# xyz_step_sequencer_flat

**xyz_step_sequencer_flat: placement density heat map**

Scale: 4 px per um. The die is cut into 9 by 9 equal tiles; white is low, dark blue is high, 0 to 100% covered.
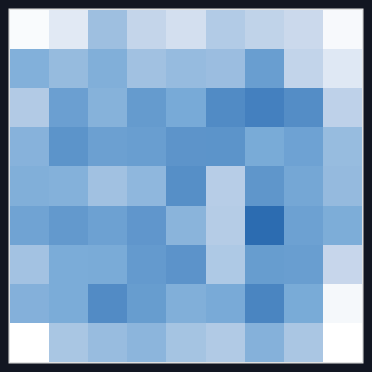

[src/rtl/xyz_step_sequencer_if.sv]
// Load/run request and datapath observation bundle for xyz_step_sequencer.
// The master drives requests and load values; the slave returns the register state and status.
interface xyz_step_sequencer_if #(
    parameter int unsigned W     = 8,
    parameter int unsigned CNT_W = 4
);
    logic             start;
    logic             mode;
    logic [W-1:0]     x_init;
    logic [W-1:0]     y_init;
    logic [W-1:0]     z_init;
    logic [CNT_W-1:0] n_steps;
    logic [W-1:0]     x;
    logic [W-1:0]     y;
    logic [W-1:0]     z;
    logic [CNT_W-1:0] step_cnt;
    logic             busy;
    logic             done;

    modport master (
        output start, mode, x_init, y_init, z_init, n_steps,
        input  x, y, z, step_cnt, busy, done
    );

    modport slave (
        input  start, mode, x_init, y_init, z_init, n_steps,
        output x, y, z, step_cnt, busy, done
    );
endinterface

[src/rtl/xyz_step_sequencer.sv]
// Sequences the x/y/z update datapath: load on start, run n_steps updates in
// parallel or ordered semantics, then pulse done for one cycle.
module xyz_step_sequencer #(
    parameter int unsigned W       = 8,
    parameter int unsigned X_CONST = 25,
    parameter int unsigned Y_ADD   = 13,
    parameter int unsigned CNT_W   = 4
) (
    input  logic               CLK,
    input  logic               RST,
    xyz_step_sequencer_if.slave bus
);
    localparam int unsigned PW = 2 * W;

    localparam logic [1:0] S_IDLE = 2'd0;
    localparam logic [1:0] S_RUN  = 2'd1;
    localparam logic [1:0] S_DONE = 2'd2;

    localparam logic [W-1:0] XC = W'(X_CONST);
    localparam logic [W-1:0] YA = W'(Y_ADD);

    logic [1:0]       state, state_nxt;
    logic [W-1:0]     x_q, y_q, z_q;
    logic [W-1:0]     x_nxt, y_nxt, z_nxt;
    logic [CNT_W-1:0] cnt_q, cnt_nxt, cnt_inc;
    logic [CNT_W-1:0] n_q, n_nxt;
    logic             mode_q, mode_nxt;
    logic             busy_q, busy_nxt;
    logic             done_q, done_nxt;

    // Both semantics computed side by side; the latched mode picks one per step
    logic [W-1:0]  y_par, y_ord;
    logic [PW-1:0] z_par_full, z_ord_full;

    always_comb begin
        y_par      = x_q + YA;
        z_par_full = PW'(x_q) * PW'(y_q);
        y_ord      = XC + YA;
        z_ord_full = PW'(XC) * PW'(y_ord);
        cnt_inc    = cnt_q + CNT_W'(1);
    end

    always_ff @(posedge CLK) begin
        if (RST) begin
            state  <= S_IDLE;
            x_q    <= '0;
            y_q    <= '0;
            z_q    <= '0;
            cnt_q  <= '0;
            n_q    <= '0;
            mode_q <= 1'b0;
            busy_q <= 1'b0;
            done_q <= 1'b0;
        end else begin
            state  <= state_nxt;
            x_q    <= x_nxt;
            y_q    <= y_nxt;
            z_q    <= z_nxt;
            cnt_q  <= cnt_nxt;
            n_q    <= n_nxt;
            mode_q <= mode_nxt;
            busy_q <= busy_nxt;
            done_q <= done_nxt;
        end
    end

    always_comb begin
        state_nxt = state;
        x_nxt     = x_q;
        y_nxt     = y_q;
        z_nxt     = z_q;
        cnt_nxt   = cnt_q;
        n_nxt     = n_q;
        mode_nxt  = mode_q;

        case (state)
            S_IDLE: begin
                if (bus.start) begin
                    x_nxt     = bus.x_init;
                    y_nxt     = bus.y_init;
                    z_nxt     = bus.z_init;
                    cnt_nxt   = '0;
                    n_nxt     = bus.n_steps;
                    mode_nxt  = bus.mode;
                    state_nxt = (bus.n_steps != '0) ? S_RUN : S_DONE;
                end
            end
            S_RUN: begin
                x_nxt   = XC;
                cnt_nxt = cnt_inc;
                if (mode_q) begin
                    y_nxt = y_ord;
                    z_nxt = z_ord_full[W-1:0];
                end else begin
                    y_nxt = y_par;
                    z_nxt = z_par_full[W-1:0];
                end
                if (cnt_inc == n_q) begin
                    state_nxt = S_DONE;
                end
            end
            S_DONE: begin
                state_nxt = S_IDLE;
            end
            default: begin
                state_nxt = S_IDLE;
            end
        endcase

        // Status is registered alongside the state it reflects
        busy_nxt = (state_nxt != S_IDLE);
        done_nxt = (state_nxt == S_DONE);
    end

    assign bus.x        = x_q;
    assign bus.y        = y_q;
    assign bus.z        = z_q;
    assign bus.step_cnt = cnt_q;
    assign bus.busy     = busy_q;
    assign bus.done     = done_q;
endmodule
[src/flat_wrapper.sv]
// flat-port wrapper written by rule: the top's interface ports become plain ports
module xyz_step_sequencer_flat 
#(
    parameter int unsigned W       = 8,
    parameter int unsigned X_CONST = 25,
    parameter int unsigned Y_ADD   = 13,
    parameter int unsigned CNT_W   = 4
)
  (CLK, RST, bus_start, bus_mode, bus_x_init, bus_y_init, bus_z_init, bus_n_steps, bus_x, bus_y, bus_z, bus_step_cnt, bus_busy, bus_done);
  xyz_step_sequencer_if #(.W(W), .CNT_W(CNT_W)) bus_i ();
  input  logic CLK;
  input  logic RST;
  input wire logic [$bits(bus_i.start)-1:0] bus_start;
  input wire logic [$bits(bus_i.mode)-1:0] bus_mode;
  input wire logic [$bits(bus_i.x_init)-1:0] bus_x_init;
  input wire logic [$bits(bus_i.y_init)-1:0] bus_y_init;
  input wire logic [$bits(bus_i.z_init)-1:0] bus_z_init;
  input wire logic [$bits(bus_i.n_steps)-1:0] bus_n_steps;
  output wire logic [$bits(bus_i.x)-1:0] bus_x;
  output wire logic [$bits(bus_i.y)-1:0] bus_y;
  output wire logic [$bits(bus_i.z)-1:0] bus_z;
  output wire logic [$bits(bus_i.step_cnt)-1:0] bus_step_cnt;
  output wire logic [$bits(bus_i.busy)-1:0] bus_busy;
  output wire logic [$bits(bus_i.done)-1:0] bus_done;
  assign bus_i.start = bus_start;
  assign bus_i.mode = bus_mode;
  assign bus_i.x_init = bus_x_init;
  assign bus_i.y_init = bus_y_init;
  assign bus_i.z_init = bus_z_init;
  assign bus_i.n_steps = bus_n_steps;
  assign bus_x = bus_i.x;
  assign bus_y = bus_i.y;
  assign bus_z = bus_i.z;
  assign bus_step_cnt = bus_i.step_cnt;
  assign bus_busy = bus_i.busy;
  assign bus_done = bus_i.done;
  xyz_step_sequencer #(.W(W), .X_CONST(X_CONST), .Y_ADD(Y_ADD), .CNT_W(CNT_W)) u_core (.CLK(CLK), .RST(RST), .bus(bus_i));
endmodule
[config.mk]
export PLATFORM = sky130hd
export DESIGN_NAME = xyz_step_sequencer_flat
export DESIGN_NICKNAME = d
export VERILOG_FILES = /design/src/rtl/xyz_step_sequencer_if.sv /design/src/rtl/xyz_step_sequencer.sv /design/src/flat_wrapper.sv
export SDC_FILE = /design/constraint.sdc
export NUM_CORES = 1
export LEC_CHECK = 0
export ABC_AREA = 1
export CAP_MARGIN = 20
export CELL_PAD_IN_SITES_DETAIL_PLACEMENT = 1
export CELL_PAD_IN_SITES_GLOBAL_PLACEMENT = 1
export CORE_UTILIZATION = 36
export DETAILED_ROUTE_END_ITERATION = 12
export PLACE_DENSITY_LB_ADDON = 0.1
export SETUP_SLACK_MARGIN = 0.3
export SLEW_MARGIN = 0
export SYNTH_ARGS = -nofsm -noshare
export SYNTH_HDL_FRONTEND = slang
export SYNTH_SLANG_ARGS = --single-unit
[constraint.sdc]
create_clock -name CLK -period 4.5 [get_ports CLK]
set_input_delay 0.45 -clock CLK [delete_from_list [all_inputs] [get_ports CLK]]
set_output_delay 0.45 -clock CLK [all_outputs]
set_load 0.01 [all_outputs]
# register_file_windowed

===== config.mk =====
export PLATFORM = sky130hd
export DESIGN_NAME = register_file_windowed
export DESIGN_NICKNAME = d
export VERILOG_FILES = /design/src/rtl/register_file_windowed.sv
export SDC_FILE = /design/constraint.sdc
export NUM_CORES = 2
export LEC_CHECK = 0
export CAP_MARGIN = 10
export CORE_MARGIN = 2
export CORE_UTILIZATION = 38
export CTS_BUF_LIST = sky130_fd_sc_hd__clkbuf_16
export DETAILED_ROUTE_END_ITERATION = 7
export PLACE_DENSITY_LB_ADDON = 0.08
export SYNTH_ARGS = -nofsm -noshare
export SYNTH_HDL_FRONTEND = slang
export SYNTH_SLANG_ARGS = --single-unit

===== constraint.sdc =====
create_clock -name Clk -period 16.42 [get_ports Clk]
set_clock_uncertainty 0.2 [all_clocks]
set_input_delay 4.926 -clock Clk [delete_from_list [all_inputs] [get_ports Clk]]
set_output_delay 4.926 -clock Clk [all_outputs]
set_load 0.1 [all_outputs]

===== src/rtl/register_file_windowed.sv =====
// register_file_windowed
//   SPARC-style windowed integer register file: 8 globals plus NWIN
//   overlapping 16-register windows (outs + locals). The ins of window w
//   alias the outs of window (w+1) mod NWIN. Two combinational read ports
//   with write-through bypass, one write port, CWP with SAVE/RESTORE
//   rotation gated by WIM, and registered one-cycle trap pulses.
// Ports:
//   Clk, Reset      clock, synchronous active-high reset
//   RA, RB          logical read addresses -> Aout, Bout (zero latency)
//   RC, in, WE      logical write address, data, enable
//   Save, Restore   window rotation requests
//   WIM             window invalid mask
//   CWP             current window pointer
//   OvfTrap/UnfTrap one-cycle pulses for blocked SAVE / RESTORE
module register_file_windowed #(
  parameter int WIDTH = 32,
  parameter int NWIN  = 4,
  parameter int CWPW  = 2
) (
  input  logic             Clk,
  input  logic             Reset,
  input  logic [4:0]       RA,
  input  logic [4:0]       RB,
  output logic [WIDTH-1:0] Aout,
  output logic [WIDTH-1:0] Bout,
  input  logic [4:0]       RC,
  input  logic [WIDTH-1:0] in,
  input  logic             WE,
  input  logic             Save,
  input  logic             Restore,
  input  logic [NWIN-1:0]  WIM,
  output logic [CWPW-1:0]  CWP,
  output logic             OvfTrap,
  output logic             UnfTrap
);

  localparam int NPHYS = 8 + 16 * NWIN;
  localparam int PW    = $clog2(NPHYS);

  logic [WIDTH-1:0] regs [NPHYS];
  logic [CWPW-1:0]  cwp_q;
  logic             ovf_q, unf_q;

  // Globals occupy physical 0..7 (r0 -> phys 0, never written); window
  // banks follow at 8 + w*16. The ins use the next window's outs bank,
  // which is what makes the overlap visible as a shared physical index.
  function automatic logic [PW-1:0] phys(input logic [4:0] r, input logic [CWPW-1:0] w);
    int wi, ri, idx;
    wi = int'(w);
    ri = int'(r);
    if (ri < 8)       idx = ri;
    else if (ri < 24) idx = 8 + wi * 16 + (ri - 8);
    else              idx = 8 + ((wi + 1) % NWIN) * 16 + (ri - 24);
    return PW'(idx);
  endfunction

  logic [PW-1:0] pa, pb, pc;
  logic          wr_en;

  assign pa    = phys(RA, cwp_q);
  assign pb    = phys(RB, cwp_q);
  assign pc    = phys(RC, cwp_q);
  assign wr_en = WE && (RC != 5'd0);

  // Bypass compares physical indices so an outs/ins alias also forwards.
  always_comb begin
    Aout = regs[pa];
    Bout = regs[pb];
    if (wr_en && pc == pa) Aout = in;
    if (wr_en && pc == pb) Bout = in;
    if (RA == 5'd0) Aout = '0;
    if (RB == 5'd0) Bout = '0;
  end

  // Rotation targets with explicit wrap so non-power-of-two NWIN works.
  logic [CWPW-1:0] cwp_dec, cwp_inc;
  assign cwp_dec = (cwp_q == '0) ? CWPW'(NWIN - 1) : cwp_q - CWPW'(1);
  assign cwp_inc = (cwp_q == CWPW'(NWIN - 1)) ? '0 : cwp_q + CWPW'(1);

  always_ff @(posedge Clk) begin
    if (Reset) begin
      for (int i = 0; i < NPHYS; i++) regs[i] <= '0;
      cwp_q <= '0;
      ovf_q <= 1'b0;
      unf_q <= 1'b0;
    end else begin
      // Write uses the pre-update CWP, so it lands in the old window.
      if (wr_en) regs[pc] <= in;
      ovf_q <= 1'b0;
      unf_q <= 1'b0;
      if (Save && !Restore) begin
        if (!WIM[cwp_dec]) cwp_q <= cwp_dec;
        else               ovf_q <= 1'b1;
      end else if (Restore && !Save) begin
        if (!WIM[cwp_inc]) cwp_q <= cwp_inc;
        else               unf_q <= 1'b1;
      end
    end
  end

  assign CWP     = cwp_q;
  assign OvfTrap = ovf_q;
  assign UnfTrap = unf_q;

endmodule


# tile_mem_sequencer_flat

$ cat config.mk
export PLATFORM = sky130hd
export DESIGN_NAME = tile_mem_sequencer_flat
export DESIGN_NICKNAME = d
export VERILOG_FILES = /design/src/rtl/tile_mem_sequencer_if.sv /design/src/rtl/tile_mem_sequencer.sv /design/src/flat_wrapper.sv
export SDC_FILE = /design/constraint.sdc
export NUM_CORES = 1
export LEC_CHECK = 0
export CAP_MARGIN = 20
export CORE_MARGIN = 2
export CORE_UTILIZATION = 48
export CTS_CLUSTER_DIAMETER = 100
export DETAILED_ROUTE_END_ITERATION = 10
export GPL_ROUTABILITY_DRIVEN = 0
export PLACE_DENSITY = 0.86
export SYNTH_ARGS = -nofsm -noshare
export SYNTH_HDL_FRONTEND = slang
export SYNTH_SLANG_ARGS = --single-unit
$ cat constraint.sdc
create_clock -name clk -period 5.53 [get_ports clk]
set_clock_uncertainty 0.05 [all_clocks]
set_input_delay 1.106 -clock clk [delete_from_list [all_inputs] [get_ports clk]]
set_output_delay 1.106 -clock clk [all_outputs]
set_load 0.005 [all_outputs]
$ cat src/rtl/tile_mem_sequencer_if.sv
// Decoder command, unified-memory bus and systolic-array delivery signals of the tile memory sequencer.
// The master modport is the sequencer; the slave modport is the decoder/memory/array side.
interface tile_mem_sequencer_if #(
    parameter int N      = 2,
    parameter int DATA_W = 8,
    parameter int ACC_W  = 16
) ();
    logic                      load_weight;
    logic                      load_input;
    logic                      store;
    logic [12:0]               base_address;
    logic [N*N*ACC_W-1:0]      acc_in;
    logic [DATA_W-1:0]         mem_rdata;
    logic [12:0]               mem_addr;
    logic                      mem_rd_en;
    logic                      mem_wr_en;
    logic [ACC_W-1:0]          mem_wdata;
    logic [N*N*DATA_W-1:0]     weight_tile;
    logic                      weight_valid;
    logic [N*DATA_W-1:0]       input_row;
    logic                      input_valid;
    logic                      busy;
    logic                      cmd_err;

    modport master (
        input  load_weight, load_input, store, base_address, acc_in, mem_rdata,
        output mem_addr, mem_rd_en, mem_wr_en, mem_wdata,
               weight_tile, weight_valid, input_row, input_valid, busy, cmd_err
    );

    modport slave (
        output load_weight, load_input, store, base_address, acc_in, mem_rdata,
        input  mem_addr, mem_rd_en, mem_wr_en, mem_wdata,
               weight_tile, weight_valid, input_row, input_valid, busy, cmd_err
    );
endinterface

$ cat src/rtl/tile_mem_sequencer.sv
// Turns decoder load/store strobes into unified-memory bus cycles, delivers weight tiles and
// input rows to the systolic array, and writes accumulator tiles back. All outputs are registered.
module tile_mem_sequencer #(
    parameter int N      = 2,
    parameter int DATA_W = 8,
    parameter int ACC_W  = 16
) (
    input  logic                 clk,
    input  logic                 reset_n,
    tile_mem_sequencer_if.master bus
);
    localparam int TILE  = N * N;
    localparam int CNT_W = $clog2(TILE + 1);
    localparam int AW    = 13;

    typedef enum logic [2:0] {
        S_IDLE    = 3'd0,
        S_READ    = 3'd1,
        S_DRAIN   = 3'd2,
        S_DELIVER = 3'd3,
        S_WRITE   = 3'd4
    } state_e;

    typedef enum logic [1:0] {
        OP_WEIGHT = 2'd0,
        OP_INPUT  = 2'd1,
        OP_STORE  = 2'd2
    } op_e;

    state_e                 state_q, state_d;
    op_e                    op_q, op_d;
    logic [CNT_W-1:0]       cnt_q, cnt_d;
    logic [AW-1:0]          base_q, base_d;
    logic [TILE*ACC_W-1:0]  acc_q, acc_d;
    logic [TILE*DATA_W-1:0] buf_q, buf_d;
    logic [2:0]             strobe_prev_q;

    logic [2:0]             strobe_s;
    logic [2:0]             edge_s;
    logic                   multi_edge_s;
    logic                   err_set_s;

    logic [AW-1:0]          mem_addr_q, mem_addr_d;
    logic                   mem_rd_en_q, mem_rd_en_d;
    logic                   mem_wr_en_q, mem_wr_en_d;
    logic [ACC_W-1:0]       mem_wdata_q, mem_wdata_d;
    logic [TILE*DATA_W-1:0] weight_tile_q, weight_tile_d;
    logic                   weight_valid_q, weight_valid_d;
    logic [N*DATA_W-1:0]    input_row_q, input_row_d;
    logic                   input_valid_q, input_valid_d;
    logic                   busy_q, busy_d;
    logic                   cmd_err_q, cmd_err_d;

    // Strobe bit order {load_weight, load_input, store}; a command is a rising edge.
    assign strobe_s     = {bus.load_weight, bus.load_input, bus.store};
    assign edge_s       = strobe_s & ~strobe_prev_q;
    assign multi_edge_s = ((edge_s & (edge_s - 3'd1)) != 3'd0);
    assign err_set_s    = (state_q == S_IDLE) ? multi_edge_s : (edge_s != 3'd0);

    // Next-state, operand latching and read-data capture.
    always_comb begin
        state_d = state_q;
        op_d    = op_q;
        cnt_d   = cnt_q;
        base_d  = base_q;
        acc_d   = acc_q;
        buf_d   = buf_q;
        case (state_q)
            S_IDLE: begin
                if (edge_s != 3'd0) begin
                    base_d = bus.base_address;
                    cnt_d  = '0;
                    if (edge_s[2]) begin
                        op_d    = OP_WEIGHT;
                        state_d = S_READ;
                    end else if (edge_s[1]) begin
                        op_d    = OP_INPUT;
                        state_d = S_READ;
                    end else begin
                        op_d    = OP_STORE;
                        acc_d   = bus.acc_in;
                        state_d = S_WRITE;
                    end
                end else begin
                    state_d = S_IDLE;
                end
            end
            S_READ: begin
                // Read data lags its request by one cycle, so slot cnt-1 lands now.
                if (cnt_q != '0) begin
                    buf_d[(int'(cnt_q) - 1) * DATA_W +: DATA_W] = bus.mem_rdata;
                end else begin
                    buf_d = buf_q;
                end
                if (cnt_q == CNT_W'(TILE - 1)) begin
                    cnt_d   = '0;
                    state_d = S_DRAIN;
                end else begin
                    cnt_d   = cnt_q + CNT_W'(1);
                end
            end
            S_DRAIN: begin
                buf_d[(TILE - 1) * DATA_W +: DATA_W] = bus.mem_rdata;
                cnt_d   = '0;
                state_d = S_DELIVER;
            end
            S_DELIVER: begin
                if ((op_q == OP_INPUT) && (cnt_q != CNT_W'(N - 1))) begin
                    cnt_d = cnt_q + CNT_W'(1);
                end else begin
                    cnt_d   = '0;
                    state_d = S_IDLE;
                end
            end
            S_WRITE: begin
                if (cnt_q == CNT_W'(TILE - 1)) begin
                    cnt_d   = '0;
                    state_d = S_IDLE;
                end else begin
                    cnt_d = cnt_q + CNT_W'(1);
                end
            end
            default: begin
                cnt_d   = '0;
                state_d = S_IDLE;
            end
        endcase
    end

    // Output values for the coming cycle, derived from the next state so they register in step with it.
    always_comb begin
        mem_rd_en_d    = (state_d == S_READ);
        mem_wr_en_d    = (state_d == S_WRITE);
        weight_valid_d = (state_d == S_DELIVER) && (op_d == OP_WEIGHT);
        input_valid_d  = (state_d == S_DELIVER) && (op_d == OP_INPUT);
        busy_d         = (state_d != S_IDLE);
        cmd_err_d      = cmd_err_q | err_set_s;
        if (mem_rd_en_d || mem_wr_en_d) begin
            mem_addr_d = base_d + AW'(cnt_d);
        end else begin
            mem_addr_d = '0;
        end
        if (mem_wr_en_d) begin
            mem_wdata_d = acc_d[int'(cnt_d) * ACC_W +: ACC_W];
        end else begin
            mem_wdata_d = '0;
        end
        // The weight tile is only replaced when a new one is complete.
        if (weight_valid_d) begin
            weight_tile_d = buf_d;
        end else begin
            weight_tile_d = weight_tile_q;
        end
        if (input_valid_d) begin
            input_row_d = buf_d[int'(cnt_d) * N * DATA_W +: N * DATA_W];
        end else begin
            input_row_d = input_row_q;
        end
    end

    // State, operand and output registers.
    always_ff @(posedge clk or negedge reset_n) begin
        if (!reset_n) begin
            state_q        <= S_IDLE;
            op_q           <= OP_WEIGHT;
            cnt_q          <= '0;
            base_q         <= '0;
            acc_q          <= '0;
            buf_q          <= '0;
            strobe_prev_q  <= 3'd0;
            mem_addr_q     <= '0;
            mem_rd_en_q    <= 1'b0;
            mem_wr_en_q    <= 1'b0;
            mem_wdata_q    <= '0;
            weight_tile_q  <= '0;
            weight_valid_q <= 1'b0;
            input_row_q    <= '0;
            input_valid_q  <= 1'b0;
            busy_q         <= 1'b0;
            cmd_err_q      <= 1'b0;
        end else begin
            state_q        <= state_d;
            op_q           <= op_d;
            cnt_q          <= cnt_d;
            base_q         <= base_d;
            acc_q          <= acc_d;
            buf_q          <= buf_d;
            strobe_prev_q  <= strobe_s;
            mem_addr_q     <= mem_addr_d;
            mem_rd_en_q    <= mem_rd_en_d;
            mem_wr_en_q    <= mem_wr_en_d;
            mem_wdata_q    <= mem_wdata_d;
            weight_tile_q  <= weight_tile_d;
            weight_valid_q <= weight_valid_d;
            input_row_q    <= input_row_d;
            input_valid_q  <= input_valid_d;
            busy_q         <= busy_d;
            cmd_err_q      <= cmd_err_d;
        end
    end

    assign bus.mem_addr     = mem_addr_q;
    assign bus.mem_rd_en    = mem_rd_en_q;
    assign bus.mem_wr_en    = mem_wr_en_q;
    assign bus.mem_wdata    = mem_wdata_q;
    assign bus.weight_tile  = weight_tile_q;
    assign bus.weight_valid = weight_valid_q;
    assign bus.input_row    = input_row_q;
    assign bus.input_valid  = input_valid_q;
    assign bus.busy         = busy_q;
    assign bus.cmd_err      = cmd_err_q;
endmodule

$ cat src/flat_wrapper.sv
// flat-port wrapper written by rule: the top's interface ports become plain ports
module tile_mem_sequencer_flat 
#(
    parameter int N      = 2,
    parameter int DATA_W = 8,
    parameter int ACC_W  = 16
)
  (clk, reset_n, bus_load_weight, bus_load_input, bus_store, bus_base_address, bus_acc_in, bus_mem_rdata, bus_mem_addr, bus_mem_rd_en, bus_mem_wr_en, bus_mem_wdata, bus_weight_tile, bus_weight_valid, bus_input_row, bus_input_valid, bus_busy, bus_cmd_err);
  tile_mem_sequencer_if #(.N(N), .DATA_W(DATA_W), .ACC_W(ACC_W)) bus_i ();
  input  logic clk;
  input  logic reset_n;
  input wire logic [$bits(bus_i.load_weight)-1:0] bus_load_weight;
  input wire logic [$bits(bus_i.load_input)-1:0] bus_load_input;
  input wire logic [$bits(bus_i.store)-1:0] bus_store;
  input wire logic [$bits(bus_i.base_address)-1:0] bus_base_address;
  input wire logic [$bits(bus_i.acc_in)-1:0] bus_acc_in;
  input wire logic [$bits(bus_i.mem_rdata)-1:0] bus_mem_rdata;
  output wire logic [$bits(bus_i.mem_addr)-1:0] bus_mem_addr;
  output wire logic [$bits(bus_i.mem_rd_en)-1:0] bus_mem_rd_en;
  output wire logic [$bits(bus_i.mem_wr_en)-1:0] bus_mem_wr_en;
  output wire logic [$bits(bus_i.mem_wdata)-1:0] bus_mem_wdata;
  output wire logic [$bits(bus_i.weight_tile)-1:0] bus_weight_tile;
  output wire logic [$bits(bus_i.weight_valid)-1:0] bus_weight_valid;
  output wire logic [$bits(bus_i.input_row)-1:0] bus_input_row;
  output wire logic [$bits(bus_i.input_valid)-1:0] bus_input_valid;
  output wire logic [$bits(bus_i.busy)-1:0] bus_busy;
  output wire logic [$bits(bus_i.cmd_err)-1:0] bus_cmd_err;
  assign bus_i.load_weight = bus_load_weight;
  assign bus_i.load_input = bus_load_input;
  assign bus_i.store = bus_store;
  assign bus_i.base_address = bus_base_address;
  assign bus_i.acc_in = bus_acc_in;
  assign bus_i.mem_rdata = bus_mem_rdata;
  assign bus_mem_addr = bus_i.mem_addr;
  assign bus_mem_rd_en = bus_i.mem_rd_en;
  assign bus_mem_wr_en = bus_i.mem_wr_en;
  assign bus_mem_wdata = bus_i.mem_wdata;
  assign bus_weight_tile = bus_i.weight_tile;
  assign bus_weight_valid = bus_i.weight_valid;
  assign bus_input_row = bus_i.input_row;
  assign bus_input_valid = bus_i.input_valid;
  assign bus_busy = bus_i.busy;
  assign bus_cmd_err = bus_i.cmd_err;
  tile_mem_sequencer #(.N(N), .DATA_W(DATA_W), .ACC_W(ACC_W)) u_core (.clk(clk), .reset_n(reset_n), .bus(bus_i));
endmodule
**register_file_windowed: met1 routing**

Scale: 1 px per um. Supply wires on this layer in grey.
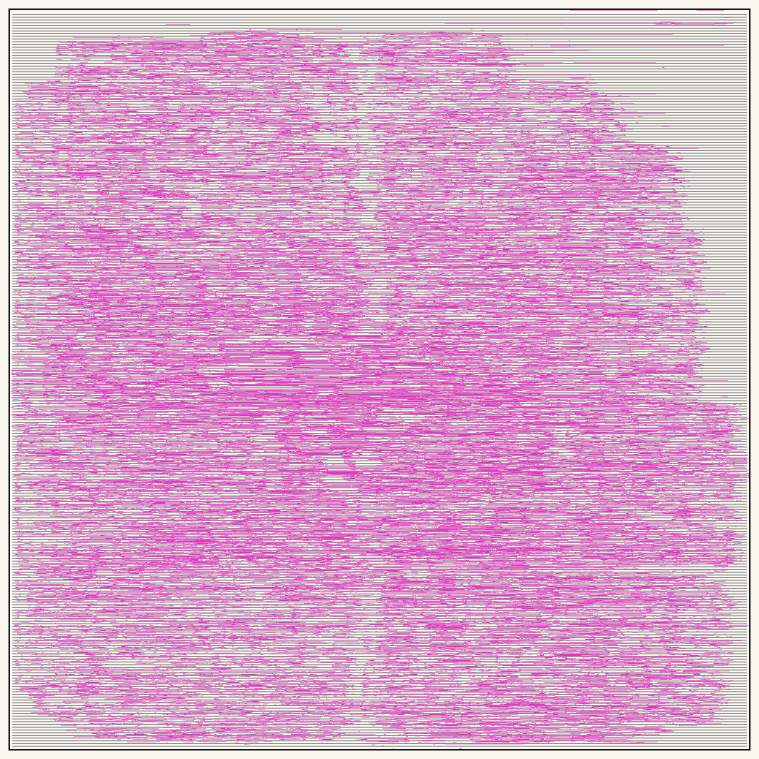
longest straight run: 223 um
nets with wire on the layer: 11756
overall via count from detail_route: 128000
met1 demand-to-capacity share in global routing: 0.417
DRT Wirelength: 899 mm

==> reports/notes.md, register_file_windowed <==
The critical path starts at RA[4]. In this run the horizontal extent of the chip is 739 um. Tap insertion was completed with 7181 tapcells. Wire segments on met3 add up to 89.6 mm in the final route. Note, the detailed placer reported a final HPWL of 597 mm. By area, the class that comes first in the final layout consists of sequential cells. The max-slew headroom at the worst pin is 0.0133, and the tally of filler cells in the layout is 46900. Leaving out buffers and inverters, the combinational logic in the layout accounts for 77900 um^2. The die is 739 um tall. The clock tree synthesis step divided the H-tree into 5 levels. With the multi-input combinational area share at 0.334, the maximum buffer depth of the clock tree is 4. The type of destination of the critical path is a primary output.

The ratio of final minimum period to clock period came out at 0.968. The run gives 0.440 as the sequential fraction of design power. The pre-antenna-repair detailed-routing pass consisted of 6 iterations. The run gives 96 as the initial antenna violation count. Per the timing report, the most critical flop-to-flop path finishes at regs[1][20]. The final design was reported to hold multi-input combinational gates totalling 6655. For this design the static power due to leakage is 77.9 nW. Routed signal wires occupy layers up through met5.

The flow ran to the end, and the final reports show no timing, DRC or antenna violations.
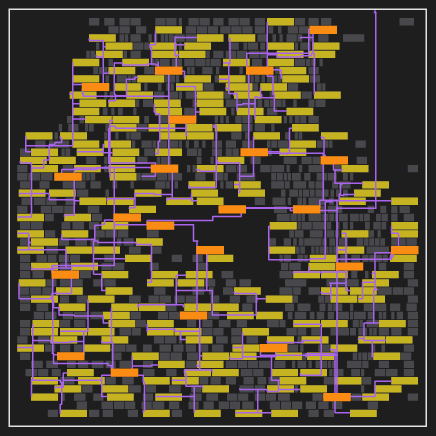
**Above:** tile_mem_sequencer_flat (clock distribution).
Scale: 3 px per um.
[purple] clock wires | length: 2520 um
[yellow] flip-flops | count: 203
[orange] clock drivers | count: 22
flops lie: spread over the die

==> reports/notes.md, tile_mem_sequencer_flat <==
The logs give 1.49 mW for the total clock network power and 0.0473 for the met3 track demand over resource. For this floorplan the total number of well-tap instances is 229. For the sequential fraction of design power, the log shows 0.358. Summing every instance area after synthesis gives 8690 um^2. The run finished with clean final reports. The tools report the final core utilization as 0.640. The logs give 0 for the final tally of max-slew violations and 2.29 mW for the switching power. The tools report the total met3 wirelength after detailed routing as 1.30 mm. CTS reports a maximum clock tree buffer depth of 3. After synthesis, the netlist uses 43 different library cells. The run gives 0.282 as the met1 usage in global routing. The iteration count of the initial detailed-routing pass was 4. The worst register-to-register path begins at u_core.cnt_q[0].

STA puts the critical path data required time at 5.86 ns. The number of H-tree levels came out at 1. The tools report the instance count after placement with tap cells included as 1093. At floorplan, the net count of the design was reported as 819. With fillers left out, the area of the finished cells amounts to 11400 um^2. For the total of endpoints with negative setup slack in the final report, the log shows 0. The global route stage reports its total congestion overflow as 0.

For the maximum vdd ir drop, the log shows 0.000377 V. The post-synthesis cell type with the largest instance count was sky130_fd_sc_hd__dfrtp_1. The clock buffers instantiated in the layout total 33.

The power share of the clock group is 0.223, and the tally of filler cells in the layout is 1351. After layout, the worst setup slack is 1.25 ns.
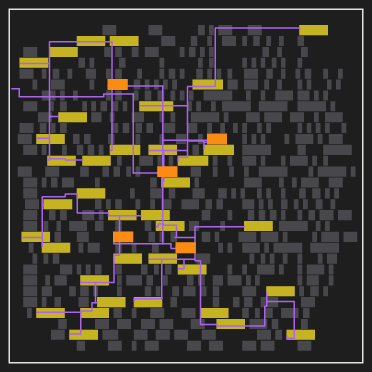
**Above:** xyz_step_sequencer_flat (clock distribution).
Scale: 4 px per um.
[yellow] flip-flops | count: 37
[orange] clock drivers | count: 5
[purple] clock wires | length: 588 um
routed clock nets: 6

## Picture notes: 'placement density heat map' of xyz_step_sequencer_flat
fullest tile: 76%
nearly empty tiles: 2.5%
mean over tiles: 43%
fraction of the core area covered by cells at the end of the flow: 0.493
placeable core region: 6980 um^2
Initial Util: 0.381

==> reports/notes.md, xyz_step_sequencer_flat <==
Data arrives at the worst endpoint at 4.08 ns. The Yosys step of the flow raised 0 warnings. The clock tree cell share of total cell area is 0.0251, and the area growth from synthesis to final layout is 29.4%.

The run finished with clean final reports. The tools report the starting DRC count in detailed routing as 78. For the number of global-route vias before repair, the log shows 2804. For the tally of filler cells in the layout, the log shows 902.

Kind of start point of the critical path: a flip-flop. The worst hold path class was reg -> reg. The pin closest to its max-slew limit shows a slew of 0.763 ns. The max-slew headroom at the worst pin was 0.491.

The met3 track demand over resource was 0.0349. Summed over all instances, the cell type with the most area after synthesis is sky130_fd_sc_hd__dfxtp_1. The final timing report lists clock skew as 0.00893 ns. The sequential-to-total area share from yosys stat is 0.278.

Per the OpenROAD floorplan log, the area of the die is 7740 um^2. In this run the critical register-to-register path is captured at u_core.bus.z[7]. The sequential fraction of design power was 0.402.

The synthesized design contains 0 enable-type register cells. Per report_power, the Sequential row totals 0.406 mW. The area share of the leading cell type in the synthesized netlist is 0.278, and the synthesized net count is 444. Setup repair after global routing left no endpoint under its margin. Highest routed metal layer: met4.

The timing report shows that the slowest cell on the worst path is sky130_fd_sc_hd__fa_1. The run gives 4 for the iteration count of the initial detailed-routing pass. Timing would allow up to 257 MHz.

==> layout pictures side by side <==
M3 wires.
Plate I
Scale: 6 px per um. Cells faint in the background.
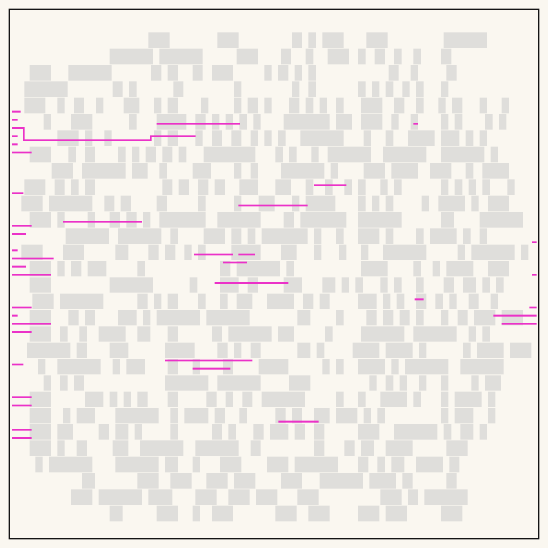
Plate II
Scale: 1 px per um. Cells faint in the background.
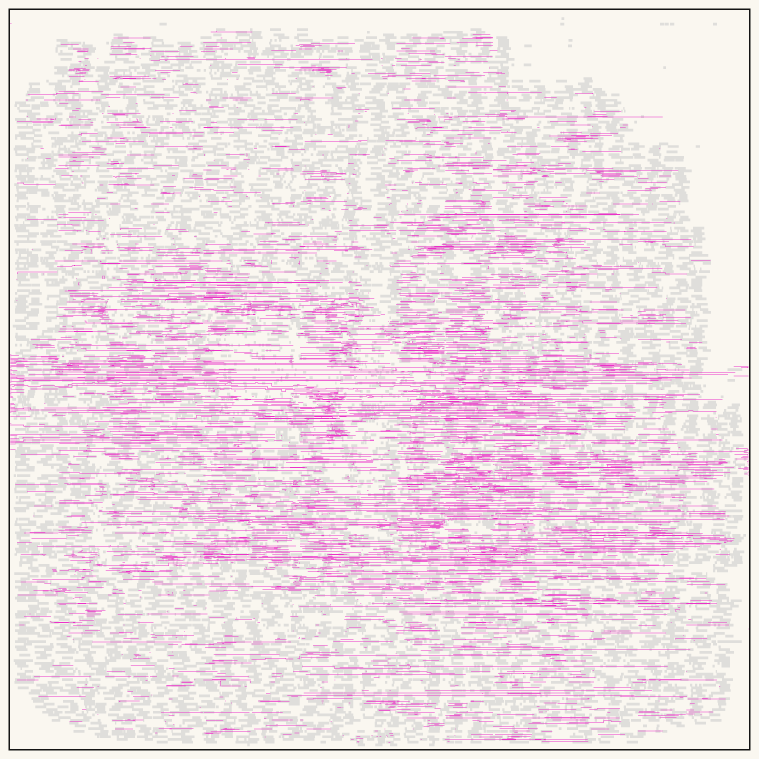
Plate III
Scale: 3 px per um. Cells faint in the background.
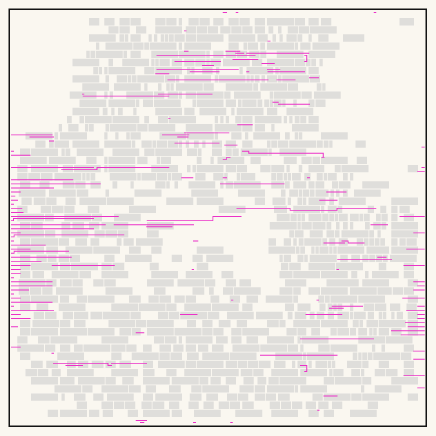
| picture | from |
|---|---|
| Plate II | register_file_windowed |
| Plate III | tile_mem_sequencer_flat |
| Plate I | xyz_step_sequencer_flat |
The one with the largest die is Plate II.
The one with the smallest die is Plate I.

Key to Plate III:
nets with wire on the layer: 104
longest straight run: 36.6 um
wire length on this layer: 1300 um
share of all routed wire: 6.2%
main direction: horizontal


# rev_dabbler_8bit

**rev_dabbler_8bit: clock distribution**

Scale: 6 px per um.
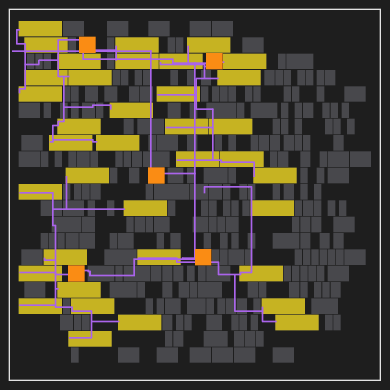

===== config.mk =====
export PLATFORM = sky130hd
export DESIGN_NAME = rev_dabbler_8bit
export DESIGN_NICKNAME = d
export VERILOG_FILES = /design/src/rtl/dabbler_pkg.sv /design/src/rtl/dabble_sub3.sv /design/src/rtl/rev_dabbler_8bit.sv
export SDC_FILE = /design/constraint.sdc
export NUM_CORES = 1
export LEC_CHECK = 0
export ABC_AREA = 1
export CAP_MARGIN = 25
export CORE_UTILIZATION = 50
export CTS_BUF_LIST = sky130_fd_sc_hd__clkbuf_4 sky130_fd_sc_hd__clkbuf_8 sky130_fd_sc_hd__clkbuf_16
export DETAILED_ROUTE_END_ITERATION = 12
export HOLD_SLACK_MARGIN = 0.08
export MAX_ROUTING_LAYER = met4
export PLACE_DENSITY = 0.75
export SLEW_MARGIN = 20
export SYNTH_ARGS = -nofsm -noshare
export SYNTH_HDL_FRONTEND = slang
export SYNTH_SLANG_ARGS = --single-unit
export TNS_END_PERCENT = 100

===== constraint.sdc =====
create_clock -name clk -period 1.9 [get_ports clk]
set_input_delay 0.38 -clock clk [delete_from_list [all_inputs] [get_ports clk]]
set_output_delay 0.38 -clock clk [all_outputs]
set_load 0.01 [all_outputs]

===== src/rtl/dabbler_pkg.sv =====
// Shared types and constants for the reverse double-dabble BCD-to-binary converter.
// Holds the FSM encoding, datapath sizing and the BCD digit legality check.
package dabbler_pkg;

    typedef enum logic [1:0] {
        ST_IDLE  = 2'd0,
        ST_SHIFT = 2'd1,
        ST_DONE  = 2'd2
    } state_e;

    localparam int N_DIGITS    = 3;
    localparam int BIN_W       = 8;
    localparam int N_ITER      = 8;
    localparam int CORR        = 3;
    localparam int CORR_THRESH = 8;
    localparam int BCD_W       = N_DIGITS * 4;
    localparam int WORK_W      = BCD_W + BIN_W;

    // True when any packed BCD nibble holds a value above 9.
    function automatic logic bcd_illegal(input logic [BCD_W-1:0] value);
        logic bad;
        bad = 1'b0;
        for (int i = 0; i < N_DIGITS; i++) begin
            if (value[4*i +: 4] > 4'd9) begin
                bad = 1'b1;
            end else begin
                bad = bad;
            end
        end
        return bad;
    endfunction

endpackage


===== src/rtl/dabble_sub3.sv =====
// Per-digit correction after a right shift: a nibble of 8 or more absorbed a
// half-ten (5) from the digit above as an 8, so 3 is removed to restore BCD.
module dabble_sub3
    import dabbler_pkg::*;
(
    input  logic [3:0] digit_in,
    output logic [3:0] digit_out
);

    // Conditional subtract-3 correction.
    always_comb begin
        digit_out = digit_in;
        if (digit_in >= 4'(CORR_THRESH)) begin
            digit_out = digit_in - 4'(CORR);
        end else begin
            digit_out = digit_in;
        end
    end

endmodule


===== src/rtl/rev_dabbler_8bit.sv =====
// Three-digit BCD to 8-bit binary converter using the reverse double-dabble
// shift/correct algorithm, with valid/ready handshakes on both sides.
module rev_dabbler_8bit
    import dabbler_pkg::*;
(
    input  logic        clk,
    input  logic        rst,
    input  logic        in_valid,
    output logic        in_ready,
    input  logic [11:0] bcd_in,
    output logic        out_valid,
    input  logic        out_ready,
    output logic [7:0]  bin_out,
    output logic        err
);

    state_e              state_q, state_d;
    logic [WORK_W-1:0]   work_q, work_d;
    logic [2:0]          cnt_q, cnt_d;
    logic                derr_q, derr_d;
    logic                in_ready_q, in_ready_d;
    logic                out_valid_q, out_valid_d;
    logic [BIN_W-1:0]    bin_q, bin_d;
    logic                err_q, err_d;

    logic [WORK_W-1:0]   shifted_s;
    logic [BCD_W-1:0]    digits_corr_s;
    logic [WORK_W-1:0]   work_step_s;
    logic                accept_s;

    assign shifted_s   = {1'b0, work_q[WORK_W-1:1]};
    assign work_step_s = {digits_corr_s, shifted_s[BIN_W-1:0]};
    assign accept_s    = in_valid && in_ready_q;

    genvar g;
    for (g = 0; g < N_DIGITS; g++) begin : g_digit
        dabble_sub3 u_sub3 (
            .digit_in  (shifted_s[BIN_W + 4*g +: 4]),
            .digit_out (digits_corr_s[4*g +: 4])
        );
    end

    // Next-state, datapath and next-output logic.
    always_comb begin
        state_d = state_q;
        work_d  = work_q;
        cnt_d   = cnt_q;
        derr_d  = derr_q;
        case (state_q)
            ST_IDLE: begin
                if (accept_s) begin
                    state_d = ST_SHIFT;
                    work_d  = {bcd_in, 8'h00};
                    cnt_d   = 3'd0;
                    derr_d  = bcd_illegal(bcd_in);
                end else begin
                    state_d = ST_IDLE;
                end
            end
            ST_SHIFT: begin
                work_d = work_step_s;
                cnt_d  = cnt_q + 3'd1;
                if (cnt_q == 3'(N_ITER - 1)) begin
                    state_d = ST_DONE;
                end else begin
                    state_d = ST_SHIFT;
                end
            end
            ST_DONE: begin
                // Release back to IDLE only; a new accept needs in_ready, which is low here.
                if (out_ready) begin
                    state_d = ST_IDLE;
                end else begin
                    state_d = ST_DONE;
                end
            end
            default: begin
                state_d = ST_IDLE;
                work_d  = '0;
                cnt_d   = 3'd0;
                derr_d  = 1'b0;
            end
        endcase

        in_ready_d  = (state_d == ST_IDLE);
        out_valid_d = (state_d == ST_DONE);
        if (out_valid_d) begin
            bin_d = work_d[BIN_W-1:0];
            err_d = derr_d || (work_d[WORK_W-1:BIN_W] != 12'h000);
        end else begin
            bin_d = 8'h00;
            err_d = 1'b0;
        end
    end

    // State, datapath and registered-output flops with synchronous reset.
    always_ff @(posedge clk) begin
        if (rst) begin
            state_q     <= ST_IDLE;
            work_q      <= '0;
            cnt_q       <= 3'd0;
            derr_q      <= 1'b0;
            in_ready_q  <= 1'b1;
            out_valid_q <= 1'b0;
            bin_q       <= 8'h00;
            err_q       <= 1'b0;
        end else begin
            state_q     <= state_d;
            work_q      <= work_d;
            cnt_q       <= cnt_d;
            derr_q      <= derr_d;
            in_ready_q  <= in_ready_d;
            out_valid_q <= out_valid_d;
            bin_q       <= bin_d;
            err_q       <= err_d;
        end
    end

    assign in_ready  = in_ready_q;
    assign out_valid = out_valid_q;
    assign bin_out   = bin_q;
    assign err       = err_q;

endmodule


# sram_access_sequencer

File: src/rtl/sram_seq_pkg.sv
// Shared types and constants for the SRAM access sequencer: FSM states, requester IDs,
// static chip/byte-enable levels and default timing.
package sram_seq_pkg;

   typedef enum logic [2:0] {
      ST_IDLE    = 3'd0,
      ST_W_SETUP = 3'd1,
      ST_W_STRB  = 3'd2,
      ST_W_HOLD  = 3'd3,
      ST_R_SETUP = 3'd4,
      ST_R_WAIT  = 3'd5,
      ST_R_DONE  = 3'd6
   } state_e;

   typedef enum logic [1:0] {
      REQ_CAP = 2'd0,
      REQ_CMP = 2'd1,
      REQ_USB = 2'd2
   } req_id_e;

   // The chip is permanently selected with both bytes enabled.
   localparam logic CE1_LVL = 1'b0;
   localparam logic CE2_LVL = 1'b1;
   localparam logic BHE_LVL = 1'b0;
   localparam logic BLE_LVL = 1'b0;

   localparam int DEF_ADR_W  = 20;
   localparam int DEF_DAT_W  = 16;
   localparam int DEF_WE_CYC = 2;
   localparam int DEF_RD_CYC = 3;

   localparam int CNT_W = 8;

   function automatic logic isRead(req_id_e id);
      return id != REQ_CAP;
   endfunction

endpackage

File: src/rtl/sram_seq_pick.sv
// Requester select: cap always wins. With SRAM_SEQ_RR_EN defined, cmp and usb alternate
// through a last-read-owner bit (reset favours cmp); otherwise cmp strictly beats usb.
module sram_seq_pick
   import sram_seq_pkg::*;
(
`ifdef SRAM_SEQ_RR_EN
   input  logic    clk_i,
   input  logic    rst_i,
   input  logic    accept_i,
`endif
   input  logic    capReq_i,
   input  logic    cmpReq_i,
   input  logic    usbReq_i,
   output logic    valid_o,
   output req_id_e id_o
);

`ifdef SRAM_SEQ_RR_EN
   logic preferUsb_q, preferUsb_d;

   always_ff @(posedge clk_i or posedge rst_i) begin
      if (rst_i) begin
         preferUsb_q <= 1'b0;
      end else begin
         preferUsb_q <= preferUsb_d;
      end
   end

   always_comb begin
      valid_o     = 1'b1;
      id_o        = REQ_CAP;
      preferUsb_d = preferUsb_q;
      if (capReq_i) begin
         id_o = REQ_CAP;
      end else if (cmpReq_i && usbReq_i) begin
         id_o = preferUsb_q ? REQ_USB : REQ_CMP;
      end else if (cmpReq_i) begin
         id_o = REQ_CMP;
      end else if (usbReq_i) begin
         id_o = REQ_USB;
      end else begin
         valid_o = 1'b0;
      end
      // Only a granted read moves the pointer; writes leave the cmp/usb balance alone.
      if (accept_i && valid_o && (id_o != REQ_CAP)) begin
         preferUsb_d = (id_o == REQ_CMP);
      end
   end
`else
   always_comb begin
      valid_o = 1'b1;
      id_o    = REQ_CAP;
      if (capReq_i) begin
         id_o = REQ_CAP;
      end else if (cmpReq_i) begin
         id_o = REQ_CMP;
      end else if (usbReq_i) begin
         id_o = REQ_USB;
      end else begin
         valid_o = 1'b0;
      end
   end
`endif

endmodule

File: src/rtl/sram_access_sequencer.sv
// Shares the async waveform SRAM between capture writer, compare reader and USB readout,
// owning all strobes and timing. Define SRAM_SEQ_RR_EN for cmp/usb round-robin.
module sram_access_sequencer
   import sram_seq_pkg::*;
#(
   parameter int ADR_W  = DEF_ADR_W,
   parameter int DAT_W  = DEF_DAT_W,
   parameter int WE_CYC = DEF_WE_CYC,
   parameter int RD_CYC = DEF_RD_CYC
)(
   input  logic             CLK,
   input  logic             RST,
   input  logic             cap_req,
   input  logic [ADR_W-1:0] cap_adr,
   input  logic [DAT_W-1:0] cap_wd,
   output logic             cap_gnt,
   input  logic             cmp_req,
   input  logic [ADR_W-1:0] cmp_adr,
   output logic             cmp_gnt,
   output logic             cmp_rvalid,
   output logic [DAT_W-1:0] cmp_rd,
   input  logic             usb_req,
   input  logic [ADR_W-1:0] usb_adr,
   output logic             usb_gnt,
   output logic             usb_rvalid,
   output logic [DAT_W-1:0] usb_rd,
   output logic [ADR_W-1:0] ADX,
   input  logic [DAT_W-1:0] DX_I,
   output logic [DAT_W-1:0] DX_O,
   output logic             DX_OE,
   output logic             CEX,
   output logic             CEY,
   output logic             CE1,
   output logic             CE2,
   output logic             BHE,
   output logic             BLE,
   output logic             busy
);

   state_e           state_q, state_d;
   logic [CNT_W-1:0] cnt_q, cnt_d;
   logic [ADR_W-1:0] adx_q, adx_d;
   logic [DAT_W-1:0] dxO_q, dxO_d;
   logic [DAT_W-1:0] cmpRd_q, cmpRd_d;
   logic [DAT_W-1:0] usbRd_q, usbRd_d;
   req_id_e          owner_q, owner_d;
   logic             cex_q, cex_d;
   logic             cey_q, cey_d;
   logic             dxOe_q, dxOe_d;

   logic             grantEn;
   logic             pickValid;
   req_id_e          pickId;
   logic             capGnt, cmpGnt, usbGnt;

   // Grants are suppressed while reset is held so no accept pulse escapes during reset.
   assign grantEn = (state_q == ST_IDLE) && !RST;

   sram_seq_pick uPick (
`ifdef SRAM_SEQ_RR_EN
      .clk_i    (CLK),
      .rst_i    (RST),
      .accept_i (grantEn),
`endif
      .capReq_i (cap_req),
      .cmpReq_i (cmp_req),
      .usbReq_i (usb_req),
      .valid_o  (pickValid),
      .id_o     (pickId)
   );

   always_ff @(posedge CLK or posedge RST) begin
      if (RST) begin
         state_q <= ST_IDLE;
         cnt_q   <= '0;
         adx_q   <= '0;
         dxO_q   <= '0;
         cmpRd_q <= '0;
         usbRd_q <= '0;
         owner_q <= REQ_CAP;
         cex_q   <= 1'b1;
         cey_q   <= 1'b1;
         dxOe_q  <= 1'b0;
      end else begin
         state_q <= state_d;
         cnt_q   <= cnt_d;
         adx_q   <= adx_d;
         dxO_q   <= dxO_d;
         cmpRd_q <= cmpRd_d;
         usbRd_q <= usbRd_d;
         owner_q <= owner_d;
         cex_q   <= cex_d;
         cey_q   <= cey_d;
         dxOe_q  <= dxOe_d;
      end
   end

   always_comb begin
      state_d = state_q;
      cnt_d   = cnt_q;
      adx_d   = adx_q;
      dxO_d   = dxO_q;
      cmpRd_d = cmpRd_q;
      usbRd_d = usbRd_q;
      owner_d = owner_q;
      capGnt  = 1'b0;
      cmpGnt  = 1'b0;
      usbGnt  = 1'b0;

      case (state_q)
         ST_IDLE: begin
            if (grantEn && pickValid) begin
               owner_d = pickId;
               case (pickId)
                  REQ_CAP: begin
                     capGnt = 1'b1;
                     adx_d  = cap_adr;
                     dxO_d  = cap_wd;
                  end
                  REQ_CMP: begin
                     cmpGnt = 1'b1;
                     adx_d  = cmp_adr;
                  end
                  default: begin
                     usbGnt = 1'b1;
                     adx_d  = usb_adr;
                  end
               endcase
               state_d = isRead(pickId) ? ST_R_SETUP : ST_W_SETUP;
            end
         end
         ST_W_SETUP: begin
            cnt_d   = CNT_W'(WE_CYC - 1);
            state_d = ST_W_STRB;
         end
         ST_W_STRB: begin
            if (cnt_q == '0) begin
               state_d = ST_W_HOLD;
            end else begin
               cnt_d = cnt_q - CNT_W'(1);
            end
         end
         ST_W_HOLD: begin
            state_d = ST_IDLE;
         end
         ST_R_SETUP: begin
            cnt_d   = CNT_W'(RD_CYC - 1);
            state_d = ST_R_WAIT;
         end
         ST_R_WAIT: begin
            // Read data is captured on the edge that ends the last OE_n-low cycle.
            if (cnt_q == '0) begin
               state_d = ST_R_DONE;
               if (owner_q == REQ_CMP) begin
                  cmpRd_d = DX_I;
               end else begin
                  usbRd_d = DX_I;
               end
            end else begin
               cnt_d = cnt_q - CNT_W'(1);
            end
         end
         ST_R_DONE: begin
            state_d = ST_IDLE;
         end
         default: begin
            state_d = ST_IDLE;
         end
      endcase

      // Strobes are registered from the next state so the pads see clean flop outputs.
      cex_d  = (state_d != ST_R_WAIT);
      cey_d  = (state_d != ST_W_STRB);
      dxOe_d = (state_d == ST_W_SETUP) || (state_d == ST_W_STRB) || (state_d == ST_W_HOLD);
   end

   assign cap_gnt    = capGnt;
   assign cmp_gnt    = cmpGnt;
   assign usb_gnt    = usbGnt;
   assign cmp_rvalid = (state_q == ST_R_DONE) && (owner_q == REQ_CMP);
   assign usb_rvalid = (state_q == ST_R_DONE) && (owner_q == REQ_USB);
   assign cmp_rd     = cmpRd_q;
   assign usb_rd     = usbRd_q;

   assign ADX   = adx_q;
   assign DX_O  = dxO_q;
   assign DX_OE = dxOe_q;
   assign CEX   = cex_q;
   assign CEY   = cey_q;
   assign CE1   = CE1_LVL;
   assign CE2   = CE2_LVL;
   assign BHE   = BHE_LVL;
   assign BLE   = BLE_LVL;
   assign busy  = (state_q != ST_IDLE);

endmodule

File: config.mk
export PLATFORM = sky130hd
export DESIGN_NAME = sram_access_sequencer
export DESIGN_NICKNAME = d
export VERILOG_FILES = /design/src/rtl/sram_seq_pkg.sv /design/src/rtl/sram_seq_pick.sv /design/src/rtl/sram_access_sequencer.sv
export SDC_FILE = /design/constraint.sdc
export NUM_CORES = 1
export LEC_CHECK = 0
export CAP_MARGIN = 20
export CORE_MARGIN = 3
export CORE_UTILIZATION = 42
export DETAILED_ROUTE_END_ITERATION = 7
export PLACE_DENSITY = 0.81
export SKIP_CTS_REPAIR_TIMING = 1
export SLEW_MARGIN = 25
export SYNTH_ARGS = -nofsm -noshare
export SYNTH_HDL_FRONTEND = slang
export SYNTH_SLANG_ARGS = --single-unit
File: constraint.sdc
create_clock -name CLK -period 4.6 [get_ports CLK]
set_input_delay 0.92 -clock CLK [delete_from_list [all_inputs] [get_ports CLK]]
set_output_delay 0.92 -clock CLK [all_outputs]
set_load 0.02 [all_outputs]
# stall_ctrl

<file path="config.mk">
export PLATFORM = sky130hd
export DESIGN_NAME = stall_ctrl
export DESIGN_NICKNAME = d
export VERILOG_FILES = /design/src/rtl/stall_ctrl.sv
export SDC_FILE = /design/constraint.sdc
export NUM_CORES = 1
export LEC_CHECK = 0
export CORE_MARGIN = 5
export CORE_UTILIZATION = 30
export DETAILED_ROUTE_END_ITERATION = 10
export PLACE_DENSITY_LB_ADDON = 0.05
export SYNTH_ARGS = -nofsm -noshare
export SYNTH_HDL_FRONTEND = slang
export SYNTH_SLANG_ARGS = --single-unit
</file>
<file path="constraint.sdc">
create_clock -name clk_in -period 1.65 [get_ports clk_in]
set_input_delay 0.33 -clock clk_in [delete_from_list [all_inputs] [get_ports clk_in]]
set_output_delay 0.33 -clock clk_in [all_outputs]
set_load 0.02 [all_outputs]
</file>
<file path="src/rtl/stall_ctrl.sv">
// Pipeline hazard controller: arbitrates IF/ID/MEM stall requests into a per-stage
// stall vector and sequences branch redirects so that the PC is never reloaded while
// IF still has a memory fetch in flight. Also keeps saturating stall/flush counters.
module stall_ctrl #(
    parameter int unsigned ADDR_WIDTH = 32,
    parameter int unsigned CNT_WIDTH  = 32
) (
    input  logic                  clk_in,
    input  logic                  rst_in,
    input  logic                  rdy_in,
    input  logic                  stall_req_if,
    input  logic                  stall_req_id,
    input  logic                  stall_req_mem,
    input  logic                  branch_req,
    input  logic [ADDR_WIDTH-1:0] branch_target,
    input  logic                  if_busy,
    output logic [5:0]            stall_out,
    output logic                  branch_or_not,
    output logic                  pc_redirect_valid,
    output logic [ADDR_WIDTH-1:0] pc_redirect,
    output logic [CNT_WIDTH-1:0]  stall_cycles,
    output logic [CNT_WIDTH-1:0]  flush_count
);

    typedef enum logic [0:0] {
        StRun,
        StFlushWait
    } state_e;

    state_e                state_q, state_d;
    logic [ADDR_WIDTH-1:0] target_q, target_d;
    logic [CNT_WIDTH-1:0]  stall_cnt_q, stall_cnt_d;
    logic [CNT_WIDTH-1:0]  flush_cnt_q, flush_cnt_d;

    logic                  accept;
    logic                  in_flush;
    logic [5:0]            stall_raw;
    logic                  flush_raw;
    logic                  redirect_raw;
    logic [ADDR_WIDTH-1:0] redirect_pc_raw;

    // Stall vector priority, branch acceptance and redirect generation.
    always_comb begin
        // EX is frozen under a MEM stall, so a branch seen then is dropped and re-presented.
        accept   = rdy_in & ~stall_req_mem & branch_req;
        in_flush = (state_q == StFlushWait);

        if (!rdy_in) begin
            stall_raw = 6'b111111;
        end else if (stall_req_mem) begin
            stall_raw = 6'b011111;
        end else if (stall_req_id) begin
            stall_raw = 6'b000111;
        end else if (stall_req_if) begin
            stall_raw = 6'b000011;
        end else begin
            stall_raw = 6'b000000;
        end

        flush_raw       = rdy_in & (accept | in_flush);
        // Redirect only once IF has no fetch outstanding; a newer branch wins immediately.
        redirect_raw    = rdy_in & ~if_busy & (accept | in_flush);
        redirect_pc_raw = accept ? branch_target : target_q;

        // Outputs are forced quiet while reset is held, independent of the clock.
        stall_out         = rst_in ? stall_raw : 6'b000000;
        branch_or_not     = rst_in & flush_raw;
        pc_redirect_valid = rst_in & redirect_raw;
        pc_redirect       = rst_in ? redirect_pc_raw : '0;
        stall_cycles      = stall_cnt_q;
        flush_count       = flush_cnt_q;
    end

    // Next-state for the redirect FSM, the latched target and the saturating counters.
    always_comb begin
        state_d     = state_q;
        target_d    = accept ? branch_target : target_q;
        stall_cnt_d = stall_cnt_q;
        flush_cnt_d = flush_cnt_q;

        if (rdy_in) begin
            if (redirect_raw) begin
                state_d = StRun;
            end else if (accept && if_busy) begin
                state_d = StFlushWait;
            end

            if ((stall_raw != 6'b000000) && !(&stall_cnt_q)) begin
                stall_cnt_d = stall_cnt_q + CNT_WIDTH'(1);
            end
            if (redirect_raw && !(&flush_cnt_q)) begin
                flush_cnt_d = flush_cnt_q + CNT_WIDTH'(1);
            end
        end
    end

    // State registers; async reset discards any pending redirect.
    always_ff @(posedge clk_in or negedge rst_in) begin
        if (!rst_in) begin
            state_q     <= StRun;
            target_q    <= '0;
            stall_cnt_q <= '0;
            flush_cnt_q <= '0;
        end else begin
            state_q     <= state_d;
            target_q    <= target_d;
            stall_cnt_q <= stall_cnt_d;
            flush_cnt_q <= flush_cnt_d;
        end
    end

endmodule

</file>
# nes_controller_reader

<file path="src/rtl/nes_controller_reader.sv">
// NES gamepad poller: latch/clock generation, serial shift-in, and an
// atomic per-frame button word with frame-valid and new-press pulses.
//
// Ports:
//   clk            system clock, rising edge
//   reset          asynchronous active-low reset
//   nesData        serial pad data, active-low, asynchronous to clk
//   nesClock       registered shift clock to the pad
//   nesLatch       registered parallel-load latch to the pad
//   controllerData stable button state, 1 = pressed (also drives LEDs)
//   assemblyButton {8'h00, controllerData} for the CPU IO input
//   frameValid     one-cycle pulse when the outputs update
//   newPress       one-cycle per-button 0->1 pulses, with frameValid
module nes_controller_reader #(
    parameter int HALF_PERIOD = 300,
    parameter int POLL_TICKS  = 2750
) (
    input  logic        clk,
    input  logic        reset,
    input  logic        nesData,
    output logic        nesClock,
    output logic        nesLatch,
    output logic [7:0]  controllerData,
    output logic [15:0] assemblyButton,
    output logic        frameValid,
    output logic [7:0]  newPress
);

    localparam int TW = $clog2(HALF_PERIOD);
    localparam int PW = $clog2(POLL_TICKS + 1);

    typedef enum logic [2:0] {
        IDLE,
        LATCH,
        LOW,
        HIGH,
        DONE
    } state_t;

    state_t          state;
    logic [TW-1:0]   tick_cnt;
    logic            tick;
    logic [PW-1:0]   poll_cnt;
    logic            latch_half;
    logic [2:0]      bit_idx;
    logic [7:0]      shift;
    logic [1:0]      sync;
    logic            sync_data;

    assign tick           = (tick_cnt == TW'(HALF_PERIOD - 1));
    assign sync_data      = sync[1];
    assign assemblyButton = {8'h00, controllerData};

    always_ff @(posedge clk or negedge reset) begin
        if (!reset) begin
            sync <= 2'b11;
        end else begin
            sync <= {sync[0], nesData};
        end
    end

    // The single DONE cycle restarts the tick phase so the idle gap
    // is made of whole ticks counted from the end of the frame.
    always_ff @(posedge clk or negedge reset) begin
        if (!reset) begin
            tick_cnt <= '0;
        end else if (tick || state == DONE) begin
            tick_cnt <= '0;
        end else begin
            tick_cnt <= tick_cnt + 1'b1;
        end
    end

    always_ff @(posedge clk or negedge reset) begin
        if (!reset) begin
            state          <= IDLE;
            poll_cnt       <= '0;
            latch_half     <= 1'b0;
            bit_idx        <= '0;
            shift          <= '0;
            nesClock       <= 1'b0;
            nesLatch       <= 1'b0;
            controllerData <= '0;
            frameValid     <= 1'b0;
            newPress       <= '0;
        end else begin
            frameValid <= 1'b0;
            newPress   <= '0;
            unique case (state)
                IDLE: begin
                    if (tick) begin
                        if (poll_cnt == PW'(POLL_TICKS - 1)) begin
                            state      <= LATCH;
                            nesLatch   <= 1'b1;
                            latch_half <= 1'b0;
                        end else begin
                            poll_cnt <= poll_cnt + 1'b1;
                        end
                    end
                end
                LATCH: begin
                    if (tick) begin
                        if (latch_half) begin
                            state    <= LOW;
                            nesLatch <= 1'b0;
                            bit_idx  <= '0;
                        end else begin
                            latch_half <= 1'b1;
                        end
                    end
                end
                LOW: begin
                    if (tick) begin
                        shift[bit_idx] <= ~sync_data;
                        if (bit_idx == 3'd7) begin
                            state <= DONE;
                        end else begin
                            bit_idx  <= bit_idx + 1'b1;
                            state    <= HIGH;
                            nesClock <= 1'b1;
                        end
                    end
                end
                HIGH: begin
                    if (tick) begin
                        nesClock <= 1'b0;
                        state    <= LOW;
                    end
                end
                DONE: begin
                    controllerData <= shift;
                    newPress       <= shift & ~controllerData;
                    frameValid     <= 1'b1;
                    poll_cnt       <= '0;
                    state          <= IDLE;
                end
                default: begin
                    state <= IDLE;
                end
            endcase
        end
    end

endmodule

</file>
<file path="config.mk">
export PLATFORM = sky130hd
export DESIGN_NAME = nes_controller_reader
export DESIGN_NICKNAME = d
export VERILOG_FILES = /design/src/rtl/nes_controller_reader.sv
export SDC_FILE = /design/constraint.sdc
export NUM_CORES = 1
export LEC_CHECK = 0
export ABC_AREA = 1
export CORE_MARGIN = 10
export CORE_UTILIZATION = 59
export DETAILED_ROUTE_END_ITERATION = 8
export HOLD_SLACK_MARGIN = 0.03
export PLACE_DENSITY = 0.94
export SETUP_SLACK_MARGIN = 0.5
export SLEW_MARGIN = 25
export SYNTH_ARGS = -nofsm -noshare
export SYNTH_HDL_FRONTEND = slang
export SYNTH_SLANG_ARGS = --single-unit
</file>
<file path="constraint.sdc">
create_clock -name clk -period 2.5 [get_ports clk]
set_clock_uncertainty 0.1 [all_clocks]
set_input_delay 0.25 -clock clk [delete_from_list [all_inputs] [get_ports clk]]
set_output_delay 0.25 -clock clk [all_outputs]
set_load 0.03 [all_outputs]
</file>
# bus_arb4

## src/rtl/bus_arb4.sv

```systemverilog
`default_nettype none
// ============================================================================
// Module   : bus_arb4
// Brief    : Round-robin arbiter/sequencer sharing one 32-bit channel among
//            four requesters. Optional per-grant beat cap: BUS_ARB_BEATCAP_EN.
// Revision : 1.0 - initial release
// ============================================================================
module bus_arb4 #(
    parameter int MAX_BEATS = 4
) (
    input  logic        clk,
    input  logic        rst_n,
    input  logic [3:0]  req,
    input  logic [31:0] din0,
    input  logic [31:0] din1,
    input  logic [31:0] din2,
    input  logic [31:0] din3,
    input  logic        out_ready,
    output logic [3:0]  gnt,
    output logic [1:0]  sel,
    output logic [3:0]  rdy,
    output logic        out_valid,
    output logic [31:0] out_data,
    output logic        busy
);

    typedef enum logic [0:0] {
        S_IDLE = 1'b0,
        S_OWN  = 1'b1
    } state_t;

    localparam logic [7:0] c_last_beat = 8'(MAX_BEATS - 1);

    state_t     r_state;
    state_t     w_state_nxt;
    logic [3:0] r_gnt;
    logic [3:0] w_gnt_nxt;
    logic [1:0] r_sel;
    logic [1:0] w_sel_nxt;
    logic [1:0] r_ptr;
    logic [1:0] w_ptr_nxt;
    logic [7:0] r_beat_cnt;
    logic [7:0] w_beat_cnt_nxt;

    logic       w_xfer;
    logic       w_cap_hit;
    logic       w_found;
    logic [1:0] w_pick;

    assign busy      = (r_state == S_OWN);
    assign gnt       = r_gnt;
    assign sel       = r_sel;
    assign rdy       = r_gnt & {4{out_ready}};
    assign out_valid = busy & req[r_sel];
    assign w_xfer    = out_valid & out_ready;

    always_comb begin
        out_data = 32'h0;
        if (out_valid) begin
            case (r_sel)
                2'd0:    out_data = din0;
                2'd1:    out_data = din1;
                2'd2:    out_data = din2;
                default: out_data = din3;
            endcase
        end
    end

    // First requester at or after the round-robin pointer, wrapping mod 4.
    always_comb begin
        w_found = 1'b0;
        w_pick  = r_ptr;
        for (int k = 0; k < 4; k++) begin
            if (!w_found && req[r_ptr + 2'(k)]) begin
                w_found = 1'b1;
                w_pick  = r_ptr + 2'(k);
            end
        end
    end

`ifdef BUS_ARB_BEATCAP_EN
    assign w_cap_hit = w_xfer && (r_beat_cnt == c_last_beat);
`else
    // The beat counter still runs but never forces release in this build.
    logic w_unused_ok;
    assign w_cap_hit   = 1'b0;
    assign w_unused_ok = &{1'b0, r_beat_cnt, c_last_beat};
`endif

    always_comb begin
        w_state_nxt    = r_state;
        w_gnt_nxt      = r_gnt;
        w_sel_nxt      = r_sel;
        w_ptr_nxt      = r_ptr;
        w_beat_cnt_nxt = r_beat_cnt;
        case (r_state)
            S_IDLE: begin
                if (w_found) begin
                    w_state_nxt    = S_OWN;
                    w_gnt_nxt      = 4'b0001 << w_pick;
                    w_sel_nxt      = w_pick;
                    w_beat_cnt_nxt = 8'd0;
                end
            end
            S_OWN: begin
                if (w_xfer) begin
                    w_beat_cnt_nxt = r_beat_cnt + 8'd1;
                end
                // sel is kept on release; only the pointer moves past the owner.
                if (!req[r_sel] || w_cap_hit) begin
                    w_state_nxt = S_IDLE;
                    w_gnt_nxt   = 4'b0000;
                    w_ptr_nxt   = r_sel + 2'd1;
                end
            end
            default: begin
                w_state_nxt = S_IDLE;
            end
        endcase
    end

    always_ff @(posedge clk) begin
        if (!rst_n) begin
            r_state    <= S_IDLE;
            r_gnt      <= 4'b0000;
            r_sel      <= 2'd0;
            r_ptr      <= 2'd0;
            r_beat_cnt <= 8'd0;
        end else begin
            r_state    <= w_state_nxt;
            r_gnt      <= w_gnt_nxt;
            r_sel      <= w_sel_nxt;
            r_ptr      <= w_ptr_nxt;
            r_beat_cnt <= w_beat_cnt_nxt;
        end
    end

endmodule
`default_nettype wire

```

## config.mk

```make
export PLATFORM = sky130hd
export DESIGN_NAME = bus_arb4
export DESIGN_NICKNAME = d
export VERILOG_FILES = /design/src/rtl/bus_arb4.sv
export SDC_FILE = /design/constraint.sdc
export NUM_CORES = 1
export LEC_CHECK = 0
export CAP_MARGIN = 20
export CORE_MARGIN = 2
export CORE_UTILIZATION = 29
export DETAILED_ROUTE_END_ITERATION = 8
export PLACE_DENSITY = 0.95
export SYNTH_ARGS = -nofsm -noshare
export SYNTH_HDL_FRONTEND = slang
export SYNTH_SLANG_ARGS = --single-unit
```

## constraint.sdc

```tcl
create_clock -name clk -period 2.9 [get_ports clk]
set_clock_uncertainty 0.2 [all_clocks]
set_input_delay 0.58 -clock clk [delete_from_list [all_inputs] [get_ports clk]]
set_output_delay 0.58 -clock clk [all_outputs]
set_load 0.02 [all_outputs]
```


==> notes/layouts.md <==
Pictures saved along the way, in no particular order.

Met1 routing.
image #1
Scale: 3 px per um. Supply wires on this layer in grey.
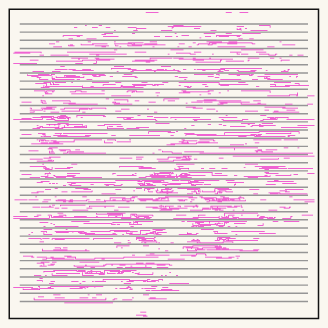
image #2
Scale: 4 px per um. Supply wires on this layer in grey.
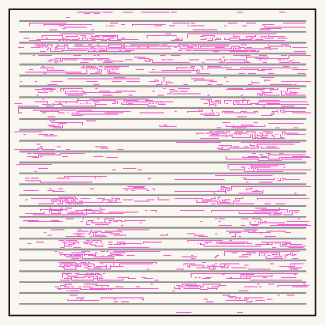
image #3
Scale: 2 px per um. Supply wires on this layer in grey.
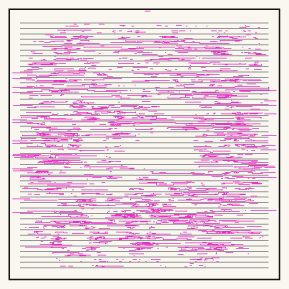
image #4
Scale: 3 px per um. Supply wires on this layer in grey.
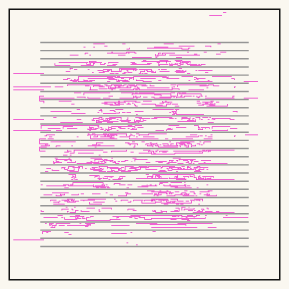
image #5
Scale: 4 px per um. Supply wires on this layer in grey.
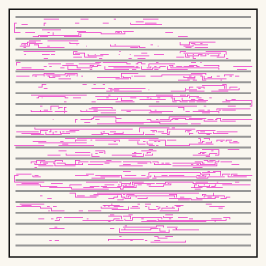
Image #3 comes from stall_ctrl.
Image #2 comes from bus_arb4.
Image #1 comes from sram_access_sequencer.
Image #5 comes from rev_dabbler_8bit.
Image #4 comes from nes_controller_reader.

**rev_dabbler_8bit: clock routing**

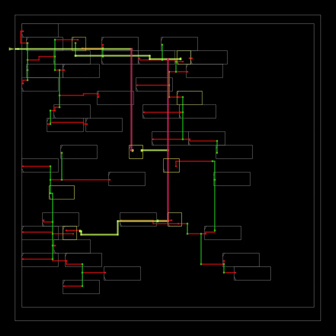
clock network power: 0.490 mW
layout sequential cell count: 37

## Picture notes: 'clock distribution' of rev_dabbler_8bit
[purple] clock wires | length: 408 um
[yellow] flip-flops | count: 37
[orange] clock drivers | count: 5
routed clock nets: 6

==> reports/notes.md, rev_dabbler_8bit <==
The final power report lists total power as 1.64 mW. With the number of buffers and inverters on the critical path at 1, the post-CTS setup buffer count is 0. Well tap count: 46.

The effective utilization at floorplan came out at 0.528. The top cell types in the final layout, fill and taps aside, are 56 x sky130_fd_sc_hd__nand2_1, 46 x sky130_fd_sc_hd__nor2_1, 39 x sky130_fd_sc_hd__inv_1. The tools report the met1 usage in global routing as 0.283. The startpoint identified for the worst register-to-register timing path is state_q[0]. The worst setup path is captured at a primary output.

By instance count after routing, the leading logic cell type is sky130_fd_sc_hd__nand2_1. The global-route layer with the greatest usage was met2. The report lists the cells along the critical path as clkdlybuf4s50_1. Dominant combinational cell family by area after synthesis: simple AND/OR/NAND/NOR gates. The slew at the pin with the worst max-slew slack came out at 0.340 ns.

The highest clock rate is 560 MHz, and the sequential-to-total area share from yosys stat is 0.417. Mux contribution to synthesized area: 0. Total global routing track utilization: 0.233.

The critical path in this run is classified as reg -> out. The number of cells reported by Yosys stat comes to 253. The run gives 0 for the initial antenna violation count. The aoi/oai-family share of the synthesized area is 0.115, and the max-slew headroom at the worst pin is 0.774. The run gives 1.81 mm as the sum of routed wire segments on met1. The final tally of max-slew violations is 0.

Looking at the group totals, the largest power group turns out to be registers. With the number of buffers added by the clock tree synthesis step at 5, the largest fanout on the critical path is 6. The flow ran to the end, and the final reports show no timing, DRC or antenna violations.

The script computed a power per unit cell area of 743 nW/um^2.
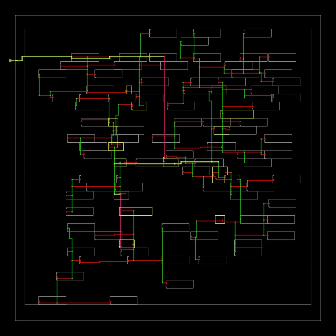
**Above:** sram_access_sequencer (clock routing).
Clock Sink Count: 84
clock buffer count from CTS: 9
Clock Buffer Count: 9
Worst Clk Skew: 0.0176 ns

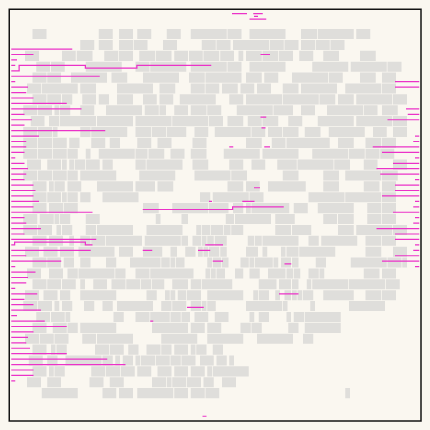
**Above:** sram_access_sequencer (M3 wires).
Scale: 4 px per um. Cells faint in the background.
wire length on this layer: 723 um
longest straight run: 28.3 um

==> reports/notes.md, sram_access_sequencer <==
The basic-gate share of the synthesized area counting and, or, nand and nor cells came out at 0.103. The area growth from synthesis to final layout came out at 51.9%. Global-route layer with the greatest usage: met2. Share of post-route cells with drive strength above 1: 0.167.

In the final design database the tool counted 592 nets. Fill cells in the final layout number 656. The initial antenna violation count was 0. Looking at the setup timing report, the critical path kind is in -> out. The number of signal-net buffers in the layout came out at 179.

The layout contains a multi-input combinational cell count of 211. The portion of total power attributed to combinational logic is 0.482, and the number of enable-type register cells in the synthesized netlist is 0. The routed design has 9.76 mm of wire.

The congestion estimate from routability-driven global placement came to 0.733. Each instance of the synthesized netlist takes up on average 12.1 um^2. The iteration count recorded for the first detailed-route pass is 4.

The run finished with clean final reports.
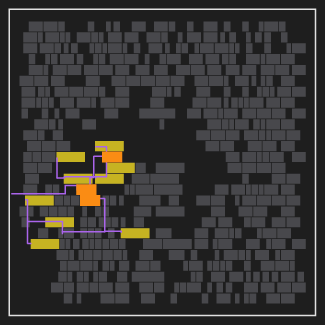
**Above:** bus_arb4 (clock distribution).
Scale: 4 px per um.
[orange] clock drivers | count: 3
[purple] clock wires | length: 117 um
[yellow] flip-flops | count: 9
routed clock nets: 4
Clk network pwr share: 0.146
clock latency at the later pin of the worst-skew pair: 0.23 ns
clock network power: 0.141 mW

==> reports/notes.md, bus_arb4 <==
The detailed router placed 2644 vias in this run. Across the whole layout, storage elements account for 180 um^2. TritonCTS built the clock tree. Per the log, the first TritonRoute iteration ended with a DRC count of 276. The worst setup path is of the in -> out kind. According to the finish report, the design has a final net count of 549.

Per STA, the worst path is made up of clkdlybuf4s50_1, mux4_2, nand2_4, clkbuf_16, nor2_1, buf_2. The multi-input combinational area share works out to 0.355. For this run, the number of standard cells in the final layout without fillers is 479. The total wirelength of the detailed-routed design is 8.11 mm, and the quantity of hold-fixing buffers added after cts is 0. Number of signal-net buffers in the layout: 193.

The run gives 0.158 for the sequential fraction of design power. Counting flops and latches in the post-synthesis netlist gives 9. Along the worst path, the maximum fanout reaches 12.

Summing all multi-input logic gate instances after layout gives 1180 um^2. The timing report lists the critical path depth as 6 cells. Number of cells produced by synthesis: 239. For the worst reg-to-reg path, the startpoint reported by OpenROAD is sel[0]. The tools report the total met3 wirelength after detailed routing as 828 um. With the routability congestion estimate at 0.895, the number of warnings issued by yosys is 0. The biggest slice of the area belongs to non-clock buffers. Setup repair after global routing left no endpoint under its margin.

Among logic cells in the layout, the one with the most instances is sky130_fd_sc_hd__clkdlybuf4s50_1. The tools report the sequential-to-total area share from yosys stat as 0.119. The tools report the post-DP HPWL as 6.21 mm. The iteration count of the initial detailed-routing pass was 6. The run finished with clean final reports.
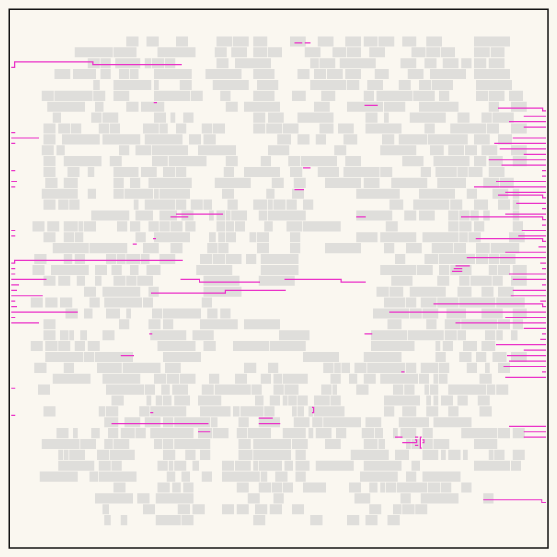
**Above:** stall_ctrl (M3 wires).
Scale: 4 px per um. Cells faint in the background.
nets with wire on the layer: 94
main direction: horizontal
wire length on this layer: 796 um
longest straight run: 41.9 um
share of all routed wire: 5.5%

==> reports/notes.md, stall_ctrl <==
Counting plain and timing-repair buffers in the layout gives 298. The total of endpoints with negative setup slack in the final report is 37. The total clock network power is 2.56 mW. The tools report the post-layout worst setup margin as -0.223 ns. The run finished, with violations left. After floorplanning, the core was sized to cover 15200 um^2.

In the power breakdown, the internal column shows 5.54 mW. The final reports fail on negative setup slack. Initial antenna violation count: 0. In the final routing, the length of wire on met1 measures 6.39 mm.

The routed via count divided by cell count was 4.68; the overall die width was 134 um. For the worst path required time, the log shows 1.32 ns. Per the post-synthesis stats, the area per cell is 11.5 um^2.

In this run the number of cells on the critical path is 7. In this run, synthesis inferred 0 flip-flops with an integrated enable. Compared with the post-synthesis result, the final layout area differs by 84.3%.

The iteration count of the initial detailed-routing pass was 4. The kind of critical path was in -> out. The post-detailed-route wirelength per cell is 16.2 um, and the total count of hold-check failures in the final report is 0. Summed over all nets, wire length on met3 after detailed routing comes to 795 um.

The starting DRC count in detailed routing was 110.
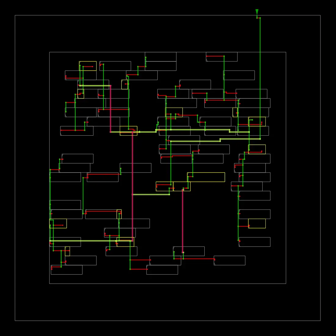
**Above:** nes_controller_reader (clock routing).
Clock Sink Count: 57
layout sequential cell count: 57
Clock Buffer Count: 13

==> reports/notes.md, nes_controller_reader <==
The flow ran to the end, and the final reports show no timing, DRC or antenna violations. The flop share of the area was 0.427. The basic-gate share of the synthesized area counting and, or, nand and nor cells was 0.332; the XOR/XNOR share of the synthesized area was 0.0122.

Per the post-synthesis stats, the area per cell is 8.14 um^2. The routed design could run at a clock period as short as 1.81 ns. The run gives 2.91 mm for the amount of wire on met2 after detailed routing. After detailed routing, the met3 layer carries 374 um of wire. Flip-flop count of the largest register after layout: 12. The final core utilization is 0.709. In the final layout, the multi-input gates occupy 1200 um^2.

On the worst path, the slowest cell contributes a delay of 0.73 ns. The share of post-route cells with drive strength above 1 works out to 0.100. The number of cells in Yosys stat is 352.

The run gives 0.480 for the area share of the leading cell type in the synthesized netlist. The portion of total power attributed to combinational logic came out at 0.022. For the smallest hold slack, the log shows 0.225 ns.

The mux contribution to synthesized area is 0. Buffers added to address setup during post-CTS repair amount to 0. The run gives 0.0565 for the met3 track demand over resource. The run reported a max-capacitance violation count of 0. The worst path required time is 2.15 ns, and the met2 capacity usage during global routing is 0.240.

# counter_uni_mod_flat

## src/rtl/counter_uni_mod_if.sv

```systemverilog
// Control and status bundle for counter_uni_mod; the master drives mode/limit/step, the slave returns count and flags.
interface counter_uni_mod_if #(
  parameter int WIDTH = 8,
  parameter int STEPW = 4
);
  logic             en;
  logic             load_n;
  logic [WIDTH-1:0] preld_val;
  logic             updown;
  logic             wrapstop;
  logic [WIDTH-1:0] limit;
  logic [STEPW-1:0] step;
  logic             clr_flags;
  logic [WIDTH-1:0] dcout;
  logic             overflow;
  logic             underflow;
  logic             tc;
  logic             ovf_sticky;

  modport master (
    output en, load_n, preld_val, updown, wrapstop, limit, step, clr_flags,
    input  dcout, overflow, underflow, tc, ovf_sticky
  );

  modport slave (
    input  en, load_n, preld_val, updown, wrapstop, limit, step, clr_flags,
    output dcout, overflow, underflow, tc, ovf_sticky
  );
endinterface

```

## src/rtl/counter_uni_mod.sv

```systemverilog
// Up/down modulo-(limit+1) counter with step, preload, wrap or stop-to-HALT, and sticky boundary flag.
// One cycle from sampled inputs to dcout/pulses; tc is combinational; no backpressure, en gates counting.
module counter_uni_mod #(
  parameter int               WIDTH     = 8,
  parameter int               STEPW     = 4,
  parameter logic [WIDTH-1:0] RESET_VAL = '0
) (
  input logic               clk_i,
  input logic               areset_n_i,
  counter_uni_mod_if.slave  bus
);
  localparam int CW = ((WIDTH > STEPW) ? WIDTH : STEPW) + 1;

  typedef enum logic {RUN, HALT} state_e;

  state_e           state_q, state_d;
  logic [WIDTH-1:0] cnt_q, cnt_d;
  logic             ovf_q, ovf_d;
  logic             unf_q, unf_d;
  logic             sticky_q, sticky_d;

  logic [CW-1:0]    step_ext, limit_ext, cnt_ext, s_ext, sum_ext;
  logic [CW-1:0]    up_wrap_ext, dn_wrap_ext;

  // Effective step is clamped to limit so a single step never crosses more than one boundary.
  always_comb begin
    step_ext    = CW'(bus.step);
    limit_ext   = CW'(bus.limit);
    cnt_ext     = CW'(cnt_q);
    s_ext       = (step_ext < limit_ext) ? step_ext : limit_ext;
    sum_ext     = cnt_ext + s_ext;
    up_wrap_ext = sum_ext - limit_ext - CW'(1);
    dn_wrap_ext = cnt_ext + limit_ext + CW'(1) - s_ext;
  end

  always_comb begin
    state_d  = state_q;
    cnt_d    = cnt_q;
    ovf_d    = 1'b0;
    unf_d    = 1'b0;
    if (!bus.load_n) begin
      cnt_d   = (bus.preld_val > bus.limit) ? bus.limit : bus.preld_val;
      state_d = RUN;
    end else if (state_q == RUN && bus.en && s_ext != '0) begin
      if (cnt_q > bus.limit) begin
        // Stale count after limit was lowered: snap back into range.
        ovf_d = bus.updown;
        unf_d = !bus.updown;
        cnt_d = bus.wrapstop ? '0 : bus.limit;
        if (!bus.wrapstop) state_d = HALT;
      end else if (bus.updown) begin
        if (sum_ext > limit_ext) begin
          ovf_d = 1'b1;
          if (bus.wrapstop) begin
            cnt_d = WIDTH'(up_wrap_ext);
          end else begin
            cnt_d   = bus.limit;
            state_d = HALT;
          end
        end else begin
          cnt_d = WIDTH'(sum_ext);
        end
      end else begin
        if (cnt_ext < s_ext) begin
          unf_d = 1'b1;
          if (bus.wrapstop) begin
            cnt_d = WIDTH'(dn_wrap_ext);
          end else begin
            cnt_d   = '0;
            state_d = HALT;
          end
        end else begin
          cnt_d = WIDTH'(cnt_ext - s_ext);
        end
      end
    end
    sticky_d = (ovf_d || unf_d) ? 1'b1 : (sticky_q && !bus.clr_flags);
  end

  always_ff @(posedge clk_i or negedge areset_n_i) begin
    if (!areset_n_i) begin
      state_q  <= RUN;
      cnt_q    <= RESET_VAL;
      ovf_q    <= 1'b0;
      unf_q    <= 1'b0;
      sticky_q <= 1'b0;
    end else begin
      state_q  <= state_d;
      cnt_q    <= cnt_d;
      ovf_q    <= ovf_d;
      unf_q    <= unf_d;
      sticky_q <= sticky_d;
    end
  end

  assign bus.dcout      = cnt_q;
  assign bus.overflow   = ovf_q;
  assign bus.underflow  = unf_q;
  assign bus.ovf_sticky = sticky_q;
  assign bus.tc         = bus.updown ? (cnt_q == bus.limit) : (cnt_q == '0);
endmodule

```

## src/flat_wrapper.sv

```systemverilog
// flat-port wrapper written by rule: the top's interface ports become plain ports
module counter_uni_mod_flat 
#(
  parameter int               WIDTH     = 8,
  parameter int               STEPW     = 4,
  parameter logic [WIDTH-1:0] RESET_VAL = '0
)
  (clk_i, areset_n_i, bus_en, bus_load_n, bus_preld_val, bus_updown, bus_wrapstop, bus_limit, bus_step, bus_clr_flags, bus_dcout, bus_overflow, bus_underflow, bus_tc, bus_ovf_sticky);
  counter_uni_mod_if #(.WIDTH(WIDTH), .STEPW(STEPW)) bus_i ();
  input logic clk_i;
  input logic areset_n_i;
  input wire logic [$bits(bus_i.en)-1:0] bus_en;
  input wire logic [$bits(bus_i.load_n)-1:0] bus_load_n;
  input wire logic [$bits(bus_i.preld_val)-1:0] bus_preld_val;
  input wire logic [$bits(bus_i.updown)-1:0] bus_updown;
  input wire logic [$bits(bus_i.wrapstop)-1:0] bus_wrapstop;
  input wire logic [$bits(bus_i.limit)-1:0] bus_limit;
  input wire logic [$bits(bus_i.step)-1:0] bus_step;
  input wire logic [$bits(bus_i.clr_flags)-1:0] bus_clr_flags;
  output wire logic [$bits(bus_i.dcout)-1:0] bus_dcout;
  output wire logic [$bits(bus_i.overflow)-1:0] bus_overflow;
  output wire logic [$bits(bus_i.underflow)-1:0] bus_underflow;
  output wire logic [$bits(bus_i.tc)-1:0] bus_tc;
  output wire logic [$bits(bus_i.ovf_sticky)-1:0] bus_ovf_sticky;
  assign bus_i.en = bus_en;
  assign bus_i.load_n = bus_load_n;
  assign bus_i.preld_val = bus_preld_val;
  assign bus_i.updown = bus_updown;
  assign bus_i.wrapstop = bus_wrapstop;
  assign bus_i.limit = bus_limit;
  assign bus_i.step = bus_step;
  assign bus_i.clr_flags = bus_clr_flags;
  assign bus_dcout = bus_i.dcout;
  assign bus_overflow = bus_i.overflow;
  assign bus_underflow = bus_i.underflow;
  assign bus_tc = bus_i.tc;
  assign bus_ovf_sticky = bus_i.ovf_sticky;
  counter_uni_mod #(.WIDTH(WIDTH), .STEPW(STEPW), .RESET_VAL(RESET_VAL)) u_core (.clk_i(clk_i), .areset_n_i(areset_n_i), .bus(bus_i));
endmodule
```

## config.mk

```make
export PLATFORM = sky130hd
export DESIGN_NAME = counter_uni_mod_flat
export DESIGN_NICKNAME = d
export VERILOG_FILES = /design/src/rtl/counter_uni_mod_if.sv /design/src/rtl/counter_uni_mod.sv /design/src/flat_wrapper.sv
export SDC_FILE = /design/constraint.sdc
export NUM_CORES = 1
export LEC_CHECK = 0
export CORE_MARGIN = 2
export CORE_UTILIZATION = 45
export CTS_CLUSTER_DIAMETER = 40
export DETAILED_ROUTE_END_ITERATION = 8
export PLACE_DENSITY = 0.64
export SLEW_MARGIN = 20
export SYNTH_ARGS = -nofsm -noshare
export SYNTH_HDL_FRONTEND = slang
export SYNTH_SLANG_ARGS = --single-unit
```

## constraint.sdc

```tcl
create_clock -name clk_i -period 7.4 [get_ports clk_i]
set_input_delay 1.48 -clock clk_i [delete_from_list [all_inputs] [get_ports clk_i]]
set_output_delay 1.48 -clock clk_i [all_outputs]
set_load 0.005 [all_outputs]
```

# fm_demodulator

$ cat src/rtl/fm_demodulator_pkg.sv
// Shared defaults and helpers for the zero-crossing FM demodulator.
// The saturate helper works on int so callers of any width can share it.
package fm_demodulator_pkg;

  localparam int unsigned DefD   = 5;
  localparam int unsigned DefA   = 8;
  localparam int unsigned DefW   = 10;
  localparam int unsigned DefC   = 10;
  localparam int unsigned DefHys = 1;

  function automatic int unsigned midscale(input int unsigned d);
    return 32'd1 << (d - 32'd1);
  endfunction

  localparam int unsigned DefMidscale = midscale(DefD);

  // Clamp val to the range of a width-bit two's complement number.
  function automatic int sat_signed(input int val, input int unsigned width);
    int hi;
    int lo;
    hi = (32'sd1 <<< (width - 32'd1)) - 32'sd1;
    lo = -(32'sd1 <<< (width - 32'd1));
    if (val > hi) begin
      return hi;
    end
    if (val < lo) begin
      return lo;
    end
    return val;
  endfunction

endpackage

$ cat src/rtl/fm_demodulator_zc_detector.sv
// Input register plus hysteresis comparator; crossing is high in the clock
// where the comparator is about to go lo->hi.
module fm_zc_detector
  import fm_demodulator_pkg::*;
#(
  parameter int unsigned D   = DefD,
  parameter int unsigned HYS = DefHys
) (
  input  logic         clk,
  input  logic         rst_n,
  input  logic [D-1:0] rf,
  output logic         crossing
);

  localparam logic [D-1:0] Mid  = D'(midscale(D));
  localparam logic [D:0]   HiTh = (D+1)'(midscale(D) + HYS);
  localparam logic [D:0]   LoTh = (D+1)'(midscale(D) - HYS);

  logic [D-1:0] rf_q;
  logic         cmp_q;
  logic         cmp_d;
  logic         above;
  logic         below;

  always_comb begin
    above = {1'b0, rf_q} >= HiTh;
    below = {1'b0, rf_q} <= LoTh;
    cmp_d = cmp_q;
    if (!cmp_q && above) begin
      cmp_d = 1'b1;
    end else if (cmp_q && below) begin
      cmp_d = 1'b0;
    end
  end

  assign crossing = !cmp_q && above;

  always_ff @(posedge clk) begin
    if (!rst_n) begin
      rf_q  <= Mid;
      cmp_q <= 1'b0;
    end else begin
      rf_q  <= rf;
      cmp_q <= cmp_d;
    end
  end

endmodule

$ cat src/rtl/fm_demodulator.sv
// Counts rising carrier crossings per 2**W-clock window and converts the
// count's deviation from the nominal carrier into a saturated audio sample.
module fm_demodulator
  import fm_demodulator_pkg::*;
#(
  parameter int unsigned D   = DefD,
  parameter int unsigned A   = DefA,
  parameter int unsigned W   = DefW,
  parameter int unsigned C   = DefC,
  parameter int unsigned HYS = DefHys
) (
  input  logic         clk,
  input  logic         rst_n,
  input  logic [D-1:0] rf,
  input  logic [C-1:0] center,
  input  logic [1:0]   gain,
  output logic [A-1:0] audio,
  output logic         audio_valid,
  output logic         carrier_det
);

  logic crossing;

  fm_zc_detector #(
    .D   (D),
    .HYS (HYS)
  ) u_zc (
    .clk      (clk),
    .rst_n    (rst_n),
    .rf       (rf),
    .crossing (crossing)
  );

  logic [W-1:0] win_q;
  logic [C-1:0] count_q;
  logic [C-1:0] total_q;
  logic [C-1:0] center_q;
  logic [1:0]   gain_q;
  logic         pend_q;
  logic [A-1:0] audio_q;
  logic         valid_q;
  logic         det_q;

  logic                term;
  logic [C:0]          count_sum;
  logic [C-1:0]        count_sat;
  logic signed [C:0]   diff;
  logic signed [C+4:0] diff_ext;
  logic signed [C+4:0] scaled;
  int                  sat_val;
  logic                det_d;
  logic [A-1:0]        audio_d;

  always_comb begin
    term      = &win_q;
    count_sum = {1'b0, count_q} + (C+1)'(crossing);
    count_sat = count_sum[C] ? '1 : count_sum[C-1:0];
    // Result path works on the totals staged at the terminal edge.
    diff      = $signed({1'b0, total_q}) - $signed({1'b0, center_q});
    diff_ext  = {{4{diff[C]}}, diff};
    scaled    = diff_ext <<< gain_q;
    sat_val   = sat_signed(int'(scaled), A);
    det_d     = total_q >= (center_q >> 1);
    audio_d   = det_d ? A'(sat_val) : '0;
  end

  always_ff @(posedge clk) begin
    if (!rst_n) begin
      win_q    <= '0;
      count_q  <= '0;
      total_q  <= '0;
      center_q <= '0;
      gain_q   <= '0;
      pend_q   <= 1'b0;
      audio_q  <= '0;
      valid_q  <= 1'b0;
      det_q    <= 1'b0;
    end else begin
      win_q   <= win_q + W'(1);
      count_q <= term ? '0 : count_sat;
      pend_q  <= term;
      valid_q <= pend_q;
      if (term) begin
        total_q  <= count_sat;
        center_q <= center;
        gain_q   <= gain;
      end
      if (pend_q) begin
        audio_q <= audio_d;
        det_q   <= det_d;
      end
    end
  end

  assign audio       = audio_q;
  assign audio_valid = valid_q;
  assign carrier_det = det_q;

endmodule

$ cat config.mk
export PLATFORM = sky130hd
export DESIGN_NAME = fm_demodulator
export DESIGN_NICKNAME = d
export VERILOG_FILES = /design/src/rtl/fm_demodulator_pkg.sv /design/src/rtl/fm_demodulator_zc_detector.sv /design/src/rtl/fm_demodulator.sv
export SDC_FILE = /design/constraint.sdc
export NUM_CORES = 1
export LEC_CHECK = 0
export ABC_CLOCK_PERIOD_IN_PS = 5000
export CAP_MARGIN = 20
export CORE_MARGIN = 2
export CORE_UTILIZATION = 55
export DETAILED_ROUTE_END_ITERATION = 10
export GPL_TIMING_DRIVEN = 0
export PLACE_DENSITY = 0.77
export SYNTH_ARGS = -nofsm -noshare
export SYNTH_HDL_FRONTEND = slang
export SYNTH_HIERARCHICAL = 1
export SYNTH_SLANG_ARGS = --single-unit
$ cat constraint.sdc
create_clock -name clk -period 5 [get_ports clk]
set_input_delay 1 -clock clk [delete_from_list [all_inputs] [get_ports clk]]
set_output_delay 1 -clock clk [all_outputs]
set_load 0.03 [all_outputs]
# sd_init_sequencer_flat

$ cat src/rtl/sd_init_sequencer_if.sv
// Command/response bus between the SD init sequencer and spiCommMaster.
interface sd_init_sequencer_if;
  logic        commReset;
  logic        spiClockEn;
  logic        commStart;
  logic        cmdTransmitBit;
  logic [5:0]  cmdIndex;
  logic [31:0] cmdArgument;
  logic [1:0]  readMode;
  logic        commFinish;
  logic        commErrorInterrupt;
  logic [39:0] readResponse;

  // Sequencer side.
  modport master (
    output commReset, spiClockEn, commStart, cmdTransmitBit, cmdIndex, cmdArgument, readMode,
    input  commFinish, commErrorInterrupt, readResponse
  );

  // spiCommMaster side.
  modport slave (
    input  commReset, spiClockEn, commStart, cmdTransmitBit, cmdIndex, cmdArgument, readMode,
    output commFinish, commErrorInterrupt, readResponse
  );
endinterface

$ cat src/rtl/sd_init_sequencer.sv
// SD-card SPI-mode power-up sequencer: CMD0, CMD8, CMD55/ACMD41 until ready, CMD58.
// Drives spiCommMaster command fields, classifies the card and reports errors.
module sd_init_sequencer #(
  parameter int unsigned WARMUP_CYCLES = 20480,
  parameter int unsigned MAX_RETRY     = 1000,
  parameter int unsigned GAP_CYCLES    = 16
) (
  input  logic                       cpuClock,
  input  logic                       reset,
  input  logic                       start,
  output logic                       busy,
  output logic                       initDone,
  output logic                       initError,
  output logic [3:0]                 errorCode,
  output logic                       cardV2,
  output logic                       cardHC,
  sd_init_sequencer_if.master        comm
);
  localparam int unsigned RetryW = $clog2(MAX_RETRY + 1);

  typedef enum logic [2:0] {
    StIdle, StWarmup, StIssue, StWait, StCheck, StGap, StDone, StError
  } state_e;

  typedef enum logic [2:0] {CmdC0, CmdC8, CmdC55, CmdC41, CmdC58} cmd_e;

  state_e            state_q, state_d;
  cmd_e              cmd_q, cmd_d;
  logic [31:0]       cnt_q, cnt_d;
  logic [RetryW-1:0] retry_q, retry_d;
  logic [39:0]       resp_q, resp_d;
  logic              start_q;
  logic              busy_q, busy_d, done_q, done_d, error_q, error_d;
  logic [3:0]        code_q, code_d;
  logic              v2_q, v2_d, hc_q, hc_d;
  logic              comm_reset_q, comm_reset_d, clk_en_q, clk_en_d, comm_start_q, comm_start_d;
  logic [5:0]        index_q, index_d;
  logic [31:0]       arg_q, arg_d;
  logic [1:0]        mode_q, mode_d;

  logic       start_edge;
  logic [7:0] r1;
  logic       err_req;
  logic [3:0] err_code;
  logic       unused_resp_bits;

  assign start_edge       = start & ~start_q;
  // R1 sits in the top byte for 5-byte reads and the bottom byte for single reads.
  assign r1               = mode_q[1] ? resp_q[39:32] : resp_q[7:0];
  assign unused_resp_bits = ^resp_q[29:12];

  assign busy                = busy_q;
  assign initDone            = done_q;
  assign initError           = error_q;
  assign errorCode           = code_q;
  assign cardV2              = v2_q;
  assign cardHC              = hc_q;
  assign comm.commReset      = comm_reset_q;
  assign comm.spiClockEn     = clk_en_q;
  assign comm.commStart      = comm_start_q;
  assign comm.cmdTransmitBit = 1'b1;
  assign comm.cmdIndex       = index_q;
  assign comm.cmdArgument    = arg_q;
  assign comm.readMode       = mode_q;

  // Next-state and registered-output logic for the init sequence.
  always_comb begin
    state_d      = state_q;
    cmd_d        = cmd_q;
    cnt_d        = cnt_q;
    retry_d      = retry_q;
    resp_d       = resp_q;
    busy_d       = busy_q;
    done_d       = done_q;
    error_d      = error_q;
    code_d       = code_q;
    v2_d         = v2_q;
    hc_d         = hc_q;
    comm_reset_d = comm_reset_q;
    clk_en_d     = clk_en_q;
    comm_start_d = comm_start_q;
    index_d      = index_q;
    arg_d        = arg_q;
    mode_d       = mode_q;
    err_req      = 1'b0;
    err_code     = 4'd0;

    unique case (state_q)
      StIdle, StDone, StError: begin
        if (state_q == StIdle) comm_reset_d = 1'b1;
        if (start_edge) begin
          state_d      = StWarmup;
          cnt_d        = WARMUP_CYCLES;
          retry_d      = '0;
          comm_reset_d = 1'b0;
          clk_en_d     = 1'b1;
          busy_d       = 1'b1;
          done_d       = 1'b0;
          error_d      = 1'b0;
          code_d       = 4'd0;
          v2_d         = 1'b0;
          hc_d         = 1'b0;
        end
      end
      StWarmup: begin
        if (cnt_q == 32'd0) begin
          cmd_d   = CmdC0;
          retry_d = '0;
          state_d = StIssue;
        end else begin
          cnt_d = cnt_q - 32'd1;
        end
      end
      StIssue: begin
        comm_start_d = 1'b1;
        state_d      = StWait;
      end
      StWait: begin
        if (comm.commFinish) begin
          resp_d       = comm.readResponse;
          comm_start_d = 1'b0;
          state_d      = StCheck;
        end
      end
      StCheck: begin
        state_d = StGap;
        cnt_d   = GAP_CYCLES;
        case (cmd_q)
          CmdC0: begin
            if (r1 == 8'h01) cmd_d = CmdC8;
            else begin err_req = 1'b1; err_code = 4'd2; end
          end
          CmdC8: begin
            if (r1 == 8'h01 && resp_q[11:0] == 12'h1AA) begin
              v2_d  = 1'b1;
              cmd_d = CmdC55;
            end else if (r1 == 8'h01) begin
              err_req = 1'b1; err_code = 4'd3;
            end else if (r1 == 8'h05) begin
              v2_d  = 1'b0;
              cmd_d = CmdC55;
            end else begin
              err_req = 1'b1; err_code = 4'd2;
            end
          end
          CmdC55: begin
            if (r1 == 8'h00 || r1 == 8'h01) cmd_d = CmdC41;
            else begin err_req = 1'b1; err_code = 4'd2; end
          end
          CmdC41: begin
            if (r1 == 8'h00) begin
              if (v2_q) begin
                cmd_d = CmdC58;
              end else begin
                state_d = StDone;
                busy_d  = 1'b0;
                done_d  = 1'b1;
              end
            end else if (r1 == 8'h01) begin
              retry_d = retry_q + RetryW'(1);
              if (retry_q + RetryW'(1) == RetryW'(MAX_RETRY)) begin
                err_req = 1'b1; err_code = 4'd4;
              end else begin
                cmd_d = CmdC55;
              end
            end else begin
              err_req = 1'b1; err_code = 4'd2;
            end
          end
          CmdC58: begin
            if (r1 != 8'h00) begin
              err_req = 1'b1; err_code = 4'd2;
            end else if (!resp_q[31]) begin
              err_req = 1'b1; err_code = 4'd5;
            end else begin
              hc_d    = resp_q[30];
              state_d = StDone;
              busy_d  = 1'b0;
              done_d  = 1'b1;
            end
          end
          default: begin
            err_req = 1'b1; err_code = 4'd2;
          end
        endcase
      end
      StGap: begin
        // The count only advances once the master has dropped commFinish.
        if (!comm.commFinish) begin
          if (cnt_q == 32'd0) state_d = StIssue;
          else cnt_d = cnt_q - 32'd1;
        end
      end
    endcase

    // A master error overrides any decision made by the active state.
    if (comm.commErrorInterrupt &&
        (state_q inside {StWarmup, StIssue, StWait, StCheck, StGap})) begin
      err_req  = 1'b1;
      err_code = 4'd1;
    end

    if (err_req) begin
      state_d      = StError;
      code_d       = err_code;
      error_d      = 1'b1;
      busy_d       = 1'b0;
      comm_start_d = 1'b0;
      comm_reset_d = 1'b1;
      clk_en_d     = 1'b0;
    end

    // Command fields are loaded on entry to ISSUE so they are stable before commStart.
    if (state_d == StIssue && state_q != StIssue) begin
      index_d = 6'd0;
      arg_d   = 32'd0;
      mode_d  = 2'b00;
      case (cmd_d)
        CmdC8:   begin index_d = 6'd8;  arg_d = 32'h0000_01AA; mode_d = 2'b10; end
        CmdC55:  index_d = 6'd55;
        CmdC41:  begin index_d = 6'd41; arg_d = v2_q ? 32'h4000_0000 : 32'd0; end
        CmdC58:  begin index_d = 6'd58; mode_d = 2'b10; end
        default: index_d = 6'd0;
      endcase
    end
  end

  // State and output registers.
  always_ff @(posedge cpuClock or posedge reset) begin
    if (reset) begin
      state_q      <= StIdle;
      cmd_q        <= CmdC0;
      cnt_q        <= '0;
      retry_q      <= '0;
      resp_q       <= '0;
      start_q      <= 1'b0;
      busy_q       <= 1'b0;
      done_q       <= 1'b0;
      error_q      <= 1'b0;
      code_q       <= 4'd0;
      v2_q         <= 1'b0;
      hc_q         <= 1'b0;
      comm_reset_q <= 1'b1;
      clk_en_q     <= 1'b0;
      comm_start_q <= 1'b0;
      index_q      <= '0;
      arg_q        <= '0;
      mode_q       <= '0;
    end else begin
      state_q      <= state_d;
      cmd_q        <= cmd_d;
      cnt_q        <= cnt_d;
      retry_q      <= retry_d;
      resp_q       <= resp_d;
      start_q      <= start;
      busy_q       <= busy_d;
      done_q       <= done_d;
      error_q      <= error_d;
      code_q       <= code_d;
      v2_q         <= v2_d;
      hc_q         <= hc_d;
      comm_reset_q <= comm_reset_d;
      clk_en_q     <= clk_en_d;
      comm_start_q <= comm_start_d;
      index_q      <= index_d;
      arg_q        <= arg_d;
      mode_q       <= mode_d;
    end
  end
endmodule

$ cat src/flat_wrapper.sv
// flat-port wrapper written by rule: the top's interface ports become plain ports
module sd_init_sequencer_flat 
#(
  parameter int unsigned WARMUP_CYCLES = 20480,
  parameter int unsigned MAX_RETRY     = 1000,
  parameter int unsigned GAP_CYCLES    = 16
)
  (cpuClock, reset, start, busy, initDone, initError, errorCode, cardV2, cardHC, comm_commReset, comm_spiClockEn, comm_commStart, comm_cmdTransmitBit, comm_cmdIndex, comm_cmdArgument, comm_readMode, comm_commFinish, comm_commErrorInterrupt, comm_readResponse);
  sd_init_sequencer_if comm_i ();
  input  logic cpuClock;
  input  logic reset;
  input  logic start;
  output logic busy;
  output logic initDone;
  output logic initError;
  output logic [3:0] errorCode;
  output logic cardV2;
  output logic cardHC;
  output wire logic [$bits(comm_i.commReset)-1:0] comm_commReset;
  output wire logic [$bits(comm_i.spiClockEn)-1:0] comm_spiClockEn;
  output wire logic [$bits(comm_i.commStart)-1:0] comm_commStart;
  output wire logic [$bits(comm_i.cmdTransmitBit)-1:0] comm_cmdTransmitBit;
  output wire logic [$bits(comm_i.cmdIndex)-1:0] comm_cmdIndex;
  output wire logic [$bits(comm_i.cmdArgument)-1:0] comm_cmdArgument;
  output wire logic [$bits(comm_i.readMode)-1:0] comm_readMode;
  input wire logic [$bits(comm_i.commFinish)-1:0] comm_commFinish;
  input wire logic [$bits(comm_i.commErrorInterrupt)-1:0] comm_commErrorInterrupt;
  input wire logic [$bits(comm_i.readResponse)-1:0] comm_readResponse;
  assign comm_commReset = comm_i.commReset;
  assign comm_spiClockEn = comm_i.spiClockEn;
  assign comm_commStart = comm_i.commStart;
  assign comm_cmdTransmitBit = comm_i.cmdTransmitBit;
  assign comm_cmdIndex = comm_i.cmdIndex;
  assign comm_cmdArgument = comm_i.cmdArgument;
  assign comm_readMode = comm_i.readMode;
  assign comm_i.commFinish = comm_commFinish;
  assign comm_i.commErrorInterrupt = comm_commErrorInterrupt;
  assign comm_i.readResponse = comm_readResponse;
  sd_init_sequencer #(.WARMUP_CYCLES(WARMUP_CYCLES), .MAX_RETRY(MAX_RETRY), .GAP_CYCLES(GAP_CYCLES)) u_core (.cpuClock(cpuClock), .reset(reset), .start(start), .busy(busy), .initDone(initDone), .initError(initError), .errorCode(errorCode), .cardV2(cardV2), .cardHC(cardHC), .comm(comm_i));
endmodule
$ cat config.mk
export PLATFORM = sky130hd
export DESIGN_NAME = sd_init_sequencer_flat
export DESIGN_NICKNAME = d
export VERILOG_FILES = /design/src/rtl/sd_init_sequencer_if.sv /design/src/rtl/sd_init_sequencer.sv /design/src/flat_wrapper.sv
export SDC_FILE = /design/constraint.sdc
export NUM_CORES = 1
export LEC_CHECK = 0
export ABC_CLOCK_PERIOD_IN_PS = 3400
export CORE_MARGIN = 8
export CORE_UTILIZATION = 35
export DETAILED_ROUTE_END_ITERATION = 8
export SLEW_MARGIN = 10
export SYNTH_ARGS = -nofsm -noshare
export SYNTH_HDL_FRONTEND = slang
export SYNTH_SLANG_ARGS = --single-unit
$ cat constraint.sdc
create_clock -name cpuClock -period 3.4 [get_ports cpuClock]
set_input_delay 0.68 -clock cpuClock [delete_from_list [all_inputs] [get_ports cpuClock]]
set_output_delay 0.68 -clock cpuClock [all_outputs]
set_load 0.03 [all_outputs]
**counter_uni_mod_flat: met1 routing**

Scale: 3 px per um. Supply wires on this layer in grey.
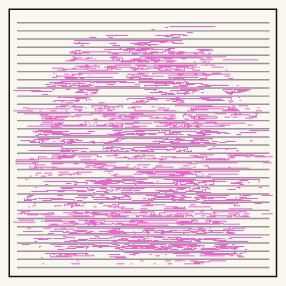
wire length on this layer: 4540 um
longest straight run: 38.2 um
share of all routed wire: 47%
met1 demand-to-capacity share in global routing: 0.372
DRT Wirelength: 9.72 mm

==> reports/notes.md, counter_uni_mod_flat <==
The total overflow left after global routing is 0. CTS placed an instance of sky130_fd_sc_hd__clkbuf_8 at the clock tree root. The tools report the max-slew headroom at the worst pin as 0.357.

The flow ran to the end, and the final reports show no timing, DRC or antenna violations. The run gives 0.272 for the aoi/oai-family share of the synthesized area. The ratio of final minimum period to clock period was 0.919; the initial antenna violation count was 0.

With the flip-flop count of the largest register after layout at 8, the tally of filler cells in the layout is 685. The area share of the leading cell type in the synthesized netlist was 0.218; the number of nets with antenna violations after routing was 0. After technology mapping, the gate count stands at 403. Per STA, the worst path accumulates the most delay in the family AND-OR/OR-AND gates.

The type recorded for the worst min-delay path is reg -> reg. The pre-antenna-repair detailed-routing pass consisted of 6 iterations. The post-placement cell area is 3720 um^2. Library cell occupying the most area in the post-synthesis netlist: sky130_fd_sc_hd__ha_1. The post-detailed-route wirelength per cell came out at 18.0 um.

At the end of routability-driven placement, the weighted congestion stood at 0.931.
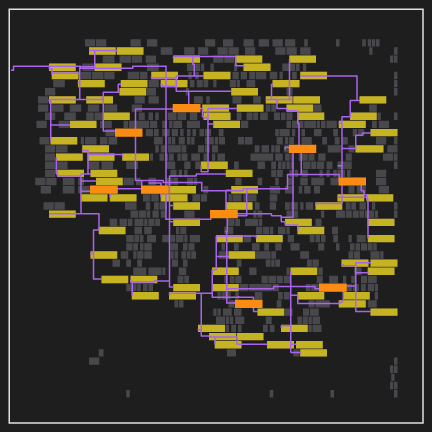
**Above:** sd_init_sequencer_flat (clock distribution).
Scale: 3 px per um.
[orange] clock drivers | count: 9
[purple] clock wires | length: 1280 um
[yellow] flip-flops | count: 90
routed clock nets: 10
clock network power: 0.938 mW
Worst Clk Skew: 0.00756 ns

==> reports/notes.md, sd_init_sequencer_flat <==
The run finished with clean final reports. The launch point of the critical path was u_core.cnt_q[0]. The final max-slew violation count recorded for this run is 0. The skew report gives the latency at the later pin of the worst-skew pair as 0.34 ns. The post-route non-filler standard cell count came out at 782. Setup repair after global routing left no endpoint under its margin. The area share of the leading cell type in the synthesized netlist works out to 0.432. The stage logs contain a warning count of 46.

The ratio of final minimum period to clock period is 0.953, and the footprint of the flip-flops and latches is 2250 um^2. The largest power group is combinational logic. The global-route layer with the greatest usage was met2. The critical path's slowest cell is sky130_fd_sc_hd__or4_4. The run gives 644 as the net count reported at finish. After synthesis the netlist holds a flip-flop and latch count of 90.

The total number of vias was 4142. The synthesized area divided by synthesized cell count is 9.54 um^2. Per the OpenROAD power report, switching power amounts to 1.94 mW.

The switching part of the total is 0.408, and the flop share of the area is 0.373. For reference, the most critical setup path is categorized as reg -> reg.
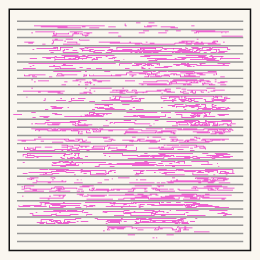
**Above:** fm_demodulator (met1 routing).
Scale: 3 px per um. Supply wires on this layer in grey.
nets with wire on the layer: 434
longest straight run: 29.0 um
share of all routed wire: 48%
main direction: horizontal
overall via count from detail_route: 2785
met1 demand-to-capacity share in global routing: 0.308

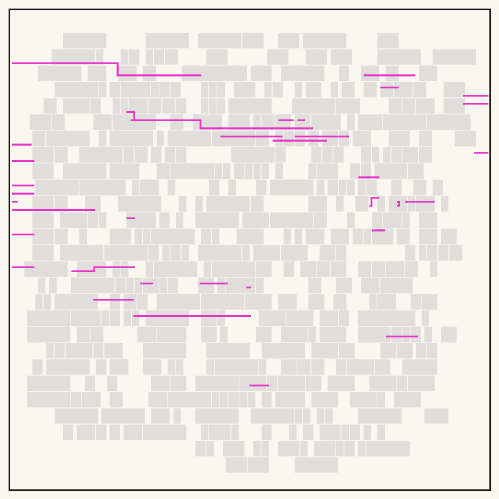
**Above:** fm_demodulator (M3 wires).
Scale: 6 px per um. Cells faint in the background.
longest straight run: 19.3 um
main direction: horizontal
wire length on this layer: 219 um
share of all routed wire: 3.2%

==> reports/notes.md, fm_demodulator <==
Each instance of the synthesized netlist takes up on average 8.43 um^2. Setup repair after global routing left no endpoint under its margin. Per STA, the endpoint of the critical path is audio[3]. The iteration count recorded for the first detailed-route pass is 5. The flow ran to the end, and the final reports show no timing, DRC or antenna violations. The sequential fraction of design power was 0.511. The post-detailed-route wirelength per cell is 14.1 um. The overall die size recorded for this design is 6390 um^2. The combinational-cell power consumption was 0.0386 mW; the number of rows created at floorplan was 27.

The number of buffers and inverters on the critical path was 1; the synthesized net count was 418. The largest net degree at the start of global routing is 12. Highest routed metal layer: met4. The leading cell type in the layout, fill and taps excluded is sky130_fd_sc_hd__dfxtp_1.

Final critical-path required period: 3.32 ns. The setup TNS is 0 ns, and the post-DP HPWL is 5.29 mm. The run gives 0.041 for the portion of total power attributed to combinational logic.

## Gallery

Placement density heat map.
picture 1
Scale: 4 px per um. The die is cut into 8 by 8 equal tiles; white is low, dark blue is high, 0 to 100% covered.
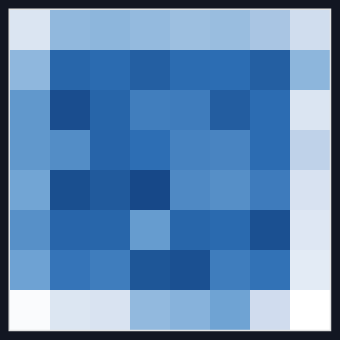
picture 2
Scale: 3 px per um. The die is cut into 14 by 14 equal tiles; white is low, dark blue is high, 0 to 100% covered.
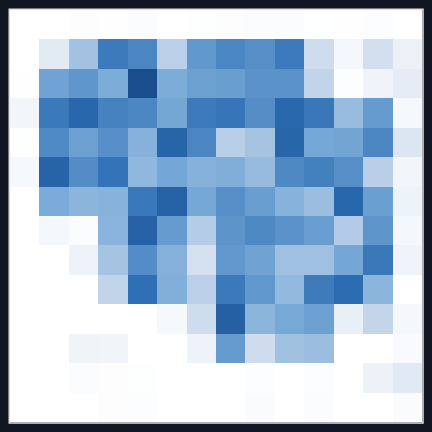
picture 3
Scale: 4 px per um. The die is cut into 9 by 9 equal tiles; white is low, dark blue is high, 0 to 100% covered.
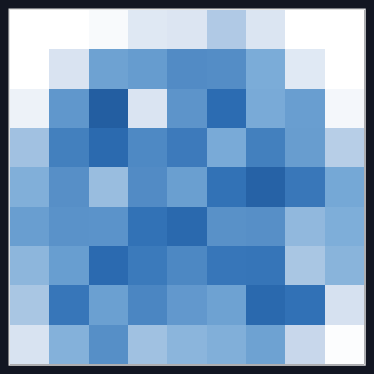
Picture 3 comes from counter_uni_mod_flat.
Picture 2 comes from sd_init_sequencer_flat.
Picture 1 comes from fm_demodulator.
- smallest die: picture 1
- highest utilization: picture 1


# seq_mul_div

**seq_mul_div: clock routing**

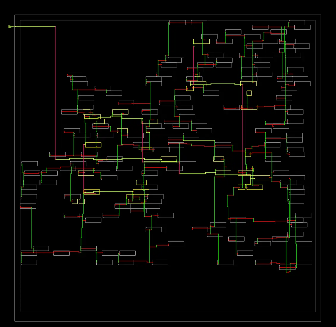
**seq_mul_div: met1 routing**

Scale: 1.5 px per um. Supply wires on this layer in grey.
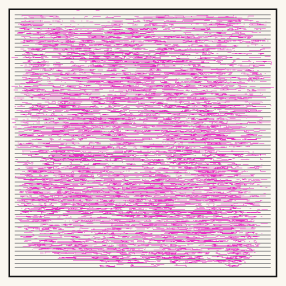
### config.mk
export PLATFORM = sky130hd
export DESIGN_NAME = seq_mul_div
export DESIGN_NICKNAME = d
export VERILOG_FILES = /design/src/rtl/seq_mul_div.sv
export SDC_FILE = /design/constraint.sdc
export NUM_CORES = 1
export LEC_CHECK = 0
export ABC_CLOCK_PERIOD_IN_PS = 10600
export CAP_MARGIN = 20
export CELL_PAD_IN_SITES_DETAIL_PLACEMENT = 1
export CELL_PAD_IN_SITES_GLOBAL_PLACEMENT = 1
export CORE_MARGIN = 3
export CORE_UTILIZATION = 48
export DETAILED_ROUTE_END_ITERATION = 7
export GPL_TIMING_DRIVEN = 1
export HOLD_SLACK_MARGIN = 0.15
export PLACE_DENSITY_LB_ADDON = 0.1
export SYNTH_ARGS = -nofsm -noshare
export SYNTH_HDL_FRONTEND = slang
export SYNTH_SLANG_ARGS = --single-unit
### constraint.sdc
create_clock -name clk -period 10.6 [get_ports clk]
set_input_delay 1.59 -clock clk [delete_from_list [all_inputs] [get_ports clk]]
set_output_delay 1.59 -clock clk [all_outputs]
set_load 0.005 [all_outputs]
### src/rtl/seq_mul_div.sv
// Iterative signed multiply/divide unit that feeds the register-bank write port.
// One shared shift/add-subtract datapath runs WIDTH steps, then one sign-fix step.
module seq_mul_div #(
  parameter int WIDTH = 32
) (
  input  logic             clk,
  input  logic             rst,
  input  logic             start,
  input  logic [1:0]       op,
  input  logic [WIDTH-1:0] a,
  input  logic [WIDTH-1:0] b,
  input  logic [4:0]       dest_in,
  output logic             busy,
  output logic             done,
  output logic [WIDTH-1:0] result,
  output logic [4:0]       dest_out,
  output logic             div_zero
);

  localparam int CW = $clog2(WIDTH);

  typedef enum logic [1:0] {
    S_IDLE,
    S_CALC,
    S_FIX
  } state_t;

  state_t           state_q;
  logic [CW-1:0]    count_q;
  logic [1:0]       op_q;
  logic             neg_q;
  logic             sign_a_q;
  logic             bzero_q;
  logic [4:0]       dest_cap_q;
  logic [WIDTH-1:0] hi_q;
  logic [WIDTH-1:0] lo_q;
  logic [WIDTH-1:0] mag_q;
  logic             busy_q;
  logic             done_q;
  logic [WIDTH-1:0] result_q;
  logic [4:0]       dest_q;
  logic             div_zero_q;

  logic [WIDTH-1:0]   a_mag;
  logic [WIDTH-1:0]   b_mag;
  logic [WIDTH:0]     add_sum;
  logic [WIDTH:0]     rem_shift;
  logic [WIDTH-1:0]   rem_diff;
  logic               rem_ge;
  logic [2*WIDTH-1:0] prod;
  logic [2*WIDTH-1:0] prod_signed;
  logic [WIDTH-1:0]   quo_signed;
  logic [WIDTH-1:0]   rem_signed;
  logic [WIDTH-1:0]   fix_result;

  // hi_q is the product high word / partial remainder; lo_q the multiplier / quotient.
  always_comb begin
    a_mag       = a[WIDTH-1] ? -a : a;
    b_mag       = b[WIDTH-1] ? -b : b;
    add_sum     = {1'b0, hi_q} + (lo_q[0] ? {1'b0, mag_q} : '0);
    rem_shift   = {hi_q, lo_q[WIDTH-1]};
    rem_ge      = rem_shift >= {1'b0, mag_q};
    rem_diff    = rem_shift[WIDTH-1:0] - mag_q;
    prod        = {hi_q, lo_q};
    prod_signed = neg_q ? -prod : prod;
    quo_signed  = neg_q ? -lo_q : lo_q;
    rem_signed  = sign_a_q ? -hi_q : hi_q;
    fix_result  = '0;
    case (op_q)
      2'b00:   fix_result = prod_signed[WIDTH-1:0];
      2'b01:   fix_result = prod_signed[2*WIDTH-1:WIDTH];
      2'b10:   fix_result = bzero_q ? '1 : quo_signed;
      // A zero divisor accepts every trial subtract, so the remainder comes back as |a|.
      default: fix_result = rem_signed;
    endcase
  end

  always_ff @(posedge clk or posedge rst) begin
    if (rst) begin
      state_q    <= S_IDLE;
      count_q    <= '0;
      op_q       <= '0;
      neg_q      <= 1'b0;
      sign_a_q   <= 1'b0;
      bzero_q    <= 1'b0;
      dest_cap_q <= '0;
      hi_q       <= '0;
      lo_q       <= '0;
      mag_q      <= '0;
      busy_q     <= 1'b0;
      done_q     <= 1'b0;
      result_q   <= '0;
      dest_q     <= '0;
      div_zero_q <= 1'b0;
    end else begin
      case (state_q)
        S_IDLE: begin
          done_q <= 1'b0;
          if (start) begin
            state_q    <= S_CALC;
            count_q    <= '0;
            busy_q     <= 1'b1;
            div_zero_q <= 1'b0;
            op_q       <= op;
            dest_cap_q <= dest_in;
            neg_q      <= a[WIDTH-1] ^ b[WIDTH-1];
            sign_a_q   <= a[WIDTH-1];
            bzero_q    <= (b == '0);
            hi_q       <= '0;
            if (op[1]) begin
              lo_q  <= a_mag;
              mag_q <= b_mag;
            end else begin
              lo_q  <= b_mag;
              mag_q <= a_mag;
            end
          end
        end
        S_CALC: begin
          if (op_q[1]) begin
            hi_q <= rem_ge ? rem_diff : rem_shift[WIDTH-1:0];
            lo_q <= {lo_q[WIDTH-2:0], rem_ge};
          end else begin
            hi_q <= add_sum[WIDTH:1];
            lo_q <= {add_sum[0], lo_q[WIDTH-1:1]};
          end
          count_q <= count_q + 1'b1;
          if (count_q == CW'(WIDTH - 1)) begin
            state_q <= S_FIX;
          end
        end
        S_FIX: begin
          result_q   <= fix_result;
          dest_q     <= dest_cap_q;
          div_zero_q <= op_q[1] & bzero_q;
          done_q     <= 1'b1;
          busy_q     <= 1'b0;
          state_q    <= S_IDLE;
        end
        default: state_q <= S_IDLE;
      endcase
    end
  end

  assign busy     = busy_q;
  assign done     = done_q;
  assign result   = result_q;
  assign dest_out = dest_q;
  assign div_zero = div_zero_q;

endmodule

==> reports/notes.md <==
The area growth from synthesis to final layout was 13.7%; the number of signal-net buffers in the layout was 133. The timing report shows that the slowest cell on the worst path is sky130_fd_sc_hd__nor4_1. The run finished with clean final reports. The area share of the leading cell type in the synthesized netlist works out to 0.272. Total number of vias: 14400. Leading cell type in the layout, fill and taps excluded: sky130_fd_sc_hd__nand2_1. The worst hold path terminates at dest_out[1]. With the number of signal-net inverters in the final layout at 69, the clock tree cell share of total cell area is 0.0376.

Clock transition time at the flip-flop clock pins of the worst setup and hold paths: 0.08 ns. The number of stages on the worst hold path was 2. Counting the fill cells in the layout gives 3554. The tightest hold path in the finished design has a slack of 0.474 ns. Once placement finished, the instance area stood at 15400 um^2. With the net count reported at finish at 2029, the switching power is 3.01 mW. The portion of the layout cell area used by non-clock buffers was 0.0811.

After synthesis, the cell types taking the most area are sky130_fd_sc_hd__dfrtp_1 27%, sky130_fd_sc_hd__o21ai_0 7.5%, sky130_fd_sc_hd__nand2_1 7.0%, sky130_fd_sc_hd__xnor2_1 6.6%, sky130_fd_sc_hd__ha_1 6.2%. Summing internal, switching and leakage power gives 5.64 mW. With the XOR/XNOR share of the synthesized area at 0.113, the count of buffers from port buffering is 113. The run gives 0 ns for the setup TNS. Among the non-sequential cells, AND-OR/OR-AND gates take the most area. The number of enable-type register cells in the synthesized netlist was 0; the iteration count of the initial detailed-routing pass was 5.
About 'clock routing' of seq_mul_div:
Clock Sink Count: 153
Worst Clk Skew: 0.0181 ns
clock network power: 0.634 mW
clock buffer count from CTS: 17
clock latency at the later pin of the worst-skew pair: 0.45 ns

About 'met1 routing' of seq_mul_div:
main direction: horizontal
wire length on this layer: 23.0 mm
share of all routed wire: 44%
longest straight run: 61.2 um
DRT Wirelength: 52.4 mm
met1 demand-to-capacity share in global routing: 0.457



==> screenshots <==
Placement density heat map.
shot_01.png
Scale: 2 px per um. The die is cut into 18 by 18 equal tiles; white is low, dark blue is high, 0 to 100% covered.
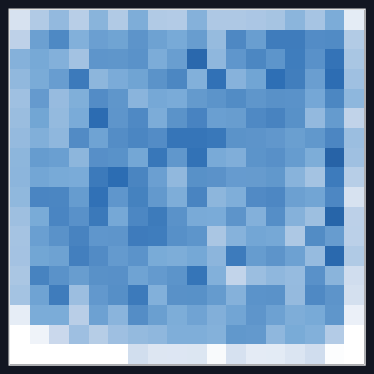
shot_02.png
Scale: 3 px per um. The die is cut into 14 by 14 equal tiles; white is low, dark blue is high, 0 to 100% covered.
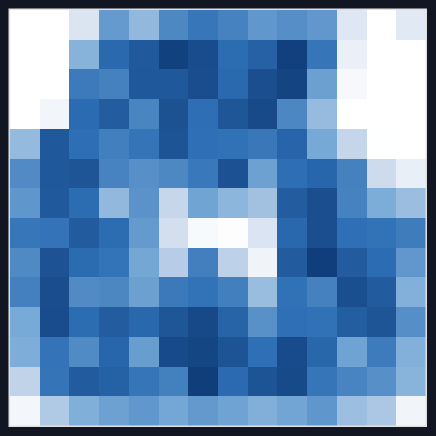
shot_03.png
Scale: 3 px per um. The die is cut into 13 by 13 equal tiles; white is low, dark blue is high, 0 to 100% covered.
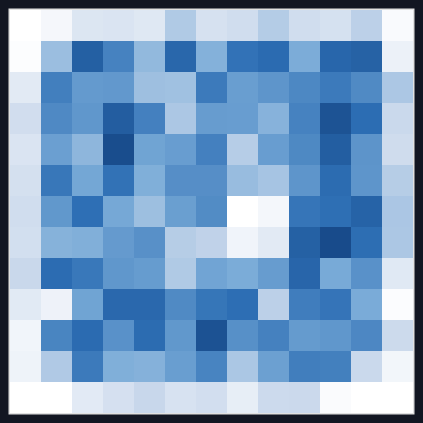
shot_04.png
Scale: 4 px per um. The die is cut into 8 by 8 equal tiles; white is low, dark blue is high, 0 to 100% covered.
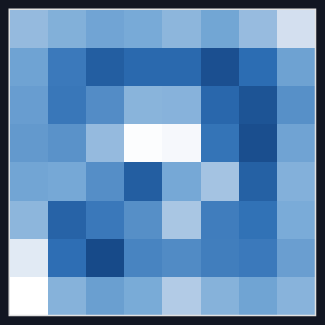
shot_05.png
Scale: 4 px per um. The die is cut into 9 by 9 equal tiles; white is low, dark blue is high, 0 to 100% covered.
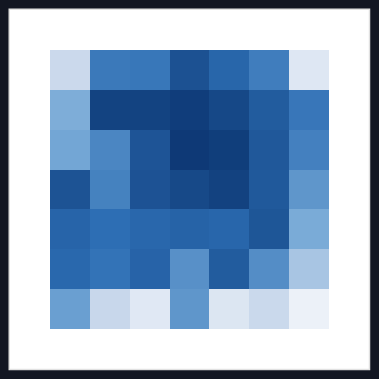
shot_06.png
Scale: 4 px per um. The die is cut into 10 by 10 equal tiles; white is low, dark blue is high, 0 to 100% covered.
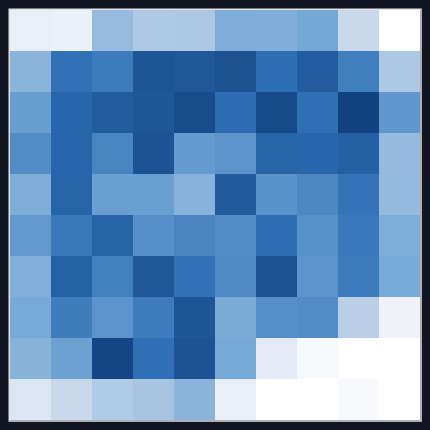
stall_ctrl is shot_03.png.
tile_mem_sequencer_flat is shot_02.png.
bus_arb4 is shot_04.png.
nes_controller_reader is shot_05.png.
sram_access_sequencer is shot_06.png.
seq_mul_div is shot_01.png.

Key to shot_05.png:
emptiest ninth of the die: south-east
mean over tiles: 41%
nearly empty tiles: 40%
fullest tile: 96%
densest ninth of the die: centre


## Gallery

M3 wires.
(a)
Scale: 6 px per um. Cells faint in the background.
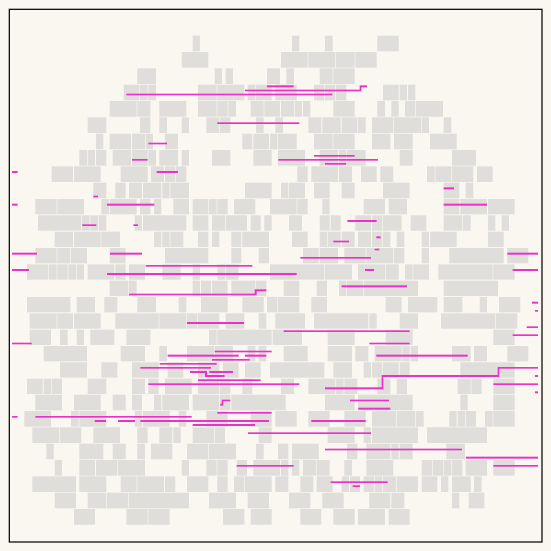
(b)
Scale: 8 px per um. Cells faint in the background.
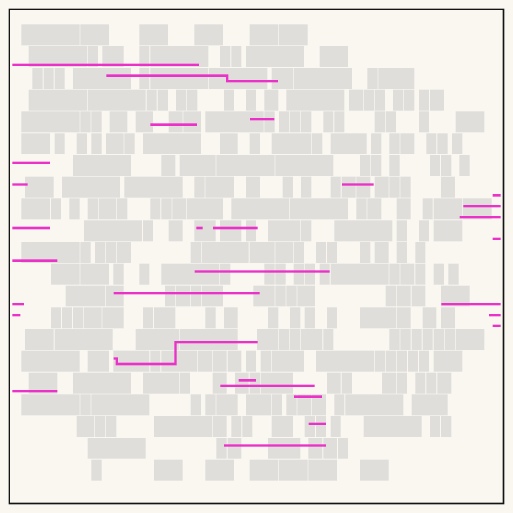
(c)
Scale: 6 px per um. Cells faint in the background.
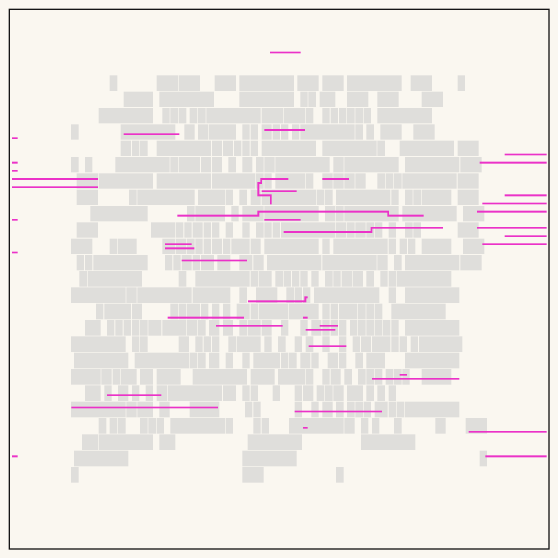
(d)
Scale: 3 px per um. Cells faint in the background.
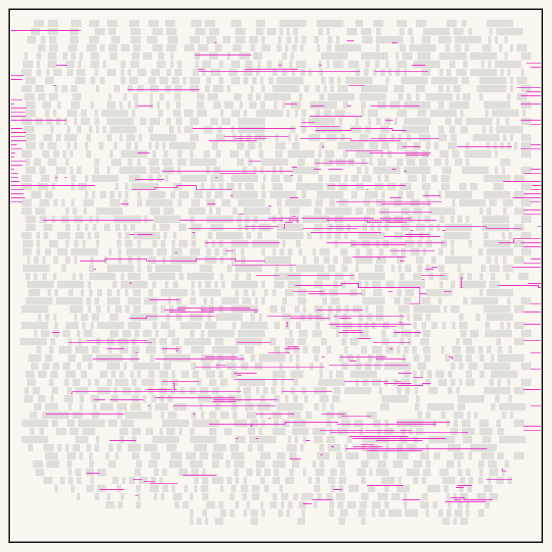
(e)
Scale: 3 px per um. Cells faint in the background.
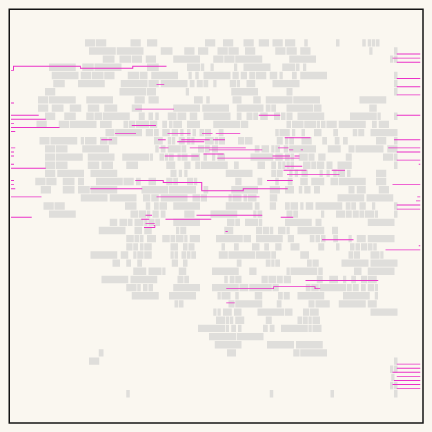
(f)
Scale: 6 px per um. Cells faint in the background.
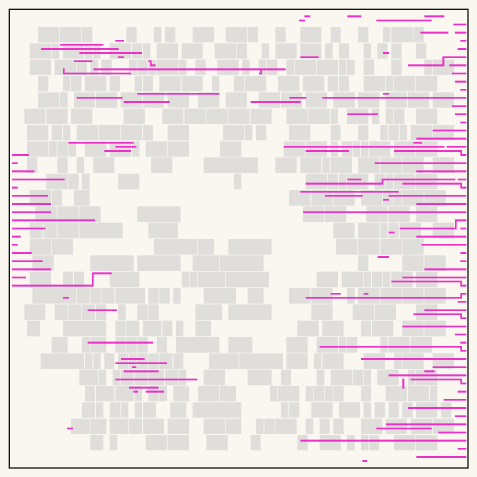
For seq_mul_div, see (d).
For sd_init_sequencer_flat, see (e).
For rev_dabbler_8bit, see (b).
For bus_arb4, see (f).
For counter_uni_mod_flat, see (a).
For nes_controller_reader, see (c).
- smallest die: (b)

No activity file was given, so power comes from the tool's default toggle rates.
